=== block 1 ===
[src/rtl/branch_resolve_pkg.sv]
// Shared decode constants and helpers for the branch resolution stage.
// Opcode values and field layout match the fetch/decode instruction format.
package branch_resolve_pkg;

  localparam int OPC_W = 6;

  localparam logic [OPC_W-1:0] OP_JMP  = 6'h20;
  localparam logic [OPC_W-1:0] OP_BZ   = 6'h21;
  localparam logic [OPC_W-1:0] OP_BN   = 6'h22;
  localparam logic [OPC_W-1:0] OP_CALL = 6'h23;
  localparam logic [OPC_W-1:0] OP_RET  = 6'h24;

  localparam int PC_INITIAL = 0;

  typedef enum logic [2:0] {
    BR_NONE,
    BR_JMP,
    BR_BZ,
    BR_BN,
    BR_CALL,
    BR_RET
  } br_kind_e;

  function automatic br_kind_e decode_op(input logic [OPC_W-1:0] op);
    br_kind_e kind;
    case (op)
      OP_JMP:  kind = BR_JMP;
      OP_BZ:   kind = BR_BZ;
      OP_BN:   kind = BR_BN;
      OP_CALL: kind = BR_CALL;
      OP_RET:  kind = BR_RET;
      default: kind = BR_NONE;
    endcase
    return kind;
  endfunction

endpackage

[src/rtl/branch_resolve_ras_stack.sv]
// Circular return-address stack: a push when full overwrites the oldest entry.
// The top entry is read combinationally so a RET can redirect in the same cycle.
import branch_resolve_pkg::*;

module ras_stack #(
  parameter int WIDTH = 16,
  parameter int DEPTH = 4
) (
  input  logic             clk_in,
  input  logic             RST,
  input  logic             push_i,
  input  logic             pop_i,
  input  logic [WIDTH-1:0] data_i,
  output logic [WIDTH-1:0] top_o,
  output logic             full_o,
  output logic             empty_o
);

  localparam int PW = (DEPTH > 1) ? $clog2(DEPTH) : 1;
  localparam int CW = $clog2(DEPTH + 1);

  logic [WIDTH-1:0] mem_q [DEPTH];
  logic [PW-1:0]    sp_q;
  logic [CW-1:0]    cnt_q;
  logic [PW-1:0]    top_idx;

  // sp_q points at the next free slot; the top lives one below it.
  assign top_idx = sp_q - PW'(1);
  assign top_o   = mem_q[top_idx];
  assign full_o  = (cnt_q == CW'(DEPTH));
  assign empty_o = (cnt_q == '0);

  always_ff @(posedge clk_in) begin
    if (push_i) begin
      mem_q[sp_q] <= data_i;
    end
  end

  always_ff @(posedge clk_in) begin
    if (!RST) begin
      sp_q  <= '0;
      cnt_q <= '0;
    end else if (push_i) begin
      sp_q <= sp_q + PW'(1);
      if (!full_o) begin
        cnt_q <= cnt_q + CW'(1);
      end
    end else if (pop_i && !empty_o) begin
      sp_q  <= top_idx;
      cnt_q <= cnt_q - CW'(1);
    end
  end

endmodule

[src/rtl/branch_resolve.sv]
// Branch resolution stage between fetch and decode: resolves jumps, branches,
// calls and returns, issues one-cycle PC redirects and squashes wrong-path slots.
import branch_resolve_pkg::*;

module branch_resolve #(
  parameter int PC_WIDTH    = 16,
  parameter int INSTR_WIDTH = 32,
  parameter int RAS_DEPTH   = 4
) (
  input  logic                   clk_in,
  input  logic                   RST,
  input  logic [INSTR_WIDTH-1:0] instr,
  input  logic [PC_WIDTH-1:0]    pc_next,
  input  logic                   flag_z,
  input  logic                   flag_n,
  input  logic                   flags_pend,
  output logic                   pc_chg,
  output logic [PC_WIDTH-1:0]    pc_in,
  output logic [INSTR_WIDTH-1:0] instr_o,
  output logic                   valid_o,
  output logic                   ras_ovf,
  output logic                   ras_unf
);

  typedef enum logic [1:0] {S_RUN, S_FLUSH, S_WAIT} state_e;

  state_e                 state_q, state_d;
  logic                   pc_chg_q, pc_chg_d;
  logic [PC_WIDTH-1:0]    pc_in_q, pc_in_d;
  logic [INSTR_WIDTH-1:0] instr_q;
  logic                   valid_q, valid_d;
  logic                   ovf_q, ovf_d;
  logic                   unf_q, unf_d;
  logic [PC_WIDTH-1:0]    wait_tgt_q, wait_tgt_d;
  logic [PC_WIDTH-1:0]    wait_pcn_q, wait_pcn_d;
  logic                   wait_bn_q, wait_bn_d;

  logic                   push, pop, ras_full, ras_empty;
  logic [PC_WIDTH-1:0]    ras_top;
  br_kind_e               kind;
  logic [PC_WIDTH-1:0]    target;
  logic                   cond_taken, wait_taken;

  assign kind       = decode_op(instr[INSTR_WIDTH-1 -: OPC_W]);
  assign target     = instr[PC_WIDTH-1:0];
  assign cond_taken = ((kind == BR_BZ) && flag_z) || ((kind == BR_BN) && flag_n);
  assign wait_taken = wait_bn_q ? flag_n : flag_z;

  ras_stack #(
    .WIDTH(PC_WIDTH),
    .DEPTH(RAS_DEPTH)
  ) u_ras (
    .clk_in (clk_in),
    .RST    (RST),
    .push_i (push),
    .pop_i  (pop),
    .data_i (pc_next),
    .top_o  (ras_top),
    .full_o (ras_full),
    .empty_o(ras_empty)
  );

  always_comb begin
    state_d    = state_q;
    pc_chg_d   = 1'b0;
    pc_in_d    = pc_in_q;
    valid_d    = 1'b0;
    ovf_d      = ovf_q;
    unf_d      = unf_q;
    wait_tgt_d = wait_tgt_q;
    wait_pcn_d = wait_pcn_q;
    wait_bn_d  = wait_bn_q;
    push       = 1'b0;
    pop        = 1'b0;
    case (state_q)
      S_RUN: begin
        valid_d = 1'b1;
        case (kind)
          BR_JMP: begin
            pc_chg_d = 1'b1;
            pc_in_d  = target;
            state_d  = S_FLUSH;
          end
          BR_BZ, BR_BN: begin
            if (flags_pend) begin
              wait_tgt_d = target;
              wait_pcn_d = pc_next;
              wait_bn_d  = (kind == BR_BN);
              state_d    = S_WAIT;
            end else if (cond_taken) begin
              pc_chg_d = 1'b1;
              pc_in_d  = target;
              state_d  = S_FLUSH;
            end
          end
          BR_CALL: begin
            push     = 1'b1;
            ovf_d    = ovf_q | ras_full;
            pc_chg_d = 1'b1;
            pc_in_d  = target;
            state_d  = S_FLUSH;
          end
          BR_RET: begin
            // An empty stack leaves nothing to return to, so the RET falls through.
            if (ras_empty) begin
              unf_d = 1'b1;
            end else begin
              pop      = 1'b1;
              pc_chg_d = 1'b1;
              pc_in_d  = ras_top;
              state_d  = S_FLUSH;
            end
          end
          default: ;
        endcase
      end
      S_FLUSH: begin
        state_d = S_RUN;
      end
      S_WAIT: begin
        if (!flags_pend) begin
          pc_chg_d = 1'b1;
          pc_in_d  = wait_taken ? wait_tgt_q : wait_pcn_q;
          state_d  = S_FLUSH;
        end
      end
      default: state_d = S_RUN;
    endcase
  end

  always_ff @(posedge clk_in) begin
    if (!RST) begin
      state_q    <= S_RUN;
      pc_chg_q   <= 1'b0;
      pc_in_q    <= PC_WIDTH'(PC_INITIAL);
      instr_q    <= '0;
      valid_q    <= 1'b0;
      ovf_q      <= 1'b0;
      unf_q      <= 1'b0;
      wait_tgt_q <= '0;
      wait_pcn_q <= '0;
      wait_bn_q  <= 1'b0;
    end else begin
      state_q    <= state_d;
      pc_chg_q   <= pc_chg_d;
      pc_in_q    <= pc_in_d;
      instr_q    <= instr;
      valid_q    <= valid_d;
      ovf_q      <= ovf_d;
      unf_q      <= unf_d;
      wait_tgt_q <= wait_tgt_d;
      wait_pcn_q <= wait_pcn_d;
      wait_bn_q  <= wait_bn_d;
    end
  end

  assign pc_chg  = pc_chg_q;
  assign pc_in   = pc_in_q;
  assign instr_o = instr_q;
  assign valid_o = valid_q;
  assign ras_ovf = ovf_q;
  assign ras_unf = unf_q;

endmodule

[config.mk]
export PLATFORM = sky130hd
export DESIGN_NAME = branch_resolve
export DESIGN_NICKNAME = d
export VERILOG_FILES = /design/src/rtl/branch_resolve_pkg.sv /design/src/rtl/branch_resolve_ras_stack.sv /design/src/rtl/branch_resolve.sv
export SDC_FILE = /design/constraint.sdc
export NUM_CORES = 1
export LEC_CHECK = 0
export ABC_CLOCK_PERIOD_IN_PS = 2340
export CAP_MARGIN = 20
export CELL_PAD_IN_SITES_DETAIL_PLACEMENT = 1
export CELL_PAD_IN_SITES_GLOBAL_PLACEMENT = 1
export CORE_MARGIN = 2
export CORE_UTILIZATION = 39
export CTS_CLUSTER_SIZE = 12
export DETAILED_ROUTE_END_ITERATION = 16
export GPL_TIMING_DRIVEN = 0
export PLACE_DENSITY = 0.75
export SLEW_MARGIN = 30
export SYNTH_ARGS = -nofsm -noshare
export SYNTH_HDL_FRONTEND = slang
export SYNTH_HIERARCHICAL = 1
export SYNTH_SLANG_ARGS = --single-unit
[constraint.sdc]
create_clock -name clk_in -period 2.34 [get_ports clk_in]
set_input_delay 0.234 -clock clk_in [delete_from_list [all_inputs] [get_ports clk_in]]
set_output_delay 0.234 -clock clk_in [all_outputs]
set_load 0.005 [all_outputs]
==> block_1/io_fan.png <==
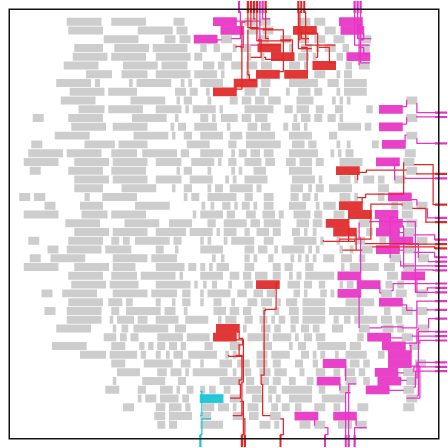
[`ras_ovf`] cyan | bits: 1 | direction: output | edge: bottom | end cells: 1 | buffers: 1 | wire: 23.7 µm
[`pc_in`] red | bits: 16 | direction: output | edge: 8 top, 5 right, 3 bottom | end cells: 16 | buffers: 16 | wire: 554 µm
[`instr_o`] magenta | bits: 32 | direction: output | edge: 22 right, 6 top, 4 bottom | end cells: 32 | buffers: 32 | wire: 565 µm
I/O pin count: 105
Port Buf Inserts: 103

==> block_1/placement.png <==
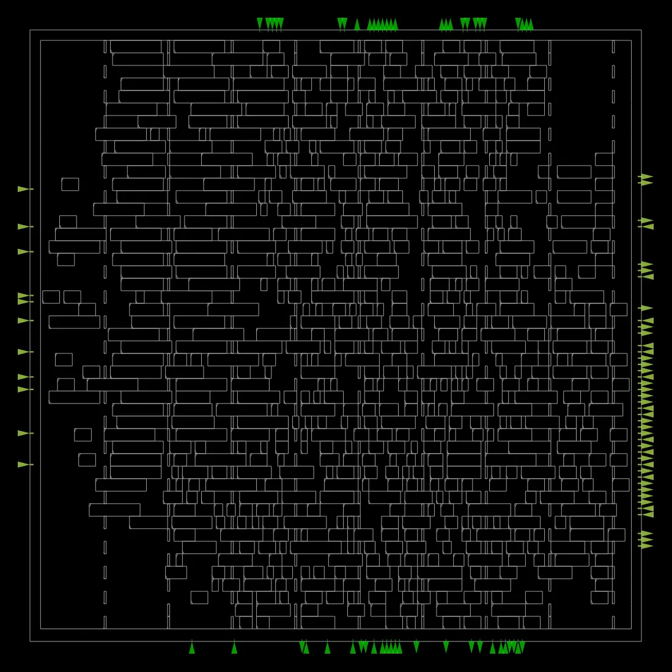
tap cells: 220
# fillers: 1,679

==> ci_impl_report.md <==
### Yosys + OpenROAD results

| Metric | Value |
|---|---|
| Wire per inst | 19.6 µm |
| Overall power | 0.00611 W |
| Area leader share | 29.7% |
| Seq area share | 43.9% |
| Power Clock | 0.00275 W |
| Comb/total area | 29.6% |
| Gr ovfl total | 0 |
| GR Layer Usage met2 | 34.8% |
| First drt pass iteration count | 5 |
| Core Area | 0.0164 mm² |
| Crit path from | u_ras/sp_q[0] |
| Final layout net count | 713 |
| Non-clk bufs | between 150 and 200 |
| Final worst slack | 0.0722 ns |
| Max reg flops | 64 |
| M3 GR Usage | 4.37% |
| Commonest cells post-synth | 92 x dfxtp_1, 83 x nand2_1, 64 x edfxtp_1, 38 x and2_1, 37 x a21boi_1 |
| Log Warnings | 29 |
| Clock buffer count | 20 |
| Max Fclk | 0.441 GHz |
| Final worst clock skew | around 0.0066 ns |
| Post-synth regs | 156 |
| Met1 WL | between 7 and 8 mm |
| DRC | 0 |
| Synth async-reset ratio | 0% |
| DR iter-0 viols | 196 |
| Mean area per synthesized cell | around 12 µm² |
| Fin Setup TNS | 0 ns |
| Outcome | completed |
| Worst Hold Depth | 2 |
| CP Capture Point | pc_in[0] |
| Seq pwr share | 47.4% |
| Dpl ws | -0.799 ns |
| Switch share | between 20% and 30% |
| Slowest cell on crit path | dfxtp_4 |
| RSZ-0062 raised after global routing | false |
| Vias in the first global route | approximately 5,000 |
| Layout cell share with drive strength beyond 1 | 19.3% |
| Final Setup Violations | 0 |
| YS chip area | 0.00647 mm² |
| MI comb area | 0.00254 mm² |
| Global Route Usage Sum | 20.3% |
| Clk buf depth | 2 |
| Yosys warning count | 6 |
| Crit-path max FO | 10 |
| Most frequent cells in the layout | 101 x clkdlybuf4s50_1, 90 x dfxtp_1, 83 x nand2_1 |
| Netlist cell types | 55 |
| FP Core Util | 39.4% |
| Buffering overhead | 16.2% |
| Seq_cells | 156 |
| Placer Congestion | 0.817 |
| Seq share, synth | 58.1% |
| Total wire length | 17.4 mm |
| Net Switching | between 0.001 and 0.0015 W |
| Final Hold Vio Count | 0 |
| Synth mux share | 11.3% |
| Inst Count DP | approximately 840 |
| Mi-comb count | 319 |
| Mapped cell area | 0.00647 mm² |
| Inverters | 6 |
| Peak VDD IR | 0.499 mV |
| Post-Layout Cell Count | 888 |
| Flop+latch power | 0.00290 W |
| Die Width | 133 µm |
| Top logic family | AND-OR/OR-AND gates |
| CP most frequent cell | buf_12 |
| WHS Endpoint | instr_o[31] |
| Top logic cell by instance count in the layout | clkdlybuf4s50_1 |
| Post-CTS resize count | 11 |
| Buf/Inv on CP | 5 |

=== block 2 ===
==> block_2/io_fan.png <==
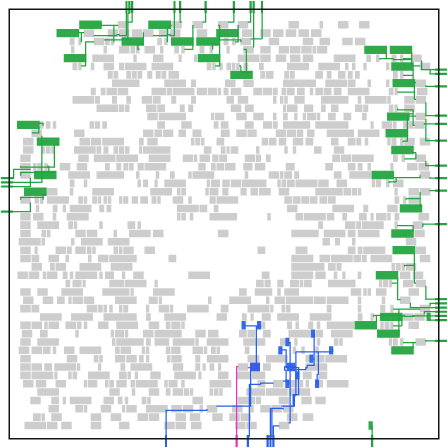
==> block_2/wires.png <==
Scale bar: 50 µm.
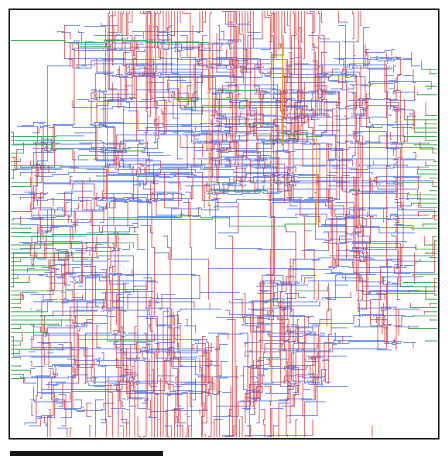
==> block_2/clk_routes.png <==
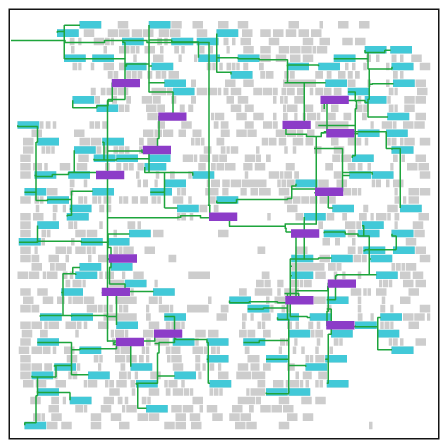
<file path="config.mk">
export PLATFORM = sky130hd
export DESIGN_NAME = mem_wb_stage
export DESIGN_NICKNAME = d
export VERILOG_FILES = /design/src/rtl/mem_wb_stage.sv
export SDC_FILE = /design/constraint.sdc
export NUM_CORES = 1
export LEC_CHECK = 0
export ABC_CLOCK_PERIOD_IN_PS = 5000
export CAP_MARGIN = 5
export CORE_MARGIN = 2
export CORE_UTILIZATION = 30
export CTS_CLUSTER_SIZE = 20
export DETAILED_ROUTE_END_ITERATION = 10
export PLACE_DENSITY_LB_ADDON = 0.15
export SYNTH_ARGS = -nofsm -noshare
export SYNTH_HDL_FRONTEND = slang
export SYNTH_SLANG_ARGS = --single-unit
</file>
<file path="constraint.sdc">
create_clock -name clk -period 5 [get_ports clk]
set_clock_uncertainty 0.2 [all_clocks]
set_input_delay 1.5 -clock clk [delete_from_list [all_inputs] [get_ports clk]]
set_output_delay 1.5 -clock clk [all_outputs]
set_load 0.02 [all_outputs]
</file>
<file path="src/rtl/mem_wb_stage.sv">
// mem_wb_stage -- memory / writeback stage of the 5-stage RV32 pipeline.
//
// Takes one instruction per ex_valid/ex_ready handshake. Non-memory ops retire
// on the following cycle. Loads and stores are issued over a req/gnt/rvalid
// data-memory port. The stage holds ex_ready low until the transaction
// completes. Loads are lane-aligned and sign/zero extended before writeback.
//
// Optional feature: define MISALIGN_TRAP_EN to trap misaligned LH/LHU/SH
// (addr[0]=1) and LW/SW (addr[1:0]!=0). A trapped access issues no memory
// request and retires with misalign_err set. When the macro is undefined,
// misaligned accesses are issued using the truncated lane rules.
//
// Ports:
//   clk, rst_n       clock, synchronous active-low reset
//   ex_*             instruction from execute (valid/ready handshake)
//   dmem_*           data-memory request/grant/response interface
//   wb_valid         retire pulse
//   reg_wren         register-file write enable (pulse)
//   wb_tag, wb_data  register-file write address/data (held between retires)
//   misalign_err     misaligned-access trap pulse (0 without MISALIGN_TRAP_EN)

module mem_wb_stage #(
  parameter int word_width     = 32,
  parameter int reg_addr_width = 5
) (
  input  logic                      clk,
  input  logic                      rst_n,
  input  logic                      ex_valid,
  output logic                      ex_ready,
  input  logic [word_width-1:0]     ex_alu_result,
  input  logic [word_width-1:0]     ex_store_data,
  input  logic [reg_addr_width-1:0] ex_rd_tag,
  input  logic                      ex_reg_wren,
  input  logic                      ex_mem_read,
  input  logic                      ex_mem_write,
  input  logic [2:0]                ex_funct3,
  output logic                      dmem_req,
  output logic                      dmem_we,
  output logic [word_width-1:0]     dmem_addr,
  output logic [3:0]                dmem_be,
  output logic [word_width-1:0]     dmem_wdata,
  input  logic                      dmem_gnt,
  input  logic                      dmem_rvalid,
  input  logic [word_width-1:0]     dmem_rdata,
  output logic                      wb_valid,
  output logic                      reg_wren,
  output logic [reg_addr_width-1:0] wb_tag,
  output logic [word_width-1:0]     wb_data,
  output logic                      misalign_err
);

  typedef enum logic [1:0] {IDLE, REQ, WAIT} state_e;

  state_e                    state_q;
  logic                      req_q, we_q, wb_valid_q, reg_wren_q, misalign_q;
  logic [word_width-1:0]     addr_q, wdata_q, wb_data_q;
  logic [3:0]                be_q;
  logic [2:0]                funct3_q;
  logic [1:0]                off_q;
  logic [reg_addr_width-1:0] rd_q, wb_tag_q;
  logic                      is_mem, mis_trap;

  // Pick the addressed lane and extend it according to funct3.
  function automatic logic [31:0] load_extract(input logic [31:0] w,
                                               input logic [2:0]  f3,
                                               input logic [1:0]  b);
    logic signed [7:0]  byt;
    logic signed [15:0] half;
    logic signed [31:0] sx;
    logic [31:0]        r;
    byt  = w[{b, 3'b000} +: 8];
    half = b[1] ? w[31:16] : w[15:0];
    sx   = '0;
    case (f3)
      3'b000:  begin sx = byt;  r = sx; end
      3'b100:  r = {24'd0, byt};
      3'b001:  begin sx = half; r = sx; end
      3'b101:  r = {16'd0, half};
      default: r = w;
    endcase
    return r;
  endfunction

  function automatic logic [3:0] store_be(input logic [2:0] f3, input logic [1:0] b);
    case (f3[1:0])
      2'b00:   return 4'b0001 << b;
      2'b01:   return 4'b0011 << {b[1], 1'b0};
      default: return 4'b1111;
    endcase
  endfunction

  // Replicate the store datum across all lanes so any byte-enable pattern
  // picks up the right bytes.
  function automatic logic [31:0] store_wdata(input logic [2:0] f3, input logic [31:0] d);
    case (f3[1:0])
      2'b00:   return {4{d[7:0]}};
      2'b01:   return {2{d[15:0]}};
      default: return d;
    endcase
  endfunction

  assign is_mem = ex_mem_read | ex_mem_write;

`ifdef MISALIGN_TRAP_EN
  assign mis_trap = (ex_funct3[1:0] == 2'b01 && ex_alu_result[0]) ||
                    (ex_funct3[1:0] == 2'b10 && ex_alu_result[1:0] != 2'b00);
`else
  assign mis_trap = 1'b0;
`endif

  always_ff @(posedge clk) begin
    if (!rst_n) begin
      state_q    <= IDLE;
      req_q      <= 1'b0;
      we_q       <= 1'b0;
      be_q       <= 4'd0;
      addr_q     <= '0;
      wdata_q    <= '0;
      funct3_q   <= 3'd0;
      off_q      <= 2'd0;
      rd_q       <= '0;
      wb_valid_q <= 1'b0;
      reg_wren_q <= 1'b0;
      misalign_q <= 1'b0;
      wb_tag_q   <= '0;
      wb_data_q  <= '0;
    end else begin
      // Retire strobes are single-cycle pulses.
      wb_valid_q <= 1'b0;
      reg_wren_q <= 1'b0;
      misalign_q <= 1'b0;
      case (state_q)
        IDLE: begin
          if (ex_valid) begin
            if (!is_mem) begin
              wb_valid_q <= 1'b1;
              wb_tag_q   <= ex_rd_tag;
              wb_data_q  <= ex_alu_result;
              reg_wren_q <= ex_reg_wren && (ex_rd_tag != '0);
            end else if (mis_trap) begin
              wb_valid_q <= 1'b1;
              misalign_q <= 1'b1;
            end else begin
              state_q  <= REQ;
              req_q    <= 1'b1;
              // Read wins when both flags are set.
              we_q     <= ex_mem_write && !ex_mem_read;
              addr_q   <= {ex_alu_result[word_width-1:2], 2'b00};
              be_q     <= store_be(ex_funct3, ex_alu_result[1:0]);
              wdata_q  <= store_wdata(ex_funct3, ex_store_data);
              funct3_q <= ex_funct3;
              off_q    <= ex_alu_result[1:0];
              rd_q     <= ex_rd_tag;
            end
          end
        end
        REQ: begin
          if (dmem_gnt) begin
            req_q <= 1'b0;
            if (we_q) begin
              state_q    <= IDLE;
              wb_valid_q <= 1'b1;
            end else begin
              state_q <= WAIT;
            end
          end
        end
        WAIT: begin
          if (dmem_rvalid) begin
            state_q    <= IDLE;
            wb_valid_q <= 1'b1;
            wb_tag_q   <= rd_q;
            reg_wren_q <= (rd_q != '0);
            wb_data_q  <= load_extract(dmem_rdata, funct3_q, off_q);
          end
        end
        default: state_q <= IDLE;
      endcase
    end
  end

  assign ex_ready     = (state_q == IDLE);
  assign dmem_req     = req_q;
  assign dmem_we      = we_q;
  assign dmem_addr    = addr_q;
  assign dmem_be      = be_q;
  assign dmem_wdata   = wdata_q;
  assign wb_valid     = wb_valid_q;
  assign reg_wren     = reg_wren_q;
  assign wb_tag       = wb_tag_q;
  assign wb_data      = wb_data_q;
  assign misalign_err = misalign_q;

endmodule

</file>
==> ci_impl_report.md <==
### Yosys + OpenROAD results

| Metric | Value |
|---|---|
| Aoi share | 25.9% |
| # rows | 49 |
| FA/HA/MAJ Cells, Area Fraction | 0% |
| Worst path top cell family by delay | AND-OR/OR-AND gates |
| Cell Pwr Density | 344 mW/mm² |
| Worst hold slack | 0.251 ns |
| # fillers | 1,786 |
| Yosys top cell by instances | nand2_1 |
| Vias per inst | roughly 5.0 |
| Global routing's busiest layer | met2 |
| WHS Endpoint | dmem_wdata[6] |
| Die area | 0.0194 mm² |
| Yosys cell count | 702 |
| Netlist cell types | 51 |
| Dominant register cell | dfxtp_1 |
| Vias in the first global route | 5,350 |
| Fin Setup TNS | 0 ns |
| Worst-Margin Slew | 1.09 ns |
| GR Util met1 | 26.9% |
| CP arrival | approximately 3.6 ns |
| Combinational Power Share | a little under a fifth |
| Pwr top | clock |
| Synth async-reset ratio | 0% |
| Post-route cell area | 0.00851 mm² |
| Most frequent cells in the layout | 219 x clkdlybuf4s50_1, 143 x nand2_1, 119 x dfxtp_1 |
| Slew Viols, Final | 0 |
| Final worst slack | 1.48 ns |
| Commonest cells post-synth | 143 x nand2_1, 119 x dfxtp_1, 85 x a21oi_1, 59 x nor2_1, 44 x clkbuf_1 |
| Synth mux share | 4.98% |
| H-tree depth | 4 |
| Critical Path RT | between 5 and 6 ns |
| Hold WC Path Type | register to register |
| Met1 WL | 9.14 mm |
| Post-Layout Cell Count | 1,133 |
| Buffering overhead | 27.5% |
| Crit-path cells | clkdlybuf4s50_1 -> or4b_4 -> a21o_1 -> a21oi_1 -> a21oi_1 |
| YS chip area | 0.00550 mm² |
| Critical R2R Launch | state_q[1] |
| Main area contributors | dfxtp_1 43%, nand2_1 9.8%, a21oi_1 7.7% |
| Layout cell share with drive strength beyond 1 | 6.19% |
| Non-clk bufs | 234 |
| RSZ-0062 raised after global routing | false |
| Antenna violations before repair | 0 |
| CP most frequent cell | a21oi_1 |
| Slowest cell on crit path | or4b_4 |
| Post-synth regs | 119 |
| Gr ovfl total | 0 |
| Outcome | completed |
| Area Overhead vs Synth | 54.6% |
| Cells after synthesis | 702 |
| Seq pwr share | between 30% and 40% |
| Overall power | 0.00293 W |
| HP Start | dmem_wdata[6] |
| CP max stage delay | 0.60 ns |
| Log Warnings | 26 |
| Vias | between 5,000 and 6,000 |
| Mean area per synthesized cell | 7.84 µm² |
| Crit path capture type | register |
| Worst Hold Depth | 2 |
| R2R Setup Slk | between 2 and 3 ns |
| Buf/Inv on CP | 1 |
| CTS tree | yes |
About block_2/io_fan.png:
[`ex_rd_tag`] blue | bits: 5 | direction: input | edge: bottom | end cells: 12 | buffers: 5 | wire: 252 µm
[`dmem_addr`] green | bits: 32 | direction: output | edge: 17 right, 10 top, 4 left, 1 bottom | end cells: 32 | buffers: 30 | wire: 575 µm
[`ex_reg_wren`] magenta | bits: 1 | direction: input | edge: bottom | end cells: 1 | buffers: 1 | wire: 24.8 µm
I/O pin count: 223
Port Buf Inserts: 219

About block_2/wires.png:
[metal 4] orange | wire length: 325 µm
[metal 1] blue | wire length: 9,140 µm
[metal 3] green | wire length: 1,090 µm
[metal 2] red | wire length: 8,930 µm

About block_2/clk_routes.png:
[clock drivers] purple | count: 17
[clock wires] green | length: 1,770 µm
[flip-flops] cyan | count: 119
routed clock nets: 18
flops lie: all over the die
Power Clock: 0.00132 W
clk latency late pin: 0.41 ns
clock network power share: 45.1%


=== block 3 ===
$ cat src/rtl/shl_sequencer_pkg.sv
// Shared definitions for the multi-step shift-left sequencer:
// CCR flag masks, FSM state encoding and a CCR packing helper.
package shl_sequencer_pkg;

  localparam logic [3:0] CCR_C = 4'b1000;
  localparam logic [3:0] CCR_V = 4'b0100;
  localparam logic [3:0] CCR_N = 4'b0010;
  localparam logic [3:0] CCR_Z = 4'b0001;

  typedef enum logic [1:0] {
    ST_IDLE  = 2'd0,
    ST_SHIFT = 2'd1,
    ST_DONE  = 2'd2
  } state_t;

  function automatic logic [3:0] pack_ccr(input logic c, input logic v,
                                          input logic n, input logic z);
    return (c ? CCR_C : 4'b0) | (v ? CCR_V : 4'b0) |
           (n ? CCR_N : 4'b0) | (z ? CCR_Z : 4'b0);
  endfunction

endpackage

$ cat src/rtl/shl_sequencer_step.sv
// shl_step: combinational one-bit shift-left with per-step C/V/N/Z flags.
// Zero latency; no flow control.
module shl_step #(
  parameter int op_size = 4
) (
  input  logic [op_size-1:0] A,
  output logic [op_size-1:0] R,
  output logic               C,
  output logic               V,
  output logic               N,
  output logic               Z
);

  always_comb begin
    R = A << 1;
    C = A[op_size-1];
    N = R[op_size-1];
    V = N ^ C;
    Z = (R == '0);
  end

endmodule

$ cat src/rtl/shl_sequencer.sv
// shl_sequencer: computes A << count one bit per clock and builds CVNZ; busy for count+1 cycles.
// Define SHL_SEQ_STICKY_V_EN to make V the OR of every step's overflow since start.
module shl_sequencer
  import shl_sequencer_pkg::*;
#(
  parameter int op_size  = 4,
  parameter int cnt_size = 3
) (
  input  logic                clk,
  input  logic                rst,
  input  logic                start,
  input  logic [op_size-1:0]  A,
  input  logic [cnt_size-1:0] count,
  output logic                busy,
  output logic                done,
  output logic [op_size-1:0]  R,
  output logic [3:0]          CCR
);

  state_t              state_q, state_d;
  logic [op_size-1:0]  r_q, r_d;
  logic [3:0]          ccr_q, ccr_d;
  logic [cnt_size-1:0] cnt_q, cnt_d;

  logic [op_size-1:0]  step_r;
  logic                step_c, step_v, step_n, step_z;
  logic                v_next;

  shl_step #(.op_size(op_size)) u_step (
    .A (r_q),
    .R (step_r),
    .C (step_c),
    .V (step_v),
    .N (step_n),
    .Z (step_z)
  );

  always_ff @(posedge clk) begin
    if (rst) begin
      state_q <= ST_IDLE;
      r_q     <= '0;
      ccr_q   <= '0;
      cnt_q   <= '0;
    end else begin
      state_q <= state_d;
      r_q     <= r_d;
      ccr_q   <= ccr_d;
      cnt_q   <= cnt_d;
    end
  end

  always_comb begin
    state_d = state_q;
    case (state_q)
      ST_IDLE:  if (start) state_d = (count == '0) ? ST_DONE : ST_SHIFT;
      ST_SHIFT: if (cnt_q == cnt_size'(1)) state_d = ST_DONE;
      ST_DONE:  state_d = ST_IDLE;
      default:  state_d = ST_IDLE;
    endcase
  end

  always_comb begin
    r_d    = r_q;
    ccr_d  = ccr_q;
    cnt_d  = cnt_q;
`ifdef SHL_SEQ_STICKY_V_EN
    v_next = step_v | ((ccr_q & CCR_V) != 4'b0);
`else
    v_next = step_v;
`endif
    // Loading the count=0 flags at start also clears any sticky V history.
    if (state_q == ST_IDLE && start) begin
      r_d   = A;
      cnt_d = count;
      ccr_d = pack_ccr(1'b0, 1'b0, A[op_size-1], A == '0);
    end else if (state_q == ST_SHIFT) begin
      r_d   = step_r;
      cnt_d = cnt_q - cnt_size'(1);
      ccr_d = pack_ccr(step_c, v_next, step_n, step_z);
    end
  end

  always_comb begin
    busy = (state_q != ST_IDLE);
    done = (state_q == ST_DONE);
    R    = r_q;
    CCR  = ccr_q;
  end

endmodule

$ cat config.mk
export PLATFORM = sky130hd
export DESIGN_NAME = shl_sequencer
export DESIGN_NICKNAME = d
export VERILOG_FILES = /design/src/rtl/shl_sequencer_pkg.sv /design/src/rtl/shl_sequencer_step.sv /design/src/rtl/shl_sequencer.sv
export SDC_FILE = /design/constraint.sdc
export NUM_CORES = 1
export LEC_CHECK = 0
export CAP_MARGIN = 5
export CORE_MARGIN = 2
export CORE_UTILIZATION = 44
export DETAILED_ROUTE_END_ITERATION = 10
export PLACE_DENSITY = 0.83
export SYNTH_ARGS = -nofsm -noshare
export SYNTH_HDL_FRONTEND = slang
export SYNTH_SLANG_ARGS = --single-unit
export TNS_END_PERCENT = 20
$ cat constraint.sdc
create_clock -name clk -period 1.85 [get_ports clk]
set_clock_uncertainty 0.2 [all_clocks]
set_input_delay 0.185 -clock clk [delete_from_list [all_inputs] [get_ports clk]]
set_output_delay 0.185 -clock clk [all_outputs]
set_load 0.005 [all_outputs]
==> ci_impl_report.md <==
### Yosys + OpenROAD results

| Metric | Value |
|---|---|
| Pwr top | registers |
| Period minus WS final | about 1.8 ns |
| Clock Network Area Fraction | 4.09% |
| Number of cells on the critical path | 2 |
| H-tree depth | 1 |
| Post-CTS resize count | 2 |
| Die area | 0.00185 mm² |
| Biggest Area Class | multi-input combinational cells |
| Worst hold slack | 0.291 ns |
| Fin Setup TNS | 0 ns |
| Largest net degree at the start of global routing | 19 |
| Final Setup Violations | 0 |
| # diodes | 0 |
| Outcome | completed |
| Global routing's busiest layer | met2 |
| Critical Path RT | 1.46 ns |
| Worst path top cell family by delay | buffers and inverters |
| Port Buf Inserts | 19 |
| Slowest cell on crit path | clkdlybuf4s50_1 |
| Netlist cell types | 31 |
| First-pass GRT wire length | 2.56 mm |
| Gr ovfl total | 0 |
| DIE HEIGHT | 43.0 µm |
| Worst-path clk slew | ~0.080 ns |
| Yosys cell count | 77 |
==> block_3/io_placement.png <==
Pins as bars across the die edge, other pins in grey.
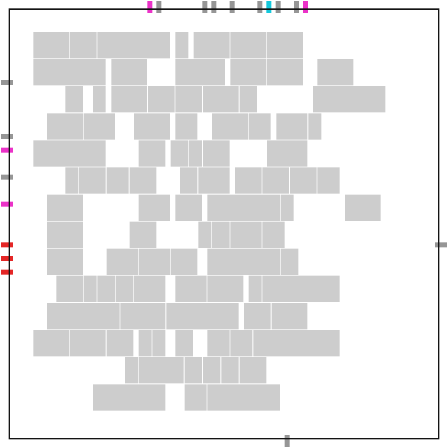
[`count`] red | pins: 3 | direction: input | edge: left
[`CCR`] magenta | pins: 4 | direction: output | edge: 2 top, 2 left
[`rst`] cyan | pins: 1 | direction: input | edge: top
all pins by edge: 10 top, 8 left, 1 right, 1 bottom


=== block 4 ===
==> block_4/io_fan.png <==
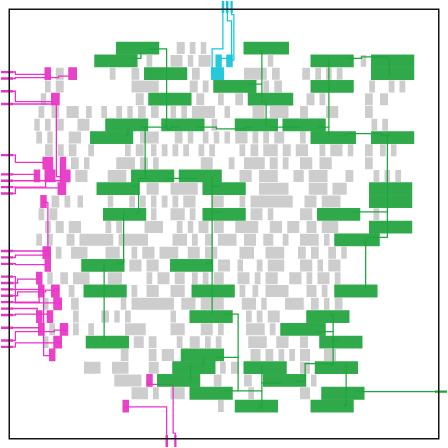
==> block_4/clk_routes.png <==
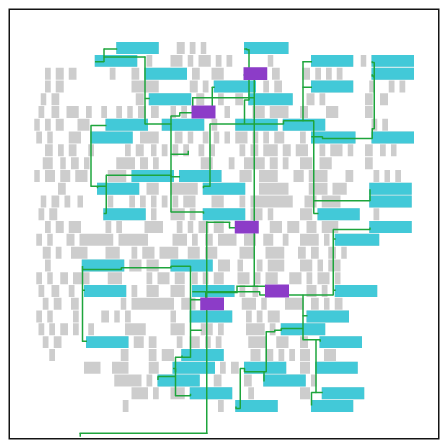
[config.mk]
export PLATFORM = sky130hd
export DESIGN_NAME = rtc_bus_arbiter
export DESIGN_NICKNAME = d
export VERILOG_FILES = /design/src/rtl/rtc_bus_arbiter_pkg.sv /design/src/rtl/rtc_bus_arbiter_phase_timer.sv /design/src/rtl/rtc_bus_arbiter.sv
export SDC_FILE = /design/constraint.sdc
export NUM_CORES = 1
export LEC_CHECK = 0
export ABC_AREA = 1
export CELL_PAD_IN_SITES_DETAIL_PLACEMENT = 1
export CELL_PAD_IN_SITES_GLOBAL_PLACEMENT = 1
export CORE_MARGIN = 5
export CORE_UTILIZATION = 40
export DETAILED_ROUTE_END_ITERATION = 10
export DONT_BUFFER_PORTS = 1
export HOLD_SLACK_MARGIN = 0.08
export PLACE_DENSITY = 0.83
export SLEW_MARGIN = 25
export SYNTH_ARGS = -nofsm -noshare
export SYNTH_HDL_FRONTEND = slang
export SYNTH_SLANG_ARGS = --single-unit
[constraint.sdc]
create_clock -name i_clk -period 1.4 [get_ports i_clk]
set_input_delay 0.28 -clock i_clk [delete_from_list [all_inputs] [get_ports i_clk]]
set_output_delay 0.28 -clock i_clk [all_outputs]
set_load 0.005 [all_outputs]
[src/rtl/rtc_bus_arbiter_pkg.sv]
// rtl/rtc_bus_arbiter_pkg.sv - shared types and requester indices for the RTC bus arbiter
package rtc_bus_arbiter_pkg;

  typedef enum logic [2:0] {
    ST_IDLE = 3'd0,
    ST_ADDR = 3'd1,
    ST_GAP  = 3'd2,
    ST_DATA = 3'd3,
    ST_REC  = 3'd4,
    ST_DONE = 3'd5
  } state_t;

  localparam int REQ_INIT = 0;
  localparam int REQ_USR  = 1;
  localparam int REQ_POLL = 2;

  function automatic logic [2:0] onehot3(input logic [1:0] idx);
    return 3'b001 << idx;
  endfunction

endpackage

[src/rtl/rtc_bus_arbiter_phase_timer.sv]
// rtl/rtc_bus_arbiter_phase_timer.sv - loadable down-counter timing each bus phase
module rtc_bus_arbiter_phase_timer #(
  parameter int CNT_W = 4
) (
  input  logic             i_clk,
  input  logic             i_rst_n,
  input  logic             i_load,
  input  logic [CNT_W-1:0] i_value,
  output logic             o_expired
);

  logic [CNT_W-1:0] r_cnt;

  always_ff @(posedge i_clk or negedge i_rst_n) begin
    if (!i_rst_n) begin
      r_cnt <= '0;
    end else if (i_load) begin
      r_cnt <= i_value;
    end else if (r_cnt != '0) begin
      r_cnt <= r_cnt - 1'b1;
    end
  end

  assign o_expired = (r_cnt == '0);

endmodule

[src/rtl/rtc_bus_arbiter.sv]
// rtl/rtc_bus_arbiter.sv - arbitrates three requesters onto the multiplexed RTC bus
module rtc_bus_arbiter
  import rtc_bus_arbiter_pkg::*;
#(
  parameter int T_ADDR   = 4,
  parameter int T_GAP    = 2,
  parameter int T_DATA   = 4,
  parameter int T_REC    = 6,
  parameter int MAX_SKIP = 4,
  parameter int CNT_W    = 4
) (
  input  logic        i_clk,
  input  logic        i_rst_n,
  input  logic [2:0]  i_req,
  input  logic [2:0]  i_we,
  input  logic [23:0] i_addr_flat,
  input  logic [23:0] i_wdata_flat,
  output logic [2:0]  o_gnt,
  output logic [2:0]  o_done,
  output logic [7:0]  o_rdata,
  output logic        o_busy,
  output logic        o_cs,
  output logic        o_ad,
  output logic        o_rd,
  output logic        o_wr,
  output logic [7:0]  o_bus_out,
  output logic        o_bus_oe,
  input  logic [7:0]  i_bus_in
);

  localparam int SKIP_W = $clog2(MAX_SKIP + 1);

  state_t            r_state;
  logic [1:0]        r_sel;
  logic              r_we;
  logic [7:0]        r_wdata;
  logic [SKIP_W-1:0] r_skip;
  logic [2:0]        r_gnt, r_done;
  logic [7:0]        r_rdata, r_bus_out;
  logic              r_busy, r_cs, r_ad, r_rd, r_wr, r_bus_oe;

  logic [1:0]        w_idx;
  logic              w_any, w_skip_full, w_load, w_expired;
  logic [7:0]        w_addr, w_wdata;
  logic [CNT_W-1:0]  w_value;

  assign w_skip_full = (r_skip == SKIP_W'(MAX_SKIP));

  // Poll only jumps ahead of user once it has been passed over MAX_SKIP times.
  always_comb begin
    w_any   = |i_req;
    w_idx   = 2'(REQ_POLL);
    w_addr  = i_addr_flat[23:16];
    w_wdata = i_wdata_flat[23:16];
    if (i_req[REQ_INIT])                      w_idx = 2'(REQ_INIT);
    else if (i_req[REQ_POLL] && w_skip_full)  w_idx = 2'(REQ_POLL);
    else if (i_req[REQ_USR])                  w_idx = 2'(REQ_USR);
    case (w_idx)
      2'd0: begin w_addr = i_addr_flat[7:0];  w_wdata = i_wdata_flat[7:0];  end
      2'd1: begin w_addr = i_addr_flat[15:8]; w_wdata = i_wdata_flat[15:8]; end
      default: ;
    endcase
  end

  always_comb begin
    w_load  = 1'b0;
    w_value = '0;
    case (r_state)
      ST_IDLE: if (w_any)     begin w_load = 1'b1; w_value = CNT_W'(T_ADDR - 1); end
      ST_ADDR: if (w_expired) begin w_load = 1'b1; w_value = CNT_W'(T_GAP - 1);  end
      ST_GAP:  if (w_expired) begin w_load = 1'b1; w_value = CNT_W'(T_DATA - 1); end
      ST_DATA: if (w_expired) begin w_load = 1'b1; w_value = CNT_W'(T_REC - 1);  end
      default: ;
    endcase
  end

  rtc_bus_arbiter_phase_timer #(.CNT_W(CNT_W)) u_timer (
    .i_clk     (i_clk),
    .i_rst_n   (i_rst_n),
    .i_load    (w_load),
    .i_value   (w_value),
    .o_expired (w_expired)
  );

  // Strobes are set for the state being entered so they change on the same edge.
  always_ff @(posedge i_clk or negedge i_rst_n) begin
    if (!i_rst_n) begin
      r_state <= ST_IDLE;   r_sel <= '0;     r_we <= 1'b0;   r_wdata <= '0;
      r_skip <= '0;         r_gnt <= '0;     r_done <= '0;   r_rdata <= '0;
      r_busy <= 1'b0;       r_cs <= 1'b1;    r_ad <= 1'b1;   r_rd <= 1'b1;
      r_wr <= 1'b1;         r_bus_oe <= 1'b0; r_bus_out <= '0;
    end else begin
      r_done <= '0;
      case (r_state)
        ST_IDLE: if (w_any) begin
          r_state   <= ST_ADDR;
          r_sel     <= w_idx;
          r_we      <= i_we[w_idx];
          r_wdata   <= w_wdata;
          r_gnt     <= onehot3(w_idx);
          r_busy    <= 1'b1;
          r_cs      <= 1'b0;
          r_ad      <= 1'b0;
          r_bus_oe  <= 1'b1;
          r_bus_out <= w_addr;
          if (w_idx == 2'(REQ_POLL))
            r_skip <= '0;
          else if (w_idx == 2'(REQ_USR) && i_req[REQ_POLL] && !w_skip_full)
            r_skip <= r_skip + 1'b1;
        end
        ST_ADDR: if (w_expired) begin
          r_state <= ST_GAP;
          r_ad    <= 1'b1;
        end
        ST_GAP: if (w_expired) begin
          r_state <= ST_DATA;
          if (r_we) begin
            r_wr      <= 1'b0;
            r_bus_out <= r_wdata;
          end else begin
            r_rd      <= 1'b0;
            r_bus_oe  <= 1'b0;
            r_bus_out <= '0;
          end
        end
        ST_DATA: if (w_expired) begin
          r_state <= ST_REC;
          if (!r_we) r_rdata <= i_bus_in;
          r_cs <= 1'b1;  r_rd <= 1'b1;  r_wr <= 1'b1;
          r_bus_oe  <= 1'b0;
          r_bus_out <= '0;
        end
        ST_REC: if (w_expired) begin
          r_state <= ST_DONE;
          r_done  <= onehot3(r_sel);
        end
        default: begin
          r_state <= ST_IDLE;
          r_gnt   <= '0;
          r_busy  <= 1'b0;
        end
      endcase
    end
  end

  assign o_gnt     = r_gnt;
  assign o_done    = r_done;
  assign o_rdata   = r_rdata;
  assign o_busy    = r_busy;
  assign o_cs      = r_cs;
  assign o_ad      = r_ad;
  assign o_rd      = r_rd;
  assign o_wr      = r_wr;
  assign o_bus_out = r_bus_out;
  assign o_bus_oe  = r_bus_oe;

endmodule

==> ci_impl_report.md <==
### Yosys + OpenROAD results

| Metric | Value |
|---|---|
| Outcome | finished with violations |
| Violations in the final reports | hold timing, setup timing |
| Placed inst area | 0.00284 mm² |
| Final worst slack | -0.0523 ns |
| Gr ovfl total | 0 |
| Antenna Violating Nets Remaining | 0 |
| Final Setup Violations | 8 |
| CP arrival | around 1.6 ns |
| Non-clk bufs | 38 |
| Cells after synthesis | 338 |
| Clk buf depth | 2 |
| Final Hold Vio Count | 49 |
| Area leader share | 42.8% |
| Global routing's busiest layer | met2 |
| Worst hold slack | -0.343 ns |
| Global Route Usage Sum | 19.1% |
| Clock buffer count | 7 |
Notes on block_4/io_fan.png above:
[`i_we`] cyan | bits: 3 | direction: input | edge: top | end cells: 3 | buffers: 0 | wire: 41.2 µm
[`i_addr_flat`] magenta | bits: 24 | direction: input | edge: 22 left, 2 bottom | end cells: 24 | buffers: 0 | wire: 285 µm
[`i_rst_n`] green | bits: 1 | direction: input | edge: right | end cells: 49 | buffers: 0 | wire: 359 µm
I/O pin count: 92
Port Buf Inserts: 0

Notes on block_4/clk_routes.png above:
[flip-flops] cyan | count: 49
[clock wires] green | length: 644 µm
[clock drivers] purple | count: 5
routed clock nets: 6
flops lie: all over the die
final worst clock skew: 0.00541 ns
clock network power share: 11.7%
clk latency late pin: 0.30 ns
Power Clock: 0.000839 W


=== block 5 ===
==> block_5/clk_routes.png <==
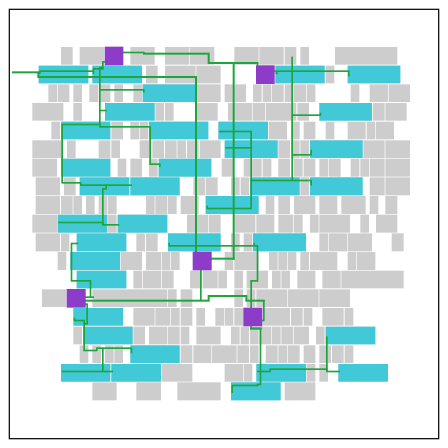
==> block_5/io_placement.png <==
Pins as bars across the die edge, other pins in grey.
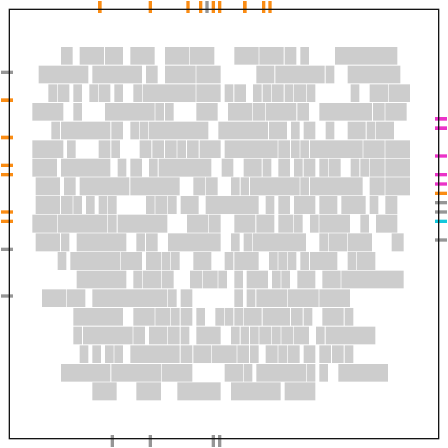
$ cat config.mk
export PLATFORM = sky130hd
export DESIGN_NAME = scs8hd_a22o_bist
export DESIGN_NICKNAME = d
export VERILOG_FILES = /design/src/rtl/scs8hd_bist_pkg.sv /design/src/rtl/scs8hd_misr16.sv /design/src/rtl/scs8hd_a22o_bist.sv
export SDC_FILE = /design/constraint.sdc
export NUM_CORES = 1
export LEC_CHECK = 0
export ABC_AREA = 1
export CAP_MARGIN = 20
export CORE_MARGIN = 3
export CORE_UTILIZATION = 50
export DETAILED_ROUTE_END_ITERATION = 12
export PLACE_DENSITY = 0.87
export SLEW_MARGIN = 5
export SYNTH_ARGS = -nofsm -noshare
export SYNTH_HDL_FRONTEND = slang
export SYNTH_SLANG_ARGS = --single-unit
$ cat constraint.sdc
create_clock -name CLK -period 1.8 [get_ports CLK]
set_input_delay 0.45 -clock CLK [delete_from_list [all_inputs] [get_ports CLK]]
set_output_delay 0.45 -clock CLK [all_outputs]
set_load 0.01 [all_outputs]
$ cat src/rtl/scs8hd_bist_pkg.sv
// scs8hd_bist_pkg: shared states and constants for cell BIST blocks
package scs8hd_bist_pkg;
  typedef enum logic [1:0] {ST_IDLE, ST_SETTLE, ST_CAPTURE, ST_DONE} bist_state_t;
  localparam logic [15:0] POLY = 16'h1021;
  localparam logic [15:0] SEED = 16'hFFFF;
  localparam int NUM_VEC = 16;
endpackage

$ cat src/rtl/scs8hd_misr16.sv
// scs8hd_misr16: 16-bit Galois MISR with seed load
module scs8hd_misr16
  import scs8hd_bist_pkg::*;
(
  input  logic        CLK,
  input  logic        RESET,
  input  logic        CLR,
  input  logic        EN,
  input  logic        DIN,
  output logic [15:0] SIG
);
  always_ff @(posedge CLK)
    if (RESET || CLR) SIG <= SEED;
    else if (EN) SIG <= {SIG[14:0], 1'b0} ^ (SIG[15] ? POLY : 16'h0) ^ {15'b0, DIN};
endmodule

$ cat src/rtl/scs8hd_a22o_bist.sv
// scs8hd_a22o_bist: exhaustive 16-vector BIST sweep of an a22o cell
module scs8hd_a22o_bist
  import scs8hd_bist_pkg::*;
#(
  parameter int SETTLE_CYC = 2
) (
  input  logic        CLK,
  input  logic        RESET,
  input  logic        START,
  input  logic        ABORT,
  input  logic        X_IN,
  output logic        A1,
  output logic        A2,
  output logic        B1,
  output logic        B2,
  output logic        BUSY,
  output logic        DONE,
  output logic        PASS,
  output logic [4:0]  FAIL_CNT,
  output logic [15:0] SIG
);
  bist_state_t state, nxt;
  logic [3:0] vec, nvec, cnt, ncnt, stim;
  logic clr, en, exp_x, din, miss;
  assign exp_x = (vec[3] & vec[2]) | (vec[1] & vec[0]);
  // an unknown X_IN counts as a mismatch and shifts in as 1
  assign din  = (X_IN !== 1'b0);
  assign miss = (X_IN !== exp_x);
  always_comb begin
    nxt  = state;
    nvec = vec;
    ncnt = cnt;
    clr  = 1'b0;
    en   = 1'b0;
    case (state)
      ST_IDLE, ST_DONE: if (START) begin
        nxt  = ST_SETTLE;
        nvec = 4'd0;
        ncnt = 4'd0;
        clr  = 1'b1;
      end
      ST_SETTLE: if (ABORT) nxt = ST_IDLE;
        else if (cnt == 4'(SETTLE_CYC - 1)) nxt = ST_CAPTURE;
        else ncnt = cnt + 4'd1;
      ST_CAPTURE: if (ABORT) nxt = ST_IDLE;
        else begin
          en   = 1'b1;
          nxt  = (vec == 4'(NUM_VEC - 1)) ? ST_DONE : ST_SETTLE;
          nvec = (vec == 4'(NUM_VEC - 1)) ? vec : vec + 4'd1;
          ncnt = 4'd0;
        end
      default: nxt = ST_IDLE;
    endcase
  end
  always_ff @(posedge CLK)
    if (RESET) begin
      state    <= ST_IDLE;
      vec      <= 4'd0;
      cnt      <= 4'd0;
      stim     <= 4'd0;
      FAIL_CNT <= 5'd0;
    end else begin
      state <= nxt;
      vec   <= nvec;
      cnt   <= ncnt;
      stim  <= (nxt == ST_SETTLE || nxt == ST_CAPTURE) ? nvec : 4'd0;
      if (clr) FAIL_CNT <= 5'd0;
      else if (en && miss && FAIL_CNT != 5'd16) FAIL_CNT <= FAIL_CNT + 5'd1;
    end
  assign {A1, A2, B1, B2} = stim;
  assign BUSY = (state == ST_SETTLE) || (state == ST_CAPTURE);
  assign DONE = (state == ST_DONE);
  assign PASS = DONE && (FAIL_CNT == 5'd0);
  scs8hd_misr16 u_misr (
    .CLK  (CLK),
    .RESET(RESET),
    .CLR  (clr),
    .EN   (en),
    .DIN  (din),
    .SIG  (SIG)
  );
endmodule
==> ci_impl_report.md <==
### Yosys + OpenROAD results

| Metric | Value |
|---|---|
| Final layout net count | 274 |
| Worst-Margin Slew | between 0.2 and 0.3 ns |
| Global Route Usage Sum | between 10% and 20% |
| Number of cells on the critical path | 12 |
| Peak VDD IR | 0.919 mV |
| Placed inst area | 0.00203 mm² |
| Global routing's busiest layer | met2 |
| Critical Path RT | 2.03 ns |
| DRC | 0 |
| Seq pwr share | 51.2% |
| Seq share, synth | 44.0% |
| Post-route cell area | 0.00219 mm² |
| Synth async-reset ratio | 0% |
| Mapped cell area | 0.00159 mm² |
| Hold WC Path Type | register to register |
| Area Overhead vs Synth | 37.2% |
| Comb/total area | 38.7% |
| CTS tree | yes |
| Seq area share | 32.8% |
| Slowest cell on crit path | dfxtp_2 |
| Commonest cells post-synth | 52 x nand2_1, 35 x dfxtp_1, 24 x nor2_1, 22 x nand3_1, 20 x inv_1 |
| FP Core Util | ~55% |
| R2R Setup Slk | 0.02 ns |
| Syn Nets | 226 |
| Dpl ws | -0.0227 ns |
| Layout cell share with drive strength beyond 1 | around a fifth |
| Outcome | completed |
| Leak pwr | 0.948 nW |
| Top logic cell by instance count in the layout | nand2_1 |
| Postcts setup bufs | 0 |
| WHS Endpoint | u_misr.SIG[10] |
| Vias per inst | about 5.0 |
| Worst r2r path cells | 12 |
| Core Area | 0.00290 mm² |
| Placer Congestion | 0.831 |
| Tap cells | 42 |
| Met1 WL | 1.74 mm |
| FA/HA/MAJ Cells, Area Fraction | approximately 6.3% |
| Top sig layer | met4 |
| Clk Tree Root Cell | clkbuf_4 |
| Vias in the first global route | 1,344 |
| Clk buf depth | 2 |
| Inverters | 21 |
| Reg2reg end | stim[2] |
| Worst path top cell family by delay | simple AND/OR/NAND/NOR gates |
| GR Layer Usage met2 | 28.9% |
| Post-Layout Cell Count | between 300 and 400 |
| Wire per inst | approximately 12 µm |
| Flop+latch power | roughly 0.00079 W |
| Final worst clock skew | roughly 0.013 ns |
| CTS Hold Buffers Added | 0 |
| # diodes | 0 |
| First-pass GRT wire length | ~6 mm |
| Crit path kind | register to register |
| Most frequent cells in the layout | 51 x nand2_1, 24 x dfxtp_1, 24 x clkdlybuf4s50_1 |
| Slew margin rel. | 80.6% |
| Top logic family | simple AND/OR/NAND/NOR gates |
| Final Setup Violations | 0 |
Notes on block_5/clk_routes.png above:
[flip-flops] cyan | count: 35
[clock drivers] purple | count: 5
[clock wires] green | length: 411 µm
routed clock nets: 6
clk latency late pin: 0.35 ns
Power Clock: 0.000569 W
clock network power share: 36.7%

Notes on block_5/io_placement.png above:
[`START`] cyan | pins: 1 | direction: input | edge: right
[`FAIL_CNT`] magenta | pins: 5 | direction: output | edge: right
[`SIG`] orange | pins: 16 | direction: output | edge: 9 top, 6 left, 1 right
all pins by edge: 10 right, 10 top, 9 left, 4 bottom
Die Width: 62.5 µm
DIE HEIGHT: 62.5 µm
Port Buf Inserts: 32


=== block 6 ===
==> block_6/io_placement.png <==
Pins as bars across the die edge, other pins in grey.
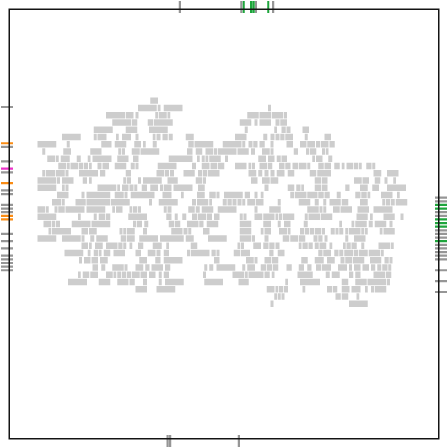
==> block_6/placement.png <==
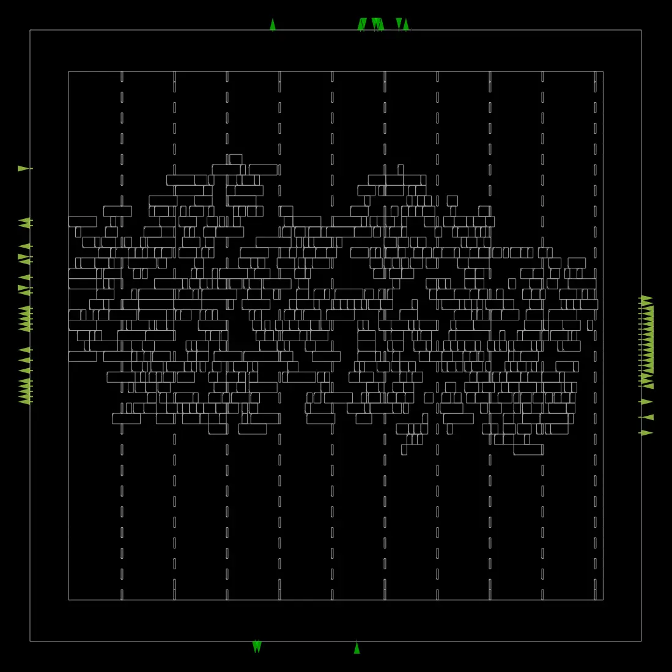
--- src/rtl/ball_collide.sv ---
// ball_collide: Pong ball engine with motion, wall/paddle bounces, misses, scoring and serve/play/point/over sequencing
module ball_collide #(
    parameter int X_MAX       = 639,
    parameter int Y_TOP       = 38,
    parameter int Y_BOT       = 511,
    parameter int LPAD_X      = 60,
    parameter int RPAD_X      = 580,
    parameter int PAD_HALF    = 50,
    parameter int BALL_R      = 4,
    parameter int CENTER_X    = 320,
    parameter int CENTER_Y    = 274,
    parameter int SERVE_TICKS = 60,
    parameter int WIN_SCORE   = 7
) (
    input  logic       clk,
    input  logic       rst,
    input  logic       tick,
    input  logic [9:0] ypos_left,
    input  logic [9:0] ypos_right,
    output logic [9:0] ball_x,
    output logic [9:0] ball_y,
    output logic [3:0] score_left,
    output logic [3:0] score_right,
    output logic       hit,
    output logic       point,
    output logic       game_over
);
    typedef enum logic [1:0] {SERVE, PLAY, POINT, OVER} state_t;
    localparam int CW = $clog2(SERVE_TICKS + 1);
    localparam logic [CW-1:0] CNT_LAST = CW'(SERVE_TICKS - 1);
    localparam logic [10:0] TOP_LIM = 11'(Y_TOP + BALL_R + 1);
    localparam logic [10:0] BOT_LIM = 11'(Y_BOT - BALL_R - 1);
    localparam logic [10:0] LFACE   = 11'(LPAD_X + BALL_R + 1);
    localparam logic [10:0] RFACE   = 11'(RPAD_X - BALL_R - 1);
    localparam logic [10:0] LMISS   = 11'(BALL_R);
    localparam logic [10:0] RMISS   = 11'(X_MAX - BALL_R);
    localparam logic [10:0] REACH   = 11'(PAD_HALF + BALL_R);

    state_t state, state_n;
    logic [CW-1:0] cnt, cnt_n;
    logic dir_x, dir_y, serve_dy, scorer;
    logic dx_n, dy_n, sdy_n, scorer_n, hit_n, point_n;
    logic [9:0] x_n, y_n;
    logic [3:0] sl_n, sr_n, inc;
    logic [10:0] bx, by, adl, adr;
    logic face, flip_y, miss;

    // dir_x 1 = right, dir_y 1 = down, scorer 1 = left player scored
    assign bx        = {1'b0, ball_x};
    assign by        = {1'b0, ball_y};
    assign adl       = ball_y >= ypos_left ? by - {1'b0, ypos_left} : {1'b0, ypos_left} - by;
    assign adr       = ball_y >= ypos_right ? by - {1'b0, ypos_right} : {1'b0, ypos_right} - by;
    assign miss      = dir_x ? bx == RMISS : bx == LMISS;
    assign face      = dir_x ? bx == RFACE && adr <= REACH : bx == LFACE && adl <= REACH;
    assign flip_y    = dir_y ? by > BOT_LIM : by < TOP_LIM;
    assign inc       = (scorer ? score_left : score_right) + 4'd1;
    assign game_over = state == OVER;

    // next-state and datapath: the new direction on each axis decides the step taken this tick
    always_comb begin
        state_n  = state;
        cnt_n    = cnt;
        x_n      = ball_x;
        y_n      = ball_y;
        dx_n     = dir_x;
        dy_n     = dir_y;
        sdy_n    = serve_dy;
        scorer_n = scorer;
        sl_n     = score_left;
        sr_n     = score_right;
        hit_n    = 1'b0;
        point_n  = 1'b0;
        case (state)
            SERVE: if (tick) begin
                cnt_n   = cnt == CNT_LAST ? {CW{1'b0}} : cnt + 1'b1;
                state_n = cnt == CNT_LAST ? PLAY : SERVE;
            end
            PLAY: if (tick && miss) begin
                scorer_n = dir_x;
                state_n  = POINT;
            end else if (tick) begin
                dy_n  = dir_y ^ flip_y;
                y_n   = dy_n ? ball_y + 10'd1 : ball_y - 10'd1;
                dx_n  = dir_x ^ face;
                x_n   = dx_n ? ball_x + 10'd1 : ball_x - 10'd1;
                hit_n = face;
            end
            POINT: begin
                point_n = 1'b1;
                sl_n    = scorer ? inc : score_left;
                sr_n    = scorer ? score_right : inc;
                state_n = inc == 4'(WIN_SCORE) ? OVER : SERVE;
                x_n     = 10'(CENTER_X);
                y_n     = 10'(CENTER_Y);
                dx_n    = scorer;
                sdy_n   = ~serve_dy;
                dy_n    = ~serve_dy;
            end
            default: ;
        endcase
    end

    // state and datapath registers with synchronous reset to a fresh serve
    always_ff @(posedge clk) begin
        if (rst) begin
            state       <= SERVE;
            cnt         <= '0;
            ball_x      <= 10'(CENTER_X);
            ball_y      <= 10'(CENTER_Y);
            dir_x       <= 1'b1;
            dir_y       <= 1'b1;
            serve_dy    <= 1'b1;
            scorer      <= 1'b0;
            score_left  <= '0;
            score_right <= '0;
            hit         <= 1'b0;
            point       <= 1'b0;
        end else begin
            state       <= state_n;
            cnt         <= cnt_n;
            ball_x      <= x_n;
            ball_y      <= y_n;
            dir_x       <= dx_n;
            dir_y       <= dy_n;
            serve_dy    <= sdy_n;
            scorer      <= scorer_n;
            score_left  <= sl_n;
            score_right <= sr_n;
            hit         <= hit_n;
            point       <= point_n;
        end
    end
endmodule

--- config.mk ---
export PLATFORM = sky130hd
export DESIGN_NAME = ball_collide
export DESIGN_NICKNAME = d
export VERILOG_FILES = /design/src/rtl/ball_collide.sv
export SDC_FILE = /design/constraint.sdc
export NUM_CORES = 1
export LEC_CHECK = 0
export CORE_MARGIN = 10
export CORE_UTILIZATION = 23
export CTS_CLUSTER_SIZE = 14
export DETAILED_ROUTE_END_ITERATION = 16
export DONT_BUFFER_PORTS = 1
export GPL_ROUTABILITY_DRIVEN = 0
export SYNTH_ARGS = -nofsm -noshare
export SYNTH_HDL_FRONTEND = slang
export SYNTH_SLANG_ARGS = --single-unit
--- constraint.sdc ---
create_clock -name clk -period 11.8 [get_ports clk]
set_input_delay 1.77 -clock clk [delete_from_list [all_inputs] [get_ports clk]]
set_output_delay 1.77 -clock clk [all_outputs]
set_load 0.02 [all_outputs]
==> ci_impl_report.md <==
### Yosys + OpenROAD results

| Metric | Value |
|---|---|
| Outcome | completed |
| DP HPWL | approximately 9.9 mm |
| Slowest cell on crit path | o21ai_2 |
| DIE HEIGHT | 160 µm |
| Biggest regs | ball_x x10, ball_y x10, cnt x6 |
| Mean area per synthesized cell | 7.74 µm² |
| # rows | between 50 and 60 |
| Top logic family | AND-OR/OR-AND gates |
| Main area contributors | dfxtp_1 19%, ha_1 17%, nor2_1 5.5% |
| Vias in the first global route | 3,735 |
| CTS tree | yes |
| Total wire length | ~12 mm |
| Final worst slack | 5.31 ns |
| CP arrival | 6.70 ns |
| RSZ-0062 raised after global routing | false |
| Clock network power share | 38.7% |
| P_comb | between 0.00005 and 0.00006 W |
| Vias per inst | 4.76 |
| Seq pwr share | between 40% and 50% |
Notes on block_6/io_placement.png above:
[`score_left`] orange | pins: 4 | direction: output | edge: left
[`tick`] magenta | pins: 1 | direction: input | edge: left
[`ypos_left`] green | pins: 10 | direction: input | edge: 6 right, 4 top

Notes on block_6/placement.png above:
seq_cells: 42
# fillers: 2,144
Post-Layout Cell Count: 837
Core Area: 0.0195 mm²
final core occ: 25.2%


=== block 7 ===
==> block_7/wires.png <==
Scale bar: 20 µm.
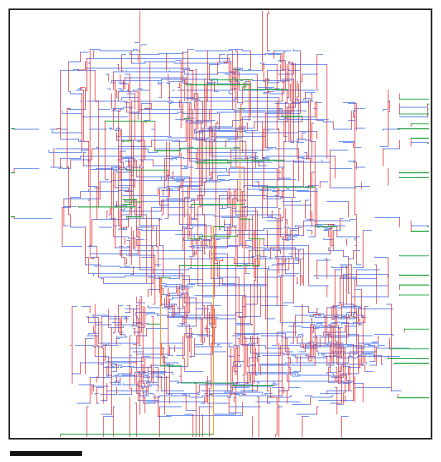
==> block_7/clk_routes.png <==
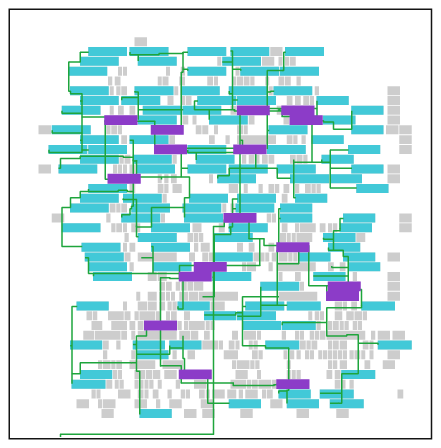
`config.mk`:
```
export PLATFORM = sky130hd
export DESIGN_NAME = rdb_sched
export DESIGN_NICKNAME = d
export VERILOG_FILES = /design/src/rtl/vector_cache_pkg.sv /design/src/rtl/rdb_pend_fifo.sv /design/src/rtl/rdb_sched.sv
export SDC_FILE = /design/constraint.sdc
export NUM_CORES = 1
export LEC_CHECK = 0
export ABC_AREA = 1
export CAP_MARGIN = 15
export CORE_AREA = 5 5 112 114
export DETAILED_ROUTE_END_ITERATION = 10
export DIE_AREA = 0 0 117 119
export SETUP_SLACK_MARGIN = 0.5
export SYNTH_ARGS = -nofsm -noshare
export SYNTH_HDL_FRONTEND = slang
export SYNTH_SLANG_ARGS = --single-unit
```
`constraint.sdc`:
```
create_clock -name clk -period 6.3 [get_ports clk]
set_clock_uncertainty 0.15 [all_clocks]
set_input_delay 0.63 -clock clk [delete_from_list [all_inputs] [get_ports clk]]
set_output_delay 0.63 -clock clk [all_outputs]
set_load 0.005 [all_outputs]
```
`src/rtl/vector_cache_pkg.sv`:
```
// Shared sizing and record types for the vector cache read-data-buffer path.
// The pending-entry record pairs an RDB slot with the ROB entry that owns it.
package vector_cache_pkg;

    localparam int RW_DB_ENTRY_NUM      = 8;
    localparam int DB_ENTRY_IDX_WIDTH   = 3;
    localparam int MSHR_ENTRY_IDX_WIDTH = 6;
    localparam int RDB_RD_LAT           = 2;
    localparam int US_CREDIT_NUM        = 4;

    typedef struct packed {
        logic [DB_ENTRY_IDX_WIDTH-1:0]   db_entry_id;
        logic [MSHR_ENTRY_IDX_WIDTH-1:0] rob_entry_id;
    } rdb_pend_t;

endpackage

```
`src/rtl/rdb_pend_fifo.sv`:
```
// In-order queue of filled RDB entries waiting for an upstream read slot.
// Head is presented combinationally; push and pop may occur in the same cycle.
module rdb_pend_fifo
    import vector_cache_pkg::*;
#(
    parameter int DEPTH = RW_DB_ENTRY_NUM,
    parameter int PTR_W = DB_ENTRY_IDX_WIDTH
) (
    input  logic           clk,
    input  logic           rst_n,
    input  logic           i_push,
    input  rdb_pend_t      i_push_data,
    input  logic           i_pop,
    output rdb_pend_t      o_head,
    output logic           o_empty,
    output logic [PTR_W:0] o_count
);

    localparam int CNT_W = PTR_W + 1;

    logic [PTR_W-1:0] r_wr_ptr;
    logic [PTR_W-1:0] r_rd_ptr;
    logic [CNT_W-1:0] r_count;
    rdb_pend_t        r_mem [DEPTH];
    logic             w_push;
    logic             w_pop;

    function automatic logic [PTR_W-1:0] ptr_inc(input logic [PTR_W-1:0] ptr);
        return (ptr == PTR_W'(DEPTH - 1)) ? '0 : ptr + PTR_W'(1);
    endfunction

    assign o_empty = (r_count == '0);
    assign w_push  = i_push && (r_count != CNT_W'(DEPTH));
    assign w_pop   = i_pop && !o_empty;

    // NOTE: state registers use non-blocking assignments so every flop samples pre-edge values.
    always_ff @(posedge clk or negedge rst_n) begin
        if (!rst_n) begin
            r_wr_ptr <= '0;
            r_rd_ptr <= '0;
            r_count  <= '0;
        end else begin
            if (w_push) r_wr_ptr <= ptr_inc(r_wr_ptr);
            if (w_pop)  r_rd_ptr <= ptr_inc(r_rd_ptr);
            if (w_push && !w_pop)      r_count <= r_count + CNT_W'(1);
            else if (!w_push && w_pop) r_count <= r_count - CNT_W'(1);
        end
    end

    // NOTE: storage has no reset; the pointers and count decide which slots hold live data.
    always_ff @(posedge clk) begin
        if (w_push) r_mem[r_wr_ptr] <= i_push_data;
    end

    assign o_head  = r_mem[r_rd_ptr];
    assign o_count = r_count;

endmodule

```
`src/rtl/rdb_sched.sv`:
```
// RDB scheduler: entry allocation, fill writes with absolute priority, credit-limited
// in-order reads to upstream, and entry release / ROB completion on read return.
module rdb_sched
    import vector_cache_pkg::*;
#(
    parameter int ENTRY_NUM   = RW_DB_ENTRY_NUM,
    parameter int ENTRY_IDX_W = DB_ENTRY_IDX_WIDTH,
    parameter int ROB_IDX_W   = MSHR_ENTRY_IDX_WIDTH,
    parameter int RD_LAT      = RDB_RD_LAT,
    parameter int CREDIT_NUM  = US_CREDIT_NUM
) (
    input  logic                   clk,
    input  logic                   rst_n,
    output logic                   alloc_vld,
    output logic [ENTRY_IDX_W-1:0] alloc_idx,
    input  logic                   alloc_rdy,
    input  logic                   fill_vld,
    input  logic [ENTRY_IDX_W-1:0] fill_entry_id,
    input  logic [ROB_IDX_W-1:0]   fill_rob_id,
    output logic                   rdb_mem_en,
    output logic                   rdb_wr_en,
    output logic [ENTRY_IDX_W-1:0] rdb_addr,
    output logic                   us_vld,
    output logic [ENTRY_IDX_W-1:0] us_entry_id,
    output logic [ROB_IDX_W-1:0]   us_rob_id,
    input  logic                   us_credit_rtn,
    output logic                   to_us_done,
    output logic [ROB_IDX_W-1:0]   to_us_done_idx,
    output logic [ENTRY_IDX_W:0]   pend_cnt,
    output logic                   err
);

    localparam int CR_W = $clog2(CREDIT_NUM + 1);

    logic [ENTRY_NUM-1:0]   r_free;
    logic [CR_W-1:0]        r_credit;
    logic                   r_err;
    logic [RD_LAT-1:0]      r_rd_vld;
    rdb_pend_t              r_rd_pld [RD_LAT];

    logic [ENTRY_NUM-1:0]   w_free_nxt;
    logic [ENTRY_IDX_W-1:0] w_alloc_idx;
    logic                   w_alloc_fire;
    logic                   w_fill_ok;
    logic                   w_fill_bad;
    logic                   w_issue;
    logic                   w_fifo_empty;
    logic                   w_credit_full;
    logic                   w_credit_bad;
    rdb_pend_t              w_head;
    rdb_pend_t              w_push_data;

    // NOTE: every always_comb output gets a default first, so no path can infer a latch.
    always_comb begin
        w_alloc_idx = '0;
        for (int i = ENTRY_NUM - 1; i >= 0; i--) begin
            if (r_free[i]) w_alloc_idx = ENTRY_IDX_W'(i);
        end
    end

    assign alloc_vld    = |r_free;
    assign alloc_idx    = w_alloc_idx;
    assign w_alloc_fire = alloc_vld && alloc_rdy;

    // A fill to a slot nobody owns still writes the SRAM but is never queued.
    assign w_fill_ok     = fill_vld && !r_free[fill_entry_id];
    assign w_fill_bad    = fill_vld && r_free[fill_entry_id];
    assign w_credit_full = (r_credit == CR_W'(CREDIT_NUM));
    assign w_credit_bad  = us_credit_rtn && w_credit_full;
    assign w_issue       = !fill_vld && !w_fifo_empty && (r_credit != '0);

    assign w_push_data.db_entry_id  = fill_entry_id;
    assign w_push_data.rob_entry_id = fill_rob_id;

    rdb_pend_fifo #(
        .DEPTH (ENTRY_NUM),
        .PTR_W (ENTRY_IDX_W)
    ) u_pend_fifo (
        .clk         (clk),
        .rst_n       (rst_n),
        .i_push      (w_fill_ok),
        .i_push_data (w_push_data),
        .i_pop       (w_issue),
        .o_head      (w_head),
        .o_empty     (w_fifo_empty),
        .o_count     (pend_cnt)
    );

    always_comb begin
        rdb_mem_en = 1'b0;
        rdb_wr_en  = 1'b0;
        rdb_addr   = '0;
        if (fill_vld) begin
            rdb_mem_en = 1'b1;
            rdb_wr_en  = 1'b1;
            rdb_addr   = fill_entry_id;
        end else if (w_issue) begin
            rdb_mem_en = 1'b1;
            rdb_addr   = w_head.db_entry_id;
        end
    end

    always_comb begin
        w_free_nxt = r_free;
        if (w_alloc_fire) w_free_nxt[w_alloc_idx] = 1'b0;
        if (us_vld)       w_free_nxt[us_entry_id] = 1'b1;
    end

    always_ff @(posedge clk or negedge rst_n) begin
        if (!rst_n) begin
            r_free   <= '1;
            r_credit <= CR_W'(CREDIT_NUM);
            r_err    <= 1'b0;
        end else begin
            r_free <= w_free_nxt;
            if (w_issue && !us_credit_rtn) begin
                r_credit <= r_credit - CR_W'(1);
            end else if (!w_issue && us_credit_rtn && !w_credit_full) begin
                r_credit <= r_credit + CR_W'(1);
            end
            if (w_fill_bad || w_credit_bad) r_err <= 1'b1;
        end
    end

    // Fixed-latency shadow of the SRAM read; payload is zeroed on idle slots.
    always_ff @(posedge clk or negedge rst_n) begin
        if (!rst_n) begin
            r_rd_vld <= '0;
            for (int i = 0; i < RD_LAT; i++) r_rd_pld[i] <= '0;
        end else begin
            r_rd_vld[0] <= w_issue;
            r_rd_pld[0] <= w_issue ? w_head : '0;
            for (int i = 1; i < RD_LAT; i++) begin
                r_rd_vld[i] <= r_rd_vld[i-1];
                r_rd_pld[i] <= r_rd_pld[i-1];
            end
        end
    end

    assign us_vld         = r_rd_vld[RD_LAT-1];
    assign us_entry_id    = r_rd_pld[RD_LAT-1].db_entry_id;
    assign us_rob_id      = r_rd_pld[RD_LAT-1].rob_entry_id;
    assign to_us_done     = us_vld;
    assign to_us_done_idx = us_rob_id;
    assign err            = r_err;

endmodule

```
==> ci_impl_report.md <==
### Yosys + OpenROAD results

| Metric | Value |
|---|---|
| Die area | 0.0139 mm² |
| Placer Congestion | approximately 0.77 |
| Area leader share | 43.5% |
| Combinational Power Share | 29.6% |
| Reg area | around 0.0032 mm² |
| H-tree depth | 4 |
| Fin Setup TNS | 0 ns |
| Yosys top cell by instances | nand2_1 |
| Crit-path max FO | 20 |
| Post-Synth XOR/XNOR Area | 0.529% |
| Final Hold Vio Count | 0 |
| Antenna Violating Nets Remaining | 0 |
| Die Width | 117 µm |
| Seq_cells | 114 |
| Non-clk bufs | about 53 |
| Area Overhead vs Synth | 22.6% |
| Max reg flops | approximately 72 |
| First-pass GRT wire length | 17.1 mm |
| Post-route cell area | between 0.006 and 0.007 mm² |
| Buffering overhead | 8.22% |
| Max Fclk | 0.279 GHz |
| Simple-Gate Area Share | 17.2% |
| Hold WC Path Type | register to register |
| # diodes | 0 |
| Crit path from | u_pend_fifo.r_rd_ptr[1] |
| Clock buffer count | 19 |
| Slew margin rel. | 37.9% |
| CP Capture Point | rdb_addr[2] |
| Reg2reg end | u_pend_fifo.o_count[3] |
| Fin crit share | between 50% and 60% |
| Clock Network Area Fraction | 10.9% |
| Crit path kind | register to output port |
| Vias | 3,331 |
| Cell Pwr Density | 511 mW/mm² |
| Crit-path cells | inv_2 -> nor2_1 -> o21ai_0 -> o211ai_1 -> nand2_1 -> o21ai_1 -> clkdlybuf4s50_1 |
| Outcome | completed |
| Net Switching | 0.000986 W |
| DRC | 0 |
| Top logic family | simple AND/OR/NAND/NOR gates |
| WHS Endpoint | to_us_done_idx[1] |
## Picture notes: block_7/wires.png
[metal 2] red | wire length: 4,980 µm
[metal 1] blue | wire length: 4,590 µm
[metal 4] orange | wire length: 120 µm
[metal 3] green | wire length: 465 µm
total wire length: 10.2 mm
Global Route Usage Sum: 16.0%

## Picture notes: block_7/clk_routes.png
[clock wires] green | length: 1,430 µm
[clock drivers] purple | count: 17
[flip-flops] cyan | count: 114
routed clock nets: 18
flops lie: all over the die
Power Clock: 0.00109 W
clock network power share: 35.2%
clk latency late pin: 0.40 ns


=== block 8 ===
`config.mk`:
```
export PLATFORM = sky130hd
export DESIGN_NAME = qspi_ram_responder_flat
export DESIGN_NICKNAME = d
export VERILOG_FILES = /design/src/rtl/qspi_ram_responder_if.sv /design/src/rtl/qspi_ram_responder.sv /design/src/flat_wrapper.sv
export SDC_FILE = /design/constraint.sdc
export NUM_CORES = 2
export LEC_CHECK = 0
export CORE_MARGIN = 2
export CORE_UTILIZATION = 55
export CTS_CLUSTER_DIAMETER = 80
export CTS_CLUSTER_SIZE = 20
export DETAILED_ROUTE_END_ITERATION = 10
export GPL_TIMING_DRIVEN = 1
export PLACE_DENSITY = 0.71
export SYNTH_ARGS = -nofsm -noshare
export SYNTH_HDL_FRONTEND = slang
export SYNTH_SLANG_ARGS = --single-unit
```
`constraint.sdc`:
```
create_clock -name clock -period 5.6 [get_ports clock]
set_input_delay 1.12 -clock clock [delete_from_list [all_inputs] [get_ports clock]]
set_output_delay 1.12 -clock clock [all_outputs]
set_load 0.02 [all_outputs]
```
`src/rtl/qspi_ram_responder_if.sv`:
```
// qspi_ram_responder_if: quad-SPI pad bundle between a controller (master) and the RAM responder (slave)
interface qspi_ram_responder_if;
    logic       qspi_clk;
    logic       qspi_select;
    logic [3:0] qspi_data_in;
    logic [3:0] qspi_data_out;
    logic [3:0] qspi_data_oe;
    modport master (output qspi_clk, qspi_select, qspi_data_in, input qspi_data_out, qspi_data_oe);
    modport slave (input qspi_clk, qspi_select, qspi_data_in, output qspi_data_out, qspi_data_oe);
endinterface

```
`src/rtl/qspi_ram_responder.sv`:
```
// qspi_ram_responder: quad-SPI RAM target serving 0xEB reads and 0x38 writes from an internal byte array
module qspi_ram_responder #(
    parameter int MEM_BYTES     = 256,
    parameter int DUMMY_NIBBLES = 6
) (
    input  logic                 clock,
    input  logic                 reset,
    qspi_ram_responder_if.slave  bus,
    output logic                 busy,
    output logic                 bad_cmd
);
    localparam int AW = $clog2(MEM_BYTES);
    localparam int CW = $clog2((DUMMY_NIBBLES > 6 ? DUMMY_NIBBLES : 6) + 1);
    localparam logic [CW-1:0] DN = CW'(DUMMY_NIBBLES);
    localparam logic [CW-1:0] LAST_ADDR = CW'(5);
    localparam logic [2:0] IDLE = 3'd0, CMD = 3'd1, ADDR = 3'd2, DUMMY = 3'd3,
                           READ = 3'd4, WRITE = 3'd5, IGNORE = 3'd6;

    logic          clk_q, clk_prev_q, sel_q;
    logic [3:0]    din_q;
    logic [7:0]    mem [MEM_BYTES];
    logic [2:0]    state_q, state_d;
    logic [CW-1:0] cnt_q, cnt_d;
    logic [AW-1:0] addr_q, addr_d, addr_inc;
    logic [3:0]    hold_q, hold_d, dout_q, dout_d;
    logic          phase_q, phase_d, rd_q, rd_d, armed_q, armed_d, oe_q, oe_d, bad_q, bad_d, we;
    logic          rise, fall, cmd_rd, cmd_wr;
    logic [7:0]    byte_in;

    assign rise     = clk_q & ~clk_prev_q;
    assign fall     = ~clk_q & clk_prev_q;
    assign byte_in  = {hold_q, din_q};
    assign cmd_rd   = byte_in == 8'hEB;
    assign cmd_wr   = byte_in == 8'h38;
    assign addr_inc = addr_q + 1'b1;

    always_ff @(posedge clock) begin
        clk_q      <= bus.qspi_clk;
        clk_prev_q <= clk_q;
        sel_q      <= bus.qspi_select;
        din_q      <= bus.qspi_data_in;
    end

    // armed_q stays low until select is seen high after reset, so a frame cut by reset is ignored
    always_comb begin
        state_d = state_q;
        cnt_d   = cnt_q;
        addr_d  = addr_q;
        hold_d  = hold_q;
        phase_d = phase_q;
        rd_d    = rd_q;
        dout_d  = dout_q;
        oe_d    = oe_q;
        bad_d   = 1'b0;
        we      = 1'b0;
        armed_d = armed_q | sel_q;
        if (sel_q) begin
            state_d = IDLE;
            oe_d    = 1'b0;
        end else begin
            case (state_q)
                IDLE: begin
                    state_d = armed_q ? CMD : IGNORE;
                    cnt_d   = '0;
                    phase_d = 1'b0;
                end
                CMD: if (rise) begin
                    hold_d = din_q;
                    cnt_d  = cnt_q + 1'b1;
                    if (cnt_q != '0) begin
                        cnt_d   = '0;
                        rd_d    = cmd_rd;
                        state_d = (cmd_rd | cmd_wr) ? ADDR : IGNORE;
                        bad_d   = ~(cmd_rd | cmd_wr);
                    end
                end
                ADDR: if (rise) begin
                    addr_d  = {addr_q[AW-5:0], din_q};
                    cnt_d   = cnt_q == LAST_ADDR ? '0 : cnt_q + 1'b1;
                    state_d = cnt_q == LAST_ADDR ? (rd_q ? DUMMY : WRITE) : ADDR;
                end
                DUMMY: begin
                    if (rise && cnt_q != DN) cnt_d = cnt_q + 1'b1;
                    else if (fall && cnt_q == DN) begin
                        dout_d  = mem[addr_q][7:4];
                        oe_d    = 1'b1;
                        phase_d = 1'b0;
                        state_d = READ;
                    end
                end
                READ: if (fall) begin
                    phase_d = ~phase_q;
                    dout_d  = phase_q ? mem[addr_inc][7:4] : mem[addr_q][3:0];
                    addr_d  = phase_q ? addr_inc : addr_q;
                end
                WRITE: if (rise) begin
                    phase_d = ~phase_q;
                    hold_d  = din_q;
                    we      = phase_q;
                    addr_d  = phase_q ? addr_inc : addr_q;
                end
                default: ;
            endcase
        end
    end

    always_ff @(posedge clock) begin
        if (reset) begin
            state_q <= IDLE;
            cnt_q   <= '0;
            addr_q  <= '0;
            hold_q  <= '0;
            phase_q <= 1'b0;
            rd_q    <= 1'b0;
            armed_q <= 1'b0;
            dout_q  <= '0;
            oe_q    <= 1'b0;
            bad_q   <= 1'b0;
        end else begin
            state_q <= state_d;
            cnt_q   <= cnt_d;
            addr_q  <= addr_d;
            hold_q  <= hold_d;
            phase_q <= phase_d;
            rd_q    <= rd_d;
            armed_q <= armed_d;
            dout_q  <= dout_d;
            oe_q    <= oe_d;
            bad_q   <= bad_d;
        end
    end

    always_ff @(posedge clock) begin
        if (we && !reset) mem[addr_q] <= byte_in;
    end

    assign bus.qspi_data_out = dout_q;
    assign bus.qspi_data_oe  = {4{oe_q}};
    assign busy              = state_q != IDLE;
    assign bad_cmd           = bad_q;
endmodule

```
`src/flat_wrapper.sv`:
```
// flat-port wrapper written by rule: the top's interface ports become plain ports
module qspi_ram_responder_flat 
#(
    parameter int MEM_BYTES     = 256,
    parameter int DUMMY_NIBBLES = 6
)
  (clock, reset, busy, bad_cmd, bus_qspi_clk, bus_qspi_select, bus_qspi_data_in, bus_qspi_data_out, bus_qspi_data_oe);
  qspi_ram_responder_if bus_i ();
  input  logic clock;
  input  logic reset;
  output logic busy;
  output logic bad_cmd;
  input wire logic [$bits(bus_i.qspi_clk)-1:0] bus_qspi_clk;
  input wire logic [$bits(bus_i.qspi_select)-1:0] bus_qspi_select;
  input wire logic [$bits(bus_i.qspi_data_in)-1:0] bus_qspi_data_in;
  output wire logic [$bits(bus_i.qspi_data_out)-1:0] bus_qspi_data_out;
  output wire logic [$bits(bus_i.qspi_data_oe)-1:0] bus_qspi_data_oe;
  assign bus_i.qspi_clk = bus_qspi_clk;
  assign bus_i.qspi_select = bus_qspi_select;
  assign bus_i.qspi_data_in = bus_qspi_data_in;
  assign bus_qspi_data_out = bus_i.qspi_data_out;
  assign bus_qspi_data_oe = bus_i.qspi_data_oe;
  qspi_ram_responder #(.MEM_BYTES(MEM_BYTES), .DUMMY_NIBBLES(DUMMY_NIBBLES)) u_core (.clock(clock), .reset(reset), .bus(bus_i), .busy(busy), .bad_cmd(bad_cmd));
endmodule
```
==> block_8/placement.png <==
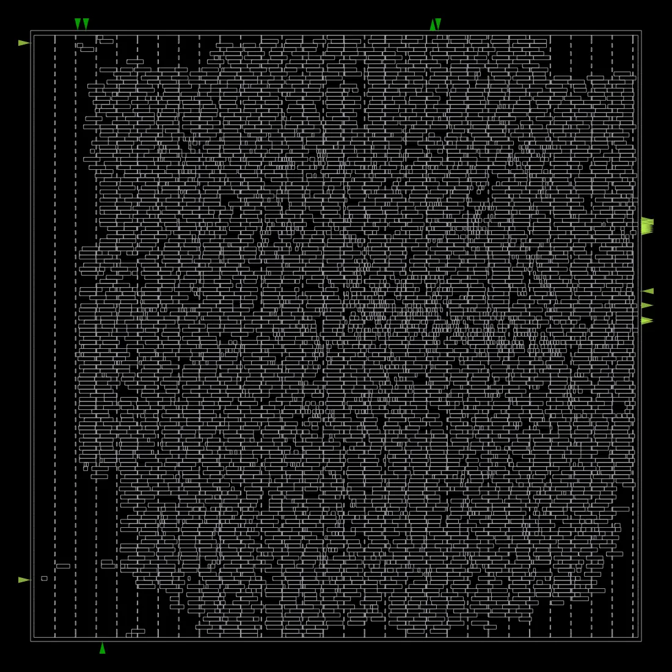
Seq area share: 64.5%
final core occ: 59.5%

==> ci_impl_report.md <==
### Yosys + OpenROAD results

| Metric | Value |
|---|---|
| Outcome | finished with violations |
| Violations in the final reports | capacitance limit, slew limit |
| Seq share, synth | 69.3% |
| Fin Setup TNS | 0 ns |
| Final Hold Vio Count | 0 |
| Buffering overhead | 2.44% |
| Crit path from | u_core.addr_q[4] |
| DIE HEIGHT | 408 µm |
| Mi-comb count | 2,053 |
| Top logic cell by instance count in the layout | edfxtp_1 |
| Global routing's busiest layer | met2 |
| # diodes | 2 |
| # Max-Cap Violations | 1 |
| Non-clk bufs | 254 |
| Yosys cell count | 4,482 |
| CTS Hold Buffers Added | 0 |
| Overall power | 0.0272 W |
| Combinational Power Share | under 10% |
| Dpl ws | 0.508 ns |
| Vias | 49,500 |
| DP HPWL | 168 mm |
| Number of cells on the critical path | 4 |
| Mean area per synthesized cell | approximately 20 µm² |
| Seq_cells | 2,090 |
| Worst-Margin Slew | 1.55 ns |
| Max Fclk | approximately 0.21 GHz |
| Cell Pwr Density | 281 mW/mm² |
| Crit-path max FO | 16 |
| Slew Viols, Final | 5 |
| P_comb | 0.00126 W |
| Crit path kind | register to register |
| MI comb area | 0.0259 mm² |
| Tap cells | 2,175 |
| Clk buf depth | 3 |
| CP Capture Point | u_core.mem[95][1] |
| Worst Hold Depth | 0 |
| Layout cell share with drive strength beyond 1 | 27.0% |
| Hold WC Path Type | register to register |
| Total wire length | between 200 and 300 mm |
| DR iter-0 viols | between 8,000 and 9,000 |
| Placer Congestion | 0.959 |
| Clk Tree Root Cell | clkbuf_16 |

=== block 9 ===
==> block_9/io_fan.png <==
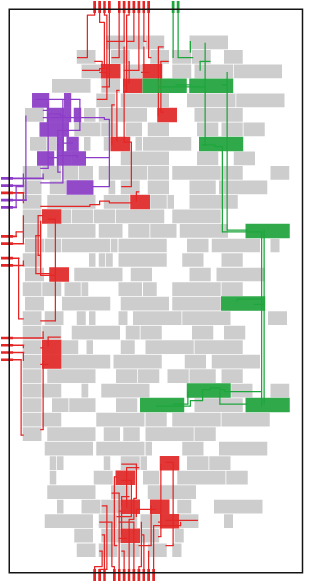
==> block_9/io_placement.png <==
Pins as bars across the die edge, other pins in grey.
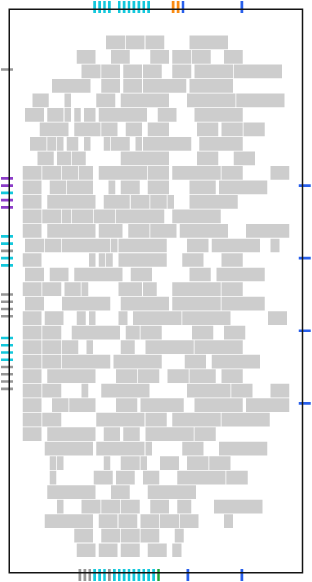
--- src/rtl/dff_bank_arbiter.sv ---
// dff_bank_arbiter: round-robin write arbiter and sequencer for a bank of
// 2**AW flip-flop registers, with a combinational read port.
// A grant takes two cycles: arbitrate/capture in IDLE, commit in ACTIVE.
// Optional macro DFF_ARB_FIXED_PRIO_EN: lowest-index request always wins
// and the round-robin pointer is not built.
module dff_bank_arbiter #(
    parameter int NREQ  = 4,
    parameter int WIDTH = 8,
    parameter int AW    = 2
) (
    input  logic                  clk,
    input  logic                  rst_n,
    input  logic [NREQ-1:0]       req,
    input  logic [NREQ*AW-1:0]    addr,
    input  logic [NREQ*WIDTH-1:0] wdata,
    output logic [NREQ-1:0]       gnt,
    output logic                  busy,
    input  logic [AW-1:0]         rd_addr,
    output logic [WIDTH-1:0]      rd_data
);

    localparam int PW    = (NREQ > 1) ? $clog2(NREQ) : 1;
    localparam int DEPTH = 2 ** AW;

    typedef enum logic {
        IDLE   = 1'b0,
        ACTIVE = 1'b1
    } state_t;

    state_t             r_state;
    logic [NREQ-1:0]    r_gnt;
    logic               r_busy;
    logic [AW-1:0]      r_hold_addr;
    logic [WIDTH-1:0]   r_hold_data;
    logic [WIDTH-1:0]   r_bank [DEPTH];

    logic [PW-1:0]      w_base;
    logic [PW-1:0]      w_win;
    logic               w_found;

`ifdef DFF_ARB_FIXED_PRIO_EN
    // Search always starts at requester 0, so the lowest set bit wins.
    assign w_base = '0;
`else
    logic [PW-1:0]      r_ptr;
    logic [PW-1:0]      r_win;
    assign w_base = r_ptr;
`endif

    // Requester index reached by stepping 'off' places from 'base', wrapping at NREQ.
    function automatic logic [PW-1:0] rr_index(input logic [PW-1:0] base, input int off);
        int sum;
        sum = int'(base) + off;
        if (sum >= NREQ) begin
            sum = sum - NREQ;
        end else begin
            sum = sum;
        end
        return PW'(sum);
    endfunction

    // Winner search: first set req bit starting at the base index.
    always_comb begin
        w_found = 1'b0;
        w_win   = '0;
        for (int off = 0; off < NREQ; off++) begin
            if (!w_found && req[rr_index(w_base, off)]) begin
                w_found = 1'b1;
                w_win   = rr_index(w_base, off);
            end else begin
                w_found = w_found;
            end
        end
    end

    // Two-state sequencer: capture winner in IDLE, commit to the bank in ACTIVE.
    always_ff @(posedge clk or negedge rst_n) begin
        if (!rst_n) begin
            r_state     <= IDLE;
            r_gnt       <= '0;
            r_busy      <= 1'b0;
            r_hold_addr <= '0;
            r_hold_data <= '0;
`ifndef DFF_ARB_FIXED_PRIO_EN
            r_ptr       <= '0;
            r_win       <= '0;
`endif
            for (int i = 0; i < DEPTH; i++) begin
                r_bank[i] <= '0;
            end
        end else begin
            case (r_state)
                IDLE: begin
                    if (w_found) begin
                        r_hold_addr <= addr[w_win*AW +: AW];
                        r_hold_data <= wdata[w_win*WIDTH +: WIDTH];
                        r_gnt       <= {{(NREQ-1){1'b0}}, 1'b1} << w_win;
                        r_busy      <= 1'b1;
`ifndef DFF_ARB_FIXED_PRIO_EN
                        r_win       <= w_win;
`endif
                        r_state     <= ACTIVE;
                    end else begin
                        r_gnt       <= '0;
                        r_busy      <= 1'b0;
                        r_state     <= IDLE;
                    end
                end
                ACTIVE: begin
                    // req is deliberately ignored here; the held values are committed.
                    r_bank[r_hold_addr] <= r_hold_data;
                    r_gnt               <= '0;
                    r_busy              <= 1'b0;
                    r_state             <= IDLE;
`ifndef DFF_ARB_FIXED_PRIO_EN
                    if (r_win == PW'(NREQ - 1)) begin
                        r_ptr <= '0;
                    end else begin
                        r_ptr <= r_win + {{(PW-1){1'b0}}, 1'b1};
                    end
`endif
                end
                default: begin
                    r_gnt   <= '0;
                    r_busy  <= 1'b0;
                    r_state <= IDLE;
                end
            endcase
        end
    end

    assign gnt     = r_gnt;
    assign busy    = r_busy;
    // No write bypass: the read shows the stored value until the write edge.
    assign rd_data = r_bank[rd_addr];

endmodule

--- config.mk ---
export PLATFORM = sky130hd
export DESIGN_NAME = dff_bank_arbiter
export DESIGN_NICKNAME = d
export VERILOG_FILES = /design/src/rtl/dff_bank_arbiter.sv
export SDC_FILE = /design/constraint.sdc
export NUM_CORES = 1
export LEC_CHECK = 0
export CORE_ASPECT_RATIO = 2
export CORE_MARGIN = 2
export CORE_UTILIZATION = 48
export CTS_CLUSTER_SIZE = 16
export DETAILED_ROUTE_END_ITERATION = 10
export MAX_ROUTING_LAYER = met4
export PLACE_DENSITY = 0.89
export SYNTH_ARGS = -nofsm -noshare
export SYNTH_HDL_FRONTEND = slang
export SYNTH_SLANG_ARGS = --single-unit
--- constraint.sdc ---
create_clock -name clk -period 2.65 [get_ports clk]
set_clock_uncertainty 0.15 [all_clocks]
set_input_delay 0.53 -clock clk [delete_from_list [all_inputs] [get_ports clk]]
set_output_delay 0.53 -clock clk [all_outputs]
set_load 0.01 [all_outputs]
==> ci_impl_report.md <==
### Yosys + OpenROAD results

| Metric | Value |
|---|---|
| Seq share, synth | 51.8% |
| Syn Nets | 224 |
| Antenna Violating Nets Remaining | 0 |
| Cell taking the most area after synthesis | dfrtp_1 |
| Layout cell share with drive strength beyond 1 | 28.5% |
| Area Overhead vs Synth | 29.9% |
| Reg area | 0.00128 mm² |
| Internal cell power | 0.00207 W |
| Largest net degree at the start of global routing | 52 |
| Top sig layer | met4 |
| Log Warnings | 26 |
| CP arrival | 1.92 ns |
| Post-Synth XOR/XNOR Area | 0% |
| Main area contributors | dfrtp_1 52%, mux2_2 16%, mux2i_1 8.1% |
| Reg2reg end | r_hold_data[2] |
| Sink Count | about 51 |
| Clk Tree Root Cell | clkbuf_8 |
| P_comb | roughly 0.0013 W |
| DIE HEIGHT | roughly 110 µm |
| Global routing's busiest layer | met2 |
| CTS tree | yes |
| Final Hold Vio Count | 0 |
| # Max-Cap Violations | 0 |
| # rows | 36 |
| Mapped cell area | 0.00246 mm² |
| Slew Viols, Final | 0 |
| Fin crit share | a little over nine tenths |
| Seq area share | 39.8% |
| Power Clock | approximately 0.00040 W |
| Critical Path RT | ~2 ns |
| Post-CTS resize count | 16 |
| Worst-path clk slew | 0.08 ns |
| Buffering overhead | 20.7% |
| Non-clk bufs | roughly 66 |
| Flop+latch power | 0.00141 W |
| Final Setup Violations | 0 |
| Netlist cell types | 30 |
| Critical R2R Launch | r_ptr[0] |
| Wire length on met2 | between 3 and 4 mm |
| Post-Layout Cell Count | just under 300 |
| Outcome | completed |
| Placer Congestion | 0.757 |
| Commonest cells post-synth | 51 x dfrtp_1, 34 x mux2_2, 20 x mux2i_1, 14 x nand2_1, 10 x o221ai_1 |
| Gr ovfl total | 0 |
| Yosys top cell by instances | dfrtp_1 |
| Synth async-reset ratio | 100% |
| FA/HA/MAJ Cells, Area Fraction | 0.508% |
| GR Util met1 | 22.3% |
| Global Route Usage Sum | 20.8% |
| Cells after synthesis | around 180 |
| Vias per inst | ~5.6 |
| Overall power | 0.00306 W |
| Combinational Power Share | 41.0% |
| CP max stage delay | 0.51 ns |
| Yosys warning count | 0 |
| Inverters | 2 |
| Crit path from | rd_addr[0] |
| First-pass GRT wire length | 8.40 mm |
| Net Switching | 0.000993 W |
| R2R Setup Slk | roughly 0.85 ns |
Notes on block_9/io_fan.png above:
[`req`] purple | bits: 4 | direction: input | edge: left | end cells: 12 | buffers: 4 | wire: 140 µm
[`wdata`] red | bits: 32 | direction: input | edge: 12 bottom, 11 top, 9 left | end cells: 16 | buffers: 32 | wire: 601 µm
[`rd_addr`] green | bits: 2 | direction: input | edge: top | end cells: 8 | buffers: 4 | wire: 227 µm

Notes on block_9/io_placement.png above:
[`rd_data`] blue | pins: 8 | direction: output | edge: 4 right, 2 top, 2 bottom
[`wdata`] cyan | pins: 32 | direction: input | edge: 12 bottom, 11 top, 9 left
[`rst_n`] green | pins: 1 | direction: input | edge: bottom
[`req`] purple | pins: 4 | direction: input | edge: left
[`rd_addr`] orange | pins: 2 | direction: input | edge: top
all pins by edge: 23 left, 19 bottom, 15 top, 4 right


=== block 10 ===
==> block_10/clk_routes.png <==
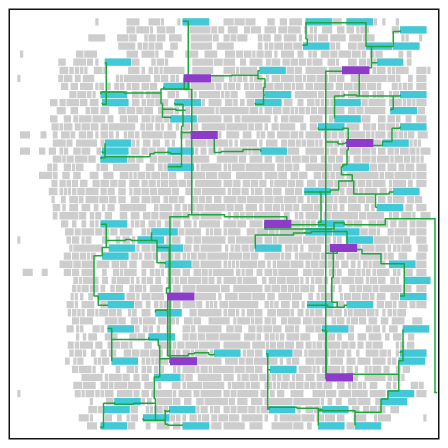
File: src/rtl/maxnet_mem_controller.sv
// Maxnet winner-take-all engine: loads four activations from memory, iterates
// mutual inhibition until at most one survives or MAX_ITER is hit, writes them back.
module maxnet_mem_controller #(
  parameter int DATA_W    = 16,
  parameter int EPS_SHIFT = 3,
  parameter int MAX_ITER  = 15
) (
  input  logic        clock,
  input  logic        reset,
  input  logic        start,
  output logic [1:0]  mem_address,
  output logic        mem_writeEn,
  output logic [31:0] mem_write_data,
  input  logic [31:0] mem_read_data,
  output logic        busy,
  output logic        done,
  output logic [1:0]  winner,
  output logic        winner_valid,
  output logic        timeout,
  output logic [3:0]  iter_count
);

  localparam int SUM_W = DATA_W + 2;

  typedef enum logic [2:0] {
    S_IDLE, S_LOAD, S_CHECK, S_ITER, S_STORE, S_DONE
  } state_t;

  state_t            r_state, w_next;
  logic [1:0]        r_idx;
  logic [DATA_W-1:0] r_x [4];
  logic [3:0]        r_iter;
  logic [1:0]        r_winner;
  logic              r_winner_valid;
  logic              r_timeout;
  logic [SUM_W-1:0]  w_sum;
  logic [2:0]        w_nz_cnt;
  logic [1:0]        w_nz_idx;
  logic              w_stop;

  // Inhibition by the other three neurons, clamped at zero instead of wrapping.
  function automatic logic [DATA_W-1:0] inhibit(input logic [DATA_W-1:0] x,
                                                input logic [SUM_W-1:0]  sum);
    logic [SUM_W-1:0] inh;
    inh = (sum - SUM_W'(x)) >> EPS_SHIFT;
    return (SUM_W'(x) > inh) ? x - inh[DATA_W-1:0] : '0;
  endfunction

  always_comb begin
    w_sum    = '0;
    w_nz_cnt = '0;
    w_nz_idx = '0;
    for (int i = 0; i < 4; i++) begin
      w_sum = w_sum + SUM_W'(r_x[i]);
      if (r_x[i] != '0) begin
        w_nz_cnt = w_nz_cnt + 3'd1;
        w_nz_idx = 2'(i);
      end
    end
    w_stop = (w_nz_cnt <= 3'd1) || (r_iter == 4'(MAX_ITER));
  end

  always_ff @(posedge clock or posedge reset) begin
    if (reset) r_state <= S_IDLE;
    else       r_state <= w_next;
  end

  always_comb begin
    w_next      = r_state;
    busy        = 1'b1;
    done        = 1'b0;
    mem_writeEn = 1'b0;
    mem_address = 2'd0;
    case (r_state)
      S_IDLE: begin
        busy = 1'b0;
        if (start) w_next = S_LOAD;
      end
      S_LOAD: begin
        mem_address = r_idx;
        if (r_idx == 2'd3) w_next = S_CHECK;
      end
      S_CHECK: w_next = w_stop ? S_STORE : S_ITER;
      S_ITER:  w_next = S_CHECK;
      S_STORE: begin
        mem_address = r_idx;
        mem_writeEn = 1'b1;
        if (r_idx == 2'd3) w_next = S_DONE;
      end
      S_DONE: begin
        done   = 1'b1;
        w_next = S_IDLE;
      end
      default: w_next = S_IDLE;
    endcase
  end

  assign mem_write_data = mem_writeEn ? 32'(r_x[r_idx]) : 32'd0;
  assign winner         = r_winner;
  assign winner_valid   = r_winner_valid;
  assign timeout        = r_timeout;
  assign iter_count     = r_iter;

  // r_idx wraps 3 -> 0 at the end of LOAD, so STORE starts at word 0 too.
  always_ff @(posedge clock or posedge reset) begin
    if (reset) begin
      r_idx          <= '0;
      r_iter         <= '0;
      r_winner       <= '0;
      r_winner_valid <= 1'b0;
      r_timeout      <= 1'b0;
      for (int i = 0; i < 4; i++) r_x[i] <= '0;
    end else begin
      case (r_state)
        S_IDLE: begin
          if (start) begin
            r_idx          <= '0;
            r_iter         <= '0;
            r_winner       <= '0;
            r_winner_valid <= 1'b0;
            r_timeout      <= 1'b0;
          end
        end
        S_LOAD: begin
          r_x[r_idx] <= mem_read_data[DATA_W-1:0];
          r_idx      <= r_idx + 2'd1;
        end
        S_CHECK: begin
          if (w_stop) begin
            r_winner       <= (w_nz_cnt == 3'd1) ? w_nz_idx : 2'd0;
            r_winner_valid <= (w_nz_cnt == 3'd1);
            r_timeout      <= (w_nz_cnt > 3'd1);
            r_idx          <= '0;
          end
        end
        S_ITER: begin
          for (int i = 0; i < 4; i++) r_x[i] <= inhibit(r_x[i], w_sum);
          r_iter <= r_iter + 4'd1;
        end
        S_STORE: r_idx <= r_idx + 2'd1;
        default: ;
      endcase
    end
  end

endmodule

File: config.mk
export PLATFORM = sky130hd
export DESIGN_NAME = maxnet_mem_controller
export DESIGN_NICKNAME = d
export VERILOG_FILES = /design/src/rtl/maxnet_mem_controller.sv
export SDC_FILE = /design/constraint.sdc
export NUM_CORES = 1
export LEC_CHECK = 0
export CORE_MARGIN = 2
export CORE_UTILIZATION = 56
export CTS_CLUSTER_DIAMETER = 80
export DETAILED_ROUTE_END_ITERATION = 8
export PLACE_DENSITY = 0.8
export SLEW_MARGIN = 10
export SYNTH_ARGS = -nofsm -noshare
export SYNTH_HDL_FRONTEND = slang
export SYNTH_SLANG_ARGS = --single-unit
File: constraint.sdc
create_clock -name clock -period 6.4 [get_ports clock]
set_input_delay 1.28 -clock clock [delete_from_list [all_inputs] [get_ports clock]]
set_output_delay 1.28 -clock clock [all_outputs]
set_load 0.02 [all_outputs]
==> ci_impl_report.md <==
### Yosys + OpenROAD results

| Metric | Value |
|---|---|
| Critical R2R Launch | r_x[35] |
| Outcome | finished with violations |
| Violations in the final reports | setup timing |
| Post-CTS resize count | 98 |
| Largest net degree at the start of global routing | 78 |
| Cells after synthesis | ~1,300 |
| DIE HEIGHT | 144 µm |
| Final Setup Violations | 63 |
| CTS tree | yes |
| Seq_cells | ~77 |
| Yosys top cell by instances | ha_1 |
| Number of enable flip-flop cells | 0 |
| Clock buffer count | 12 |
| Worst Hold Depth | 1 |
| CTS Hold Buffers Added | 0 |
| Post-Layout Cell Count | 1,889 |
| Final worst slack | -0.409 ns |
| Simple-Gate Area Share | 16.6% |
| Crit-path max FO | 5 |
| Vias | 12,000 |
About block_10/clk_routes.png:
[clock wires] green | length: 1,400 µm
[flip-flops] cyan | count: 77
[clock drivers] purple | count: 9
routed clock nets: 10
clk latency late pin: 0.36 ns
final worst clock skew: 0.00923 ns


=== block 11 ===
==> src/rtl/elc_request_scheduler_if.sv <==
`default_nettype none
// ----------------------------------------------------------------------------
// elc_request_scheduler_if : call / car / target bundle around the scheduler
// rev 1.0
// ----------------------------------------------------------------------------
interface elc_request_scheduler_if #(
  parameter int NUM_FLOORS = 8
);
  logic [NUM_FLOORS-1:0] call_req;
  logic [NUM_FLOORS-1:0] car_floor;
  logic                  car_complete;
  logic                  hold;
  logic [NUM_FLOORS-1:0] target_floor;
  logic                  target_valid;
  logic                  direction;
  logic                  door_open;
  logic [NUM_FLOORS-1:0] pending;
  logic                  error;

  modport master (
    output call_req, car_floor, car_complete, hold,
    input  target_floor, target_valid, direction, door_open, pending, error
  );

  modport slave (
    input  call_req, car_floor, car_complete, hold,
    output target_floor, target_valid, direction, door_open, pending, error
  );
endinterface
`default_nettype wire

==> src/rtl/elc_request_scheduler.sv <==
`default_nettype none
// ----------------------------------------------------------------------------
// elc_request_scheduler : SCAN call scheduler with door dwell sequencing
// rev 1.0
// ----------------------------------------------------------------------------
module elc_request_scheduler #(
  parameter int NUM_FLOORS   = 8,
  parameter int DWELL_CYCLES = 16
) (
  input  wire logic              clk,
  input  wire logic              reset,
  elc_request_scheduler_if.slave sched
);
  localparam int                    TW         = $clog2(DWELL_CYCLES + 1);
  localparam logic [1:0]            S_IDLE     = 2'd0;
  localparam logic [1:0]            S_MOVING   = 2'd1;
  localparam logic [1:0]            S_DWELL    = 2'd2;
  localparam logic [TW-1:0]         DWELL_LOAD = TW'(DWELL_CYCLES);
  localparam logic [NUM_FLOORS-1:0] ONE        = NUM_FLOORS'(1);

  function automatic logic [NUM_FLOORS-1:0] f_lowest(input logic [NUM_FLOORS-1:0] x);
    return x & (~x + ONE);
  endfunction

  function automatic logic [NUM_FLOORS-1:0] f_highest(input logic [NUM_FLOORS-1:0] x);
    logic [NUM_FLOORS-1:0] h;
    h = '0;
    for (int i = 0; i < NUM_FLOORS; i++) begin
      if (x[i]) h = ONE << i;
    end
    return h;
  endfunction

  logic [1:0]            r_state, w_state_nxt;
  logic [NUM_FLOORS-1:0] r_pending, r_target;
  logic                  r_target_valid, r_dir, r_door_open, r_error;
  logic [TW-1:0]         r_timer;

  logic [NUM_FLOORS-1:0] w_car, w_car_below, w_car_above, w_tgt_below, w_tgt_above;
  logic [NUM_FLOORS-1:0] w_pend_below, w_pend_above, w_sel, w_between, w_retarget;
  logic [NUM_FLOORS-1:0] w_clear, w_pending_nxt, w_target_nxt;
  logic                  w_car_onehot, w_here, w_sel_dir, w_dispatch, w_arrive;
  logic                  w_absorb, w_expire;
  logic                  w_tvalid_nxt, w_dir_nxt, w_door_nxt, w_error_nxt;
  logic [TW-1:0]         w_timer_nxt;

  // One-hot floor arithmetic: (x - 1) masks every floor below x.
  assign w_car        = sched.car_floor;
  assign w_car_onehot = (w_car != '0) && ((w_car & (w_car - ONE)) == '0);
  assign w_car_below  = w_car - ONE;
  assign w_car_above  = ~(w_car | w_car_below);
  assign w_tgt_below  = r_target - ONE;
  assign w_tgt_above  = ~(r_target | w_tgt_below);
  assign w_pend_below = r_pending & w_car_below;
  assign w_pend_above = r_pending & w_car_above;
  assign w_here       = (r_pending & w_car) != '0;
  assign w_dispatch   = (r_pending != '0) && !sched.hold;
  assign w_arrive     = sched.car_complete && (w_car == r_target);
  assign w_absorb     = (sched.call_req & w_car) != '0;
  assign w_expire     = !w_absorb && !sched.hold && (r_timer == TW'(1));
  assign w_between    = r_dir ? (r_pending & w_car_above & w_tgt_below)
                              : (r_pending & w_car_below & w_tgt_above);
  assign w_retarget   = r_dir ? f_lowest(w_between) : f_highest(w_between);

  always_comb begin
    w_sel     = '0;
    w_sel_dir = r_dir;
    if (w_here) begin
      w_sel = w_car;
    end else if (r_dir) begin
      if (w_pend_above != '0) begin
        w_sel = f_lowest(w_pend_above);
      end else begin
        w_sel     = f_highest(w_pend_below);
        w_sel_dir = 1'b0;
      end
    end else begin
      if (w_pend_below != '0) begin
        w_sel = f_highest(w_pend_below);
      end else begin
        w_sel     = f_lowest(w_pend_above);
        w_sel_dir = 1'b1;
      end
    end
  end

  always_ff @(posedge clk) begin
    if (reset) r_state <= S_IDLE;
    else       r_state <= w_state_nxt;
  end

  always_comb begin
    w_state_nxt = r_state;
    case (r_state)
      S_IDLE:   if (w_dispatch && w_car_onehot) w_state_nxt = w_here ? S_DWELL : S_MOVING;
      S_MOVING: if (w_arrive) w_state_nxt = S_DWELL;
      S_DWELL:  if (w_expire) w_state_nxt = S_IDLE;
      default:  w_state_nxt = S_IDLE;
    endcase
  end

  always_comb begin
    w_clear      = '0;
    w_target_nxt = r_target;
    w_tvalid_nxt = r_target_valid;
    w_dir_nxt    = r_dir;
    w_door_nxt   = r_door_open;
    w_error_nxt  = r_error;
    w_timer_nxt  = r_timer;
    case (r_state)
      S_IDLE: begin
        if (w_dispatch) begin
          if (!w_car_onehot) begin
            w_error_nxt = 1'b1;
          end else if (w_here) begin
            w_clear     = w_car;
            w_door_nxt  = 1'b1;
            w_timer_nxt = DWELL_LOAD;
          end else begin
            w_target_nxt = w_sel;
            w_tvalid_nxt = 1'b1;
            w_dir_nxt    = w_sel_dir;
          end
        end
      end
      S_MOVING: begin
        if (w_arrive) begin
          w_clear      = w_car;
          w_target_nxt = '0;
          w_tvalid_nxt = 1'b0;
          w_door_nxt   = 1'b1;
          w_timer_nxt  = DWELL_LOAD;
        end else if (w_between != '0) begin
          w_target_nxt = w_retarget;
        end
      end
      S_DWELL: begin
        if (w_absorb) begin
          w_clear     = sched.call_req & w_car;
          w_timer_nxt = DWELL_LOAD;
        end else if (!sched.hold) begin
          w_timer_nxt = r_timer - TW'(1);
          if (w_expire) w_door_nxt = 1'b0;
        end
      end
      default: ;
    endcase
  end

  // Clear beats a same-cycle call on the same floor.
  assign w_pending_nxt = (r_pending | sched.call_req) & ~w_clear;

  always_ff @(posedge clk) begin
    if (reset) begin
      r_pending      <= '0;
      r_target       <= '0;
      r_target_valid <= 1'b0;
      r_dir          <= 1'b1;
      r_door_open    <= 1'b0;
      r_error        <= 1'b0;
      r_timer        <= '0;
    end else begin
      r_pending      <= w_pending_nxt;
      r_target       <= w_target_nxt;
      r_target_valid <= w_tvalid_nxt;
      r_dir          <= w_dir_nxt;
      r_door_open    <= w_door_nxt;
      r_error        <= w_error_nxt;
      r_timer        <= w_timer_nxt;
    end
  end

  assign sched.target_floor = r_target;
  assign sched.target_valid = r_target_valid;
  assign sched.direction    = r_dir;
  assign sched.door_open    = r_door_open;
  assign sched.pending      = r_pending;
  assign sched.error        = r_error;
endmodule
`default_nettype wire

==> src/flat_wrapper.sv <==
// flat-port wrapper written by rule: the top's interface ports become plain ports
module elc_request_scheduler_flat 
#(
  parameter int NUM_FLOORS   = 8,
  parameter int DWELL_CYCLES = 16
)
  (clk, reset, sched_call_req, sched_car_floor, sched_car_complete, sched_hold, sched_target_floor, sched_target_valid, sched_direction, sched_door_open, sched_pending, sched_error);
  elc_request_scheduler_if #(.NUM_FLOORS(NUM_FLOORS)) sched_i ();
  input  wire logic clk;
  input  wire logic reset;
  input wire logic [$bits(sched_i.call_req)-1:0] sched_call_req;
  input wire logic [$bits(sched_i.car_floor)-1:0] sched_car_floor;
  input wire logic [$bits(sched_i.car_complete)-1:0] sched_car_complete;
  input wire logic [$bits(sched_i.hold)-1:0] sched_hold;
  output wire logic [$bits(sched_i.target_floor)-1:0] sched_target_floor;
  output wire logic [$bits(sched_i.target_valid)-1:0] sched_target_valid;
  output wire logic [$bits(sched_i.direction)-1:0] sched_direction;
  output wire logic [$bits(sched_i.door_open)-1:0] sched_door_open;
  output wire logic [$bits(sched_i.pending)-1:0] sched_pending;
  output wire logic [$bits(sched_i.error)-1:0] sched_error;
  assign sched_i.call_req = sched_call_req;
  assign sched_i.car_floor = sched_car_floor;
  assign sched_i.car_complete = sched_car_complete;
  assign sched_i.hold = sched_hold;
  assign sched_target_floor = sched_i.target_floor;
  assign sched_target_valid = sched_i.target_valid;
  assign sched_direction = sched_i.direction;
  assign sched_door_open = sched_i.door_open;
  assign sched_pending = sched_i.pending;
  assign sched_error = sched_i.error;
  elc_request_scheduler #(.NUM_FLOORS(NUM_FLOORS), .DWELL_CYCLES(DWELL_CYCLES)) u_core (.clk(clk), .reset(reset), .sched(sched_i));
endmodule
==> config.mk <==
export PLATFORM = sky130hd
export DESIGN_NAME = elc_request_scheduler_flat
export DESIGN_NICKNAME = d
export VERILOG_FILES = /design/src/rtl/elc_request_scheduler_if.sv /design/src/rtl/elc_request_scheduler.sv /design/src/flat_wrapper.sv
export SDC_FILE = /design/constraint.sdc
export NUM_CORES = 1
export LEC_CHECK = 0
export CAP_MARGIN = 30
export CORE_MARGIN = 8
export CORE_UTILIZATION = 50
export CTS_CLUSTER_SIZE = 40
export DETAILED_ROUTE_END_ITERATION = 8
export GPL_TIMING_DRIVEN = 0
export HOLD_SLACK_MARGIN = 0.12
export PLACE_DENSITY = 0.89
export SLEW_MARGIN = 20
export SYNTH_ARGS = -nofsm -noshare
export SYNTH_HDL_FRONTEND = slang
export SYNTH_SLANG_ARGS = --single-unit
==> constraint.sdc <==
create_clock -name clk -period 3.5 [get_ports clk]
set_clock_uncertainty 0.05 [all_clocks]
set_input_delay 0.7 -clock clk [delete_from_list [all_inputs] [get_ports clk]]
set_output_delay 0.7 -clock clk [all_outputs]
set_load 0.02 [all_outputs]
==> ci_impl_report.md <==
### Yosys + OpenROAD results

| Metric | Value |
|---|---|
| Switch share | 35.7% |
| Leak pwr | 1.33 nW |
| Layout cell share with drive strength beyond 1 | 14.3% |
| Met1 WL | 3.70 mm |
| Post-Synth XOR/XNOR Area | 2.61% |
| DIE HEIGHT | slightly below 90 µm |
| Inst Count DP | 460 |
| Biggest Area Class | multi-input combinational cells |
| Die Width | 89.2 µm |
| Outcome | completed |
| Worst Hold Depth | 2 |
| HP Start | u_core.sched.target_valid |
| Met3 WL | 1.08 mm |
| Crit path capture type | register |
| Die area | 0.00796 mm² |
| Reg area | 541 µm² |
| Seq area share | 15.6% |
==> block_11/wires.png <==
Scale bar: 20 µm.
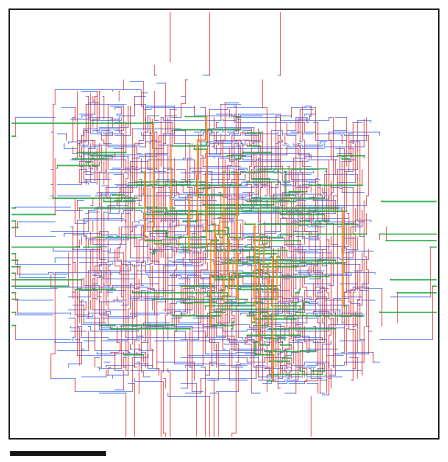
[metal 1] blue | wire length: 3,700 µm
[metal 2] red | wire length: 4,430 µm
[metal 4] orange | wire length: 325 µm
[metal 3] green | wire length: 1,080 µm

==> block_11/placement.png <==
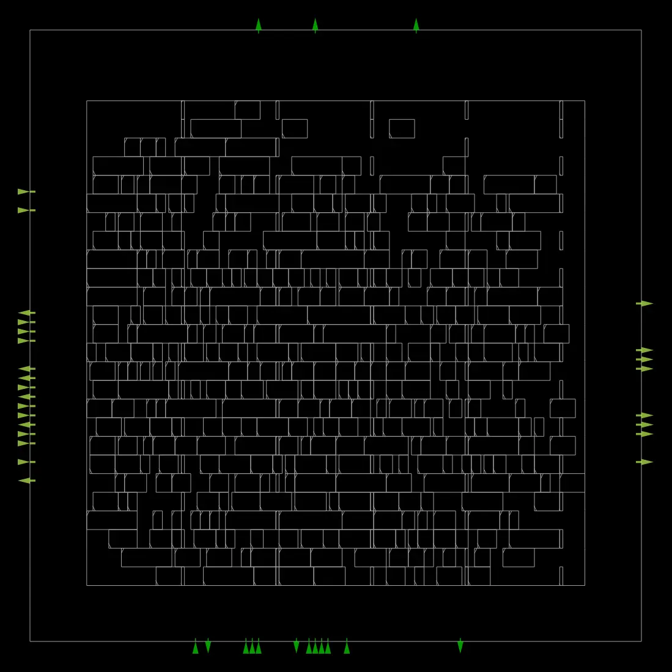
seq_cells: 27
tap cells: 70


=== block 12 ===
**config.mk**
```make
export PLATFORM = sky130hd
export DESIGN_NAME = array_sweep_bank
export DESIGN_NICKNAME = d
export VERILOG_FILES = /design/src/rtl/array_sweep_pkg.sv /design/src/rtl/array_sweep_ctrl.sv /design/src/rtl/array_sweep_bank.sv
export SDC_FILE = /design/constraint.sdc
export NUM_CORES = 1
export LEC_CHECK = 0
export CAP_MARGIN = 15
export CELL_PAD_IN_SITES_DETAIL_PLACEMENT = 1
export CELL_PAD_IN_SITES_GLOBAL_PLACEMENT = 1
export CORE_MARGIN = 5
export CORE_UTILIZATION = 25
export CTS_CLUSTER_SIZE = 20
export DETAILED_ROUTE_END_ITERATION = 10
export PLACE_DENSITY = 0.64
export REMOVE_ABC_BUFFERS = 1
export SYNTH_ARGS = -nofsm -noshare
export SYNTH_HDL_FRONTEND = slang
export SYNTH_SLANG_ARGS = --single-unit
```
**constraint.sdc**
```tcl
create_clock -name clk -period 12.5 [get_ports clk]
set_input_delay 1.25 -clock clk [delete_from_list [all_inputs] [get_ports clk]]
set_output_delay 1.25 -clock clk [all_outputs]
set_load 0.02 [all_outputs]
```
**src/rtl/array_sweep_pkg.sv**
```systemverilog
// Shared types and helpers for the array sweep bank: FSM states, the 32-bit
// working type and the deterministic sweep pattern.
package array_sweep_pkg;

   typedef enum logic [1:0] {
      IDLE = 2'd0,
      FILL = 2'd1,
      HOLD = 2'd2,
      DONE = 2'd3
   } state_e;

   typedef logic [31:0] elem_t;

   // Width of a counter holding 0..n-1; never narrower than one bit.
   function automatic int cnt_w(input int n);
      return (n > 1) ? $clog2(n) : 1;
   endfunction

   function automatic int idx_w_of(input int depth);
      return cnt_w(depth);
   endfunction

   function automatic int pass_w_of(input int num_pass);
      return cnt_w(num_pass + 1);
   endfunction

   // Pattern value at 32 bits, reduced modulo 2^width.
   function automatic elem_t sweep_val(input elem_t idx, input elem_t pass,
                                       input elem_t offset, input elem_t stride,
                                       input int width);
      elem_t raw;
      raw = idx + offset + pass * stride;
      if (width < 32) raw = raw & ((elem_t'(1) << width) - elem_t'(1));
      return raw;
   endfunction

endpackage

```
**src/rtl/array_sweep_ctrl.sv**
```systemverilog
// Sweep sequencer: walks elem/pass/hold counters and tells the parent which
// element to fill on each FILL cycle.
module array_sweep_ctrl
   import array_sweep_pkg::*;
#(
   parameter int DEPTH       = 4,
   parameter int NUM_PASS    = 2,
   parameter int HOLD_CYCLES = 1,
   parameter int IDX_W       = idx_w_of(DEPTH),
   parameter int PASS_W      = pass_w_of(NUM_PASS)
) (
   input  logic              clk,
   input  logic              rst,
   input  logic              start,
   output logic              idle,
   output logic              busy,
   output logic              done,
   output logic [PASS_W-1:0] pass_cnt,
   output logic              fill_we,
   output logic [IDX_W-1:0]  fill_idx
);

   localparam int HOLD_W = cnt_w(HOLD_CYCLES);

   state_e              state_q, state_d;
   logic [IDX_W-1:0]    elem_q, elem_d;
   logic [PASS_W-1:0]   pass_q, pass_d;
   logic [HOLD_W-1:0]   hold_q, hold_d;
   logic                busy_q, busy_d;
   logic                done_q, done_d;

   always_comb begin
      state_d = state_q;
      elem_d  = elem_q;
      pass_d  = pass_q;
      hold_d  = hold_q;
      case (state_q)
         IDLE: begin
            if (start) begin
               state_d = FILL;
               elem_d  = '0;
               pass_d  = '0;
            end
         end
         FILL: begin
            if (elem_q == IDX_W'(DEPTH - 1)) begin
               state_d = HOLD;
               hold_d  = HOLD_W'(HOLD_CYCLES - 1);
            end else begin
               elem_d = elem_q + 1'b1;
            end
         end
         HOLD: begin
            if (hold_q == '0) begin
               if (pass_q == PASS_W'(NUM_PASS - 1)) begin
                  state_d = DONE;
               end else begin
                  pass_d  = pass_q + 1'b1;
                  elem_d  = '0;
                  state_d = FILL;
               end
            end else begin
               hold_d = hold_q - 1'b1;
            end
         end
         default: state_d = IDLE;
      endcase
      // Status flags follow the next state so they line up with it.
      busy_d = (state_d == FILL) || (state_d == HOLD);
      done_d = (state_d == DONE);
   end

   always_ff @(posedge clk or posedge rst) begin
      if (rst) begin
         state_q <= IDLE;
         elem_q  <= '0;
         pass_q  <= '0;
         hold_q  <= '0;
         busy_q  <= 1'b0;
         done_q  <= 1'b0;
      end else begin
         state_q <= state_d;
         elem_q  <= elem_d;
         pass_q  <= pass_d;
         hold_q  <= hold_d;
         busy_q  <= busy_d;
         done_q  <= done_d;
      end
   end

   assign idle     = (state_q == IDLE);
   assign busy     = busy_q;
   assign done     = done_q;
   assign pass_cnt = pass_q;
   assign fill_we  = (state_q == FILL);
   assign fill_idx = elem_q;

endmodule

```
**src/rtl/array_sweep_bank.sv**
```systemverilog
// Two-view element store (packed a_flat, unpacked b) filled by a timed sweep
// or by a manual write port while idle, with a registered read port.
module array_sweep_bank
   import array_sweep_pkg::*;
#(
   parameter int WIDTH       = 16,
   parameter int DEPTH       = 4,
   parameter int NUM_PASS    = 2,
   parameter int STRIDE      = 10,
   parameter int A_OFFSET    = 1,
   parameter int B_OFFSET    = 2,
   parameter int HOLD_CYCLES = 1,
   localparam int IDX_W      = idx_w_of(DEPTH),
   localparam int PASS_W     = pass_w_of(NUM_PASS)
) (
   input  logic                   clk,
   input  logic                   rst,
   input  logic                   start,
   input  logic                   wr_en,
   input  logic [IDX_W-1:0]       wr_idx,
   input  logic [WIDTH-1:0]       wr_data_a,
   input  logic [WIDTH-1:0]       wr_data_b,
   input  logic [IDX_W-1:0]       rd_idx,
   output logic [WIDTH-1:0]       rd_data_a,
   output logic [WIDTH-1:0]       rd_data_b,
   output logic [DEPTH*WIDTH-1:0] a_flat,
   output logic                   busy,
   output logic                   done,
   output logic [PASS_W-1:0]      pass_cnt
);

   logic             idle;
   logic             fill_we;
   logic [IDX_W-1:0] fill_idx;
   logic             man_we;

   array_sweep_ctrl #(
      .DEPTH       (DEPTH),
      .NUM_PASS    (NUM_PASS),
      .HOLD_CYCLES (HOLD_CYCLES),
      .IDX_W       (IDX_W),
      .PASS_W      (PASS_W)
   ) u_ctrl (
      .clk      (clk),
      .rst      (rst),
      .start    (start),
      .idle     (idle),
      .busy     (busy),
      .done     (done),
      .pass_cnt (pass_cnt),
      .fill_we  (fill_we),
      .fill_idx (fill_idx)
   );

   // start wins over a simultaneous manual write.
   assign man_we = idle && wr_en && !start;

   logic [DEPTH*WIDTH-1:0] a_q, a_d;
   logic [WIDTH-1:0]       b_q [DEPTH];
   logic [WIDTH-1:0]       b_d [DEPTH];
   logic [WIDTH-1:0]       rd_data_a_q, rd_data_a_d;
   logic [WIDTH-1:0]       rd_data_b_q, rd_data_b_d;

   // Indices with no matching element (>= DEPTH) write nothing and read 0.
   always_comb begin
      a_d         = a_q;
      b_d         = b_q;
      rd_data_a_d = '0;
      rd_data_b_d = '0;
      for (int i = 0; i < DEPTH; i++) begin
         if (fill_we && (fill_idx == IDX_W'(i))) begin
            a_d[i*WIDTH +: WIDTH] = WIDTH'(sweep_val(elem_t'(i), elem_t'(pass_cnt),
                                       elem_t'(A_OFFSET), elem_t'(STRIDE), WIDTH));
            b_d[i]                = WIDTH'(sweep_val(elem_t'(i), elem_t'(pass_cnt),
                                       elem_t'(B_OFFSET), elem_t'(STRIDE), WIDTH));
         end else if (man_we && (wr_idx == IDX_W'(i))) begin
            a_d[i*WIDTH +: WIDTH] = wr_data_a;
            b_d[i]                = wr_data_b;
         end
         if (rd_idx == IDX_W'(i)) begin
            rd_data_a_d = a_q[i*WIDTH +: WIDTH];
            rd_data_b_d = b_q[i];
         end
      end
   end

   always_ff @(posedge clk or posedge rst) begin
      if (rst) begin
         a_q         <= '0;
         for (int i = 0; i < DEPTH; i++) b_q[i] <= '0;
         rd_data_a_q <= '0;
         rd_data_b_q <= '0;
      end else begin
         a_q         <= a_d;
         b_q         <= b_d;
         rd_data_a_q <= rd_data_a_d;
         rd_data_b_q <= rd_data_b_d;
      end
   end

   assign a_flat    = a_q;
   assign rd_data_a = rd_data_a_q;
   assign rd_data_b = rd_data_b_q;

endmodule

```
==> block_12/io_fan.png <==
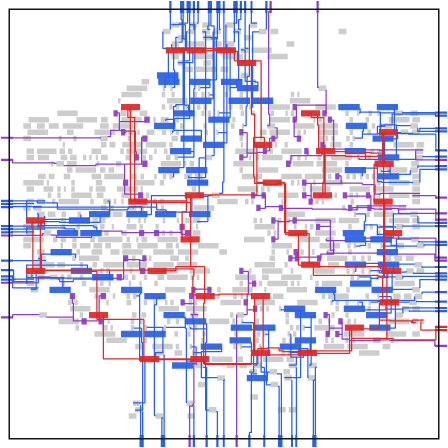
[`a_flat`] blue | bits: 64 | direction: output | edge: 20 right, 18 top, 16 bottom, 10 left | end cells: 64 | buffers: 64 | wire: 3,420 µm
[`rd_idx`] red | bits: 2 | direction: input | edge: right | end cells: 32 | buffers: 3 | wire: 1,550 µm
[`wr_data_b`] purple | bits: 16 | direction: input | edge: 7 right, 5 left, 2 bottom, 2 top | end cells: 64 | buffers: 16 | wire: 1,330 µm
Port Buf Inserts: 139
I/O pin count: 140

==> block_12/clk_routes.png <==
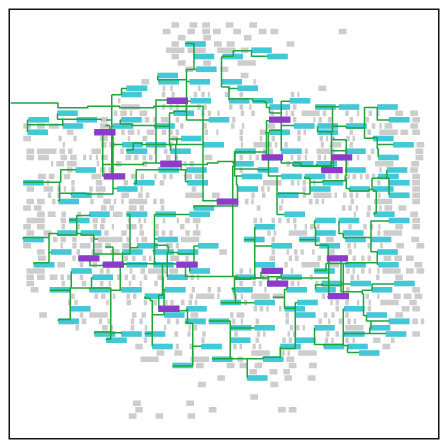
[clock drivers] purple | count: 17
[clock wires] green | length: 2,370 µm
[flip-flops] cyan | count: 168
routed clock nets: 18

==> block_12/placement.png <==
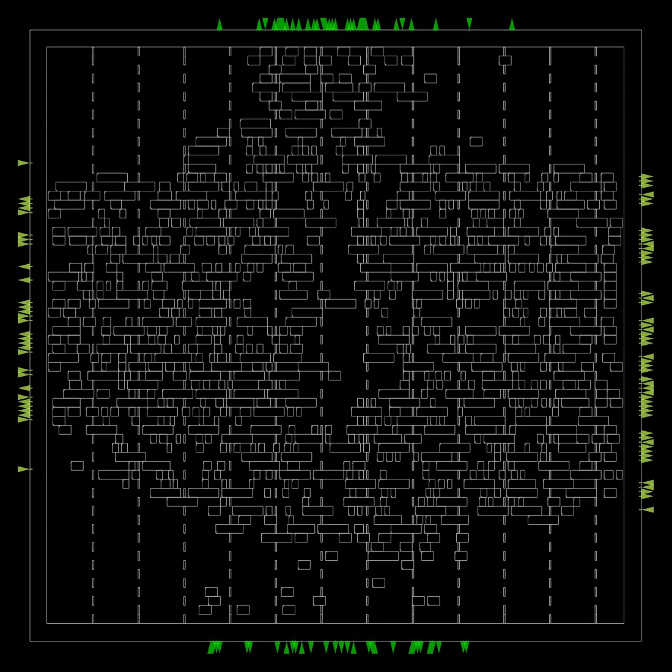
Post-Layout Cell Count: 1,229
seq_cells: 168
final core occ: 32.5%
tap cells: 396

==> ci_impl_report.md <==
### Yosys + OpenROAD results

| Metric | Value |
|---|---|
| Worst hold slack | 0.517 ns |
| Area leader share | 55.1% |
| Netlist cell types | 34 |
| Layout cell share with drive strength beyond 1 | 10.6% |
| Overall power | between 0.002 and 0.0025 W |
| Slew margin rel. | 24.2% |
| GR Layer Usage met2 | 26.6% |
| Placer Congestion | ~0.75 |
| CTS Hold Buffers Added | 0 |
| Slowest cell on crit path | buf_4 |
| WHS Endpoint | b_q[44] |
| Peak VDD IR | a little over 0.1 mV |
| Simple-Gate Area Share | 15.7% |
| Vias | between 6,000 and 7,000 |
| Final worst clock skew | 0.0100 ns |
| Antenna Violating Nets Remaining | 0 |
| Dominant register cell | dfrtp_1 |
| Global Route Usage Sum | 16.1% |
| Mean area per synthesized cell | 10.6 µm² |
| Sink Count | ~170 |
| Post-synth regs | 168 |
| Die Width | 185 µm |
| Outcome | completed |


==> layout pictures side by side <==
Routed clock nets over the placement.
(a)
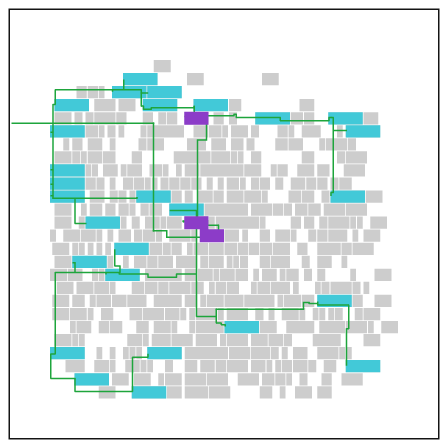
(b)
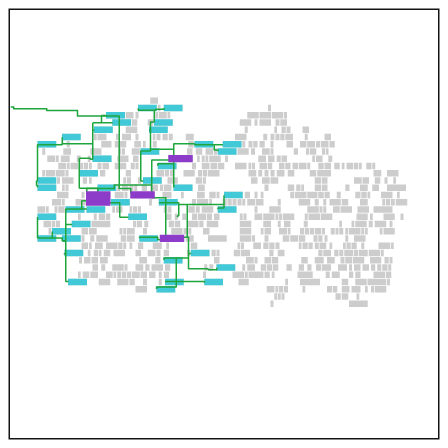
(c)
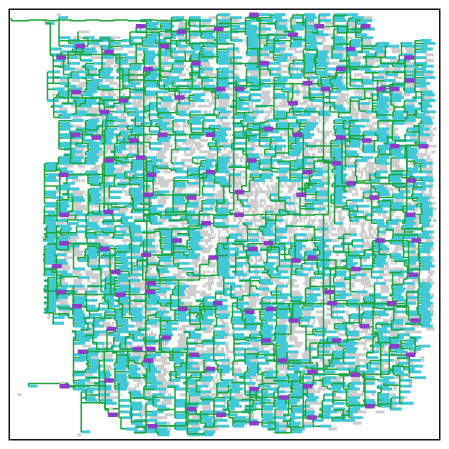
(d)
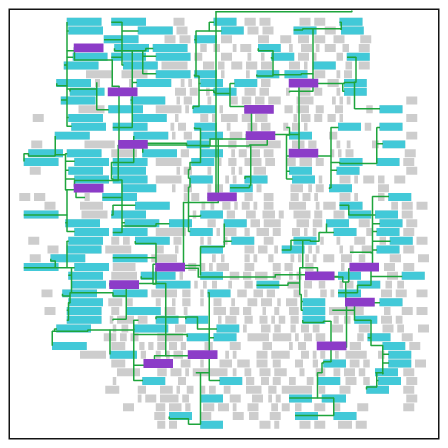
(e)
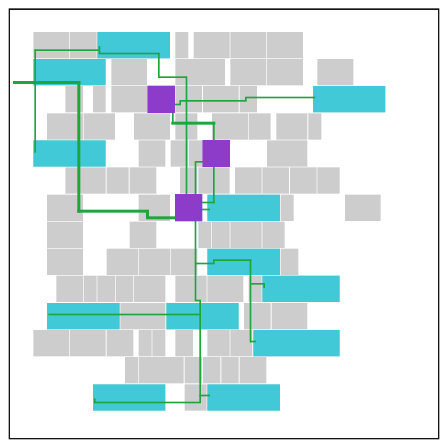
(f)
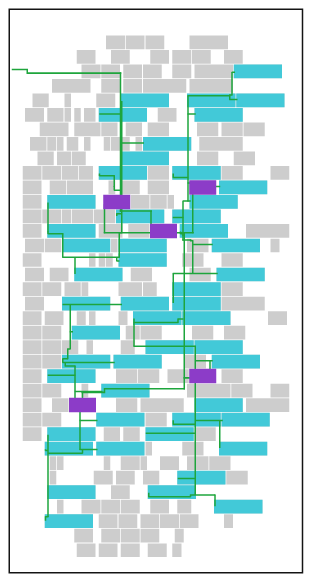
Of these, most sequential cells: (c)
- (d) = block 1
- (f) = block 9
- (a) = block 11
- (b) = block 6
- (c) = block 8
- (e) = block 3

Key to (b):
[flip-flops] cyan | count: 42
[clock wires] green | length: 569 µm
[clock drivers] purple | count: 5
routed clock nets: 6


==> notes/layouts.md <==
Pictures saved along the way, in no particular order.

Cell outlines without signal wires.
panel A
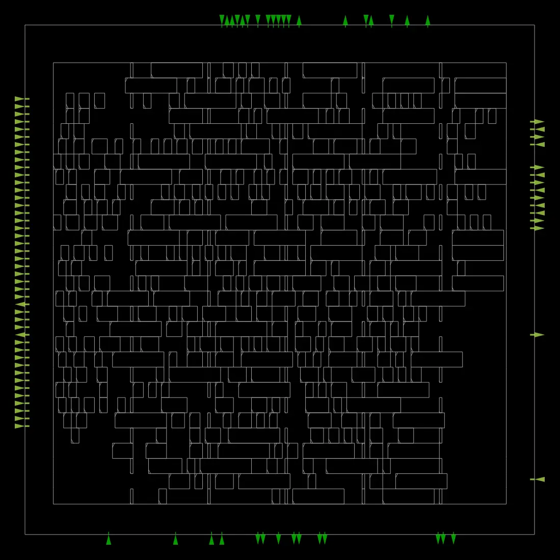
panel B
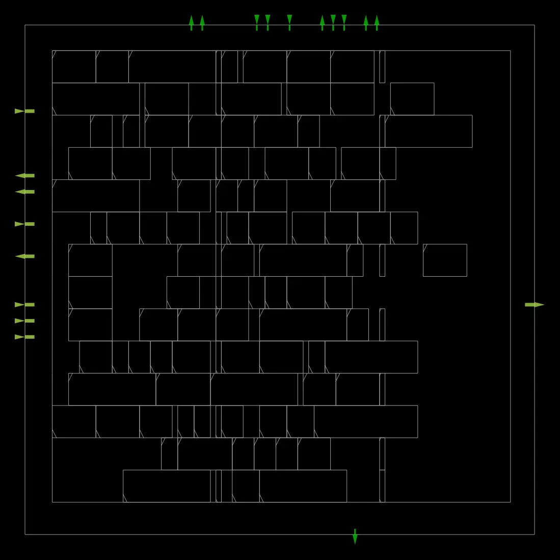
panel C
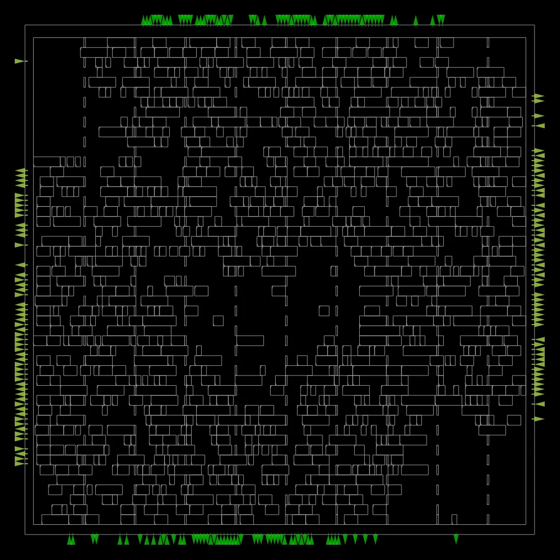
panel D
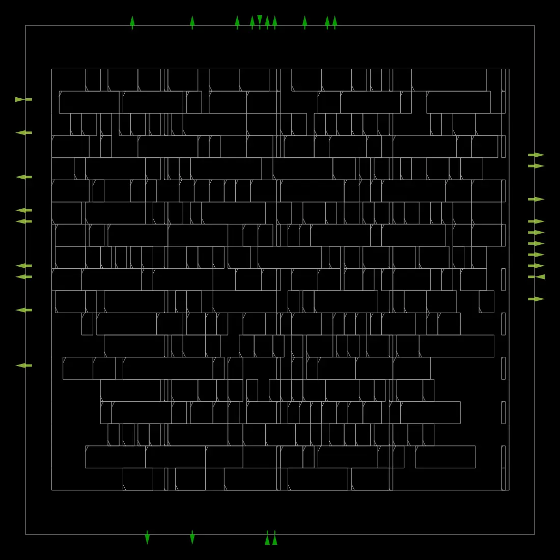
panel E
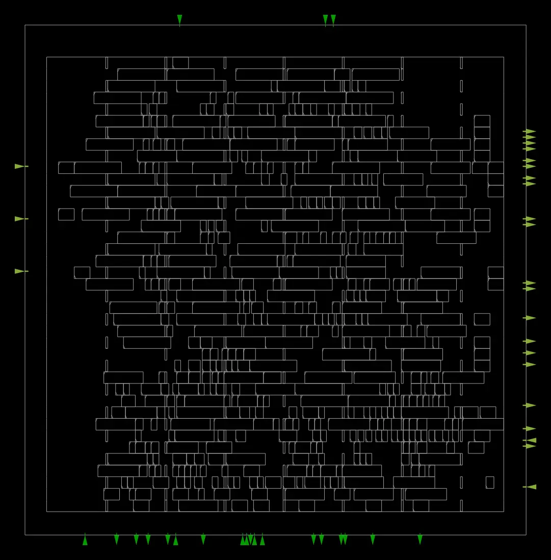
panel F
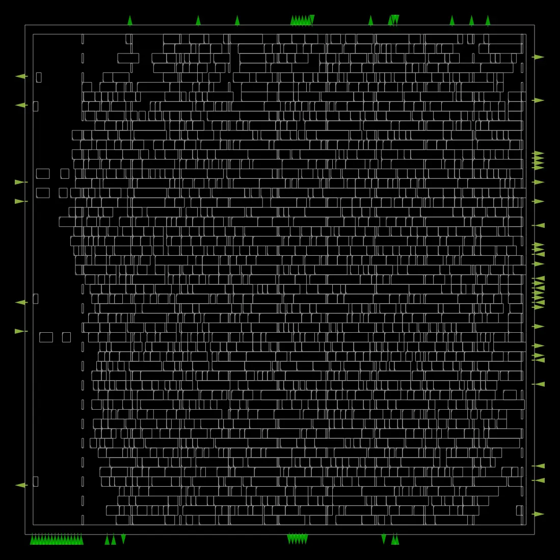
panel D: block 5
panel C: block 2
panel F: block 10
panel A: block 4
panel B: block 3
panel E: block 7
Of these, fewest sequential cells: panel B
Of these, most cells: panel F

Power and IR drop assume default switching activity.
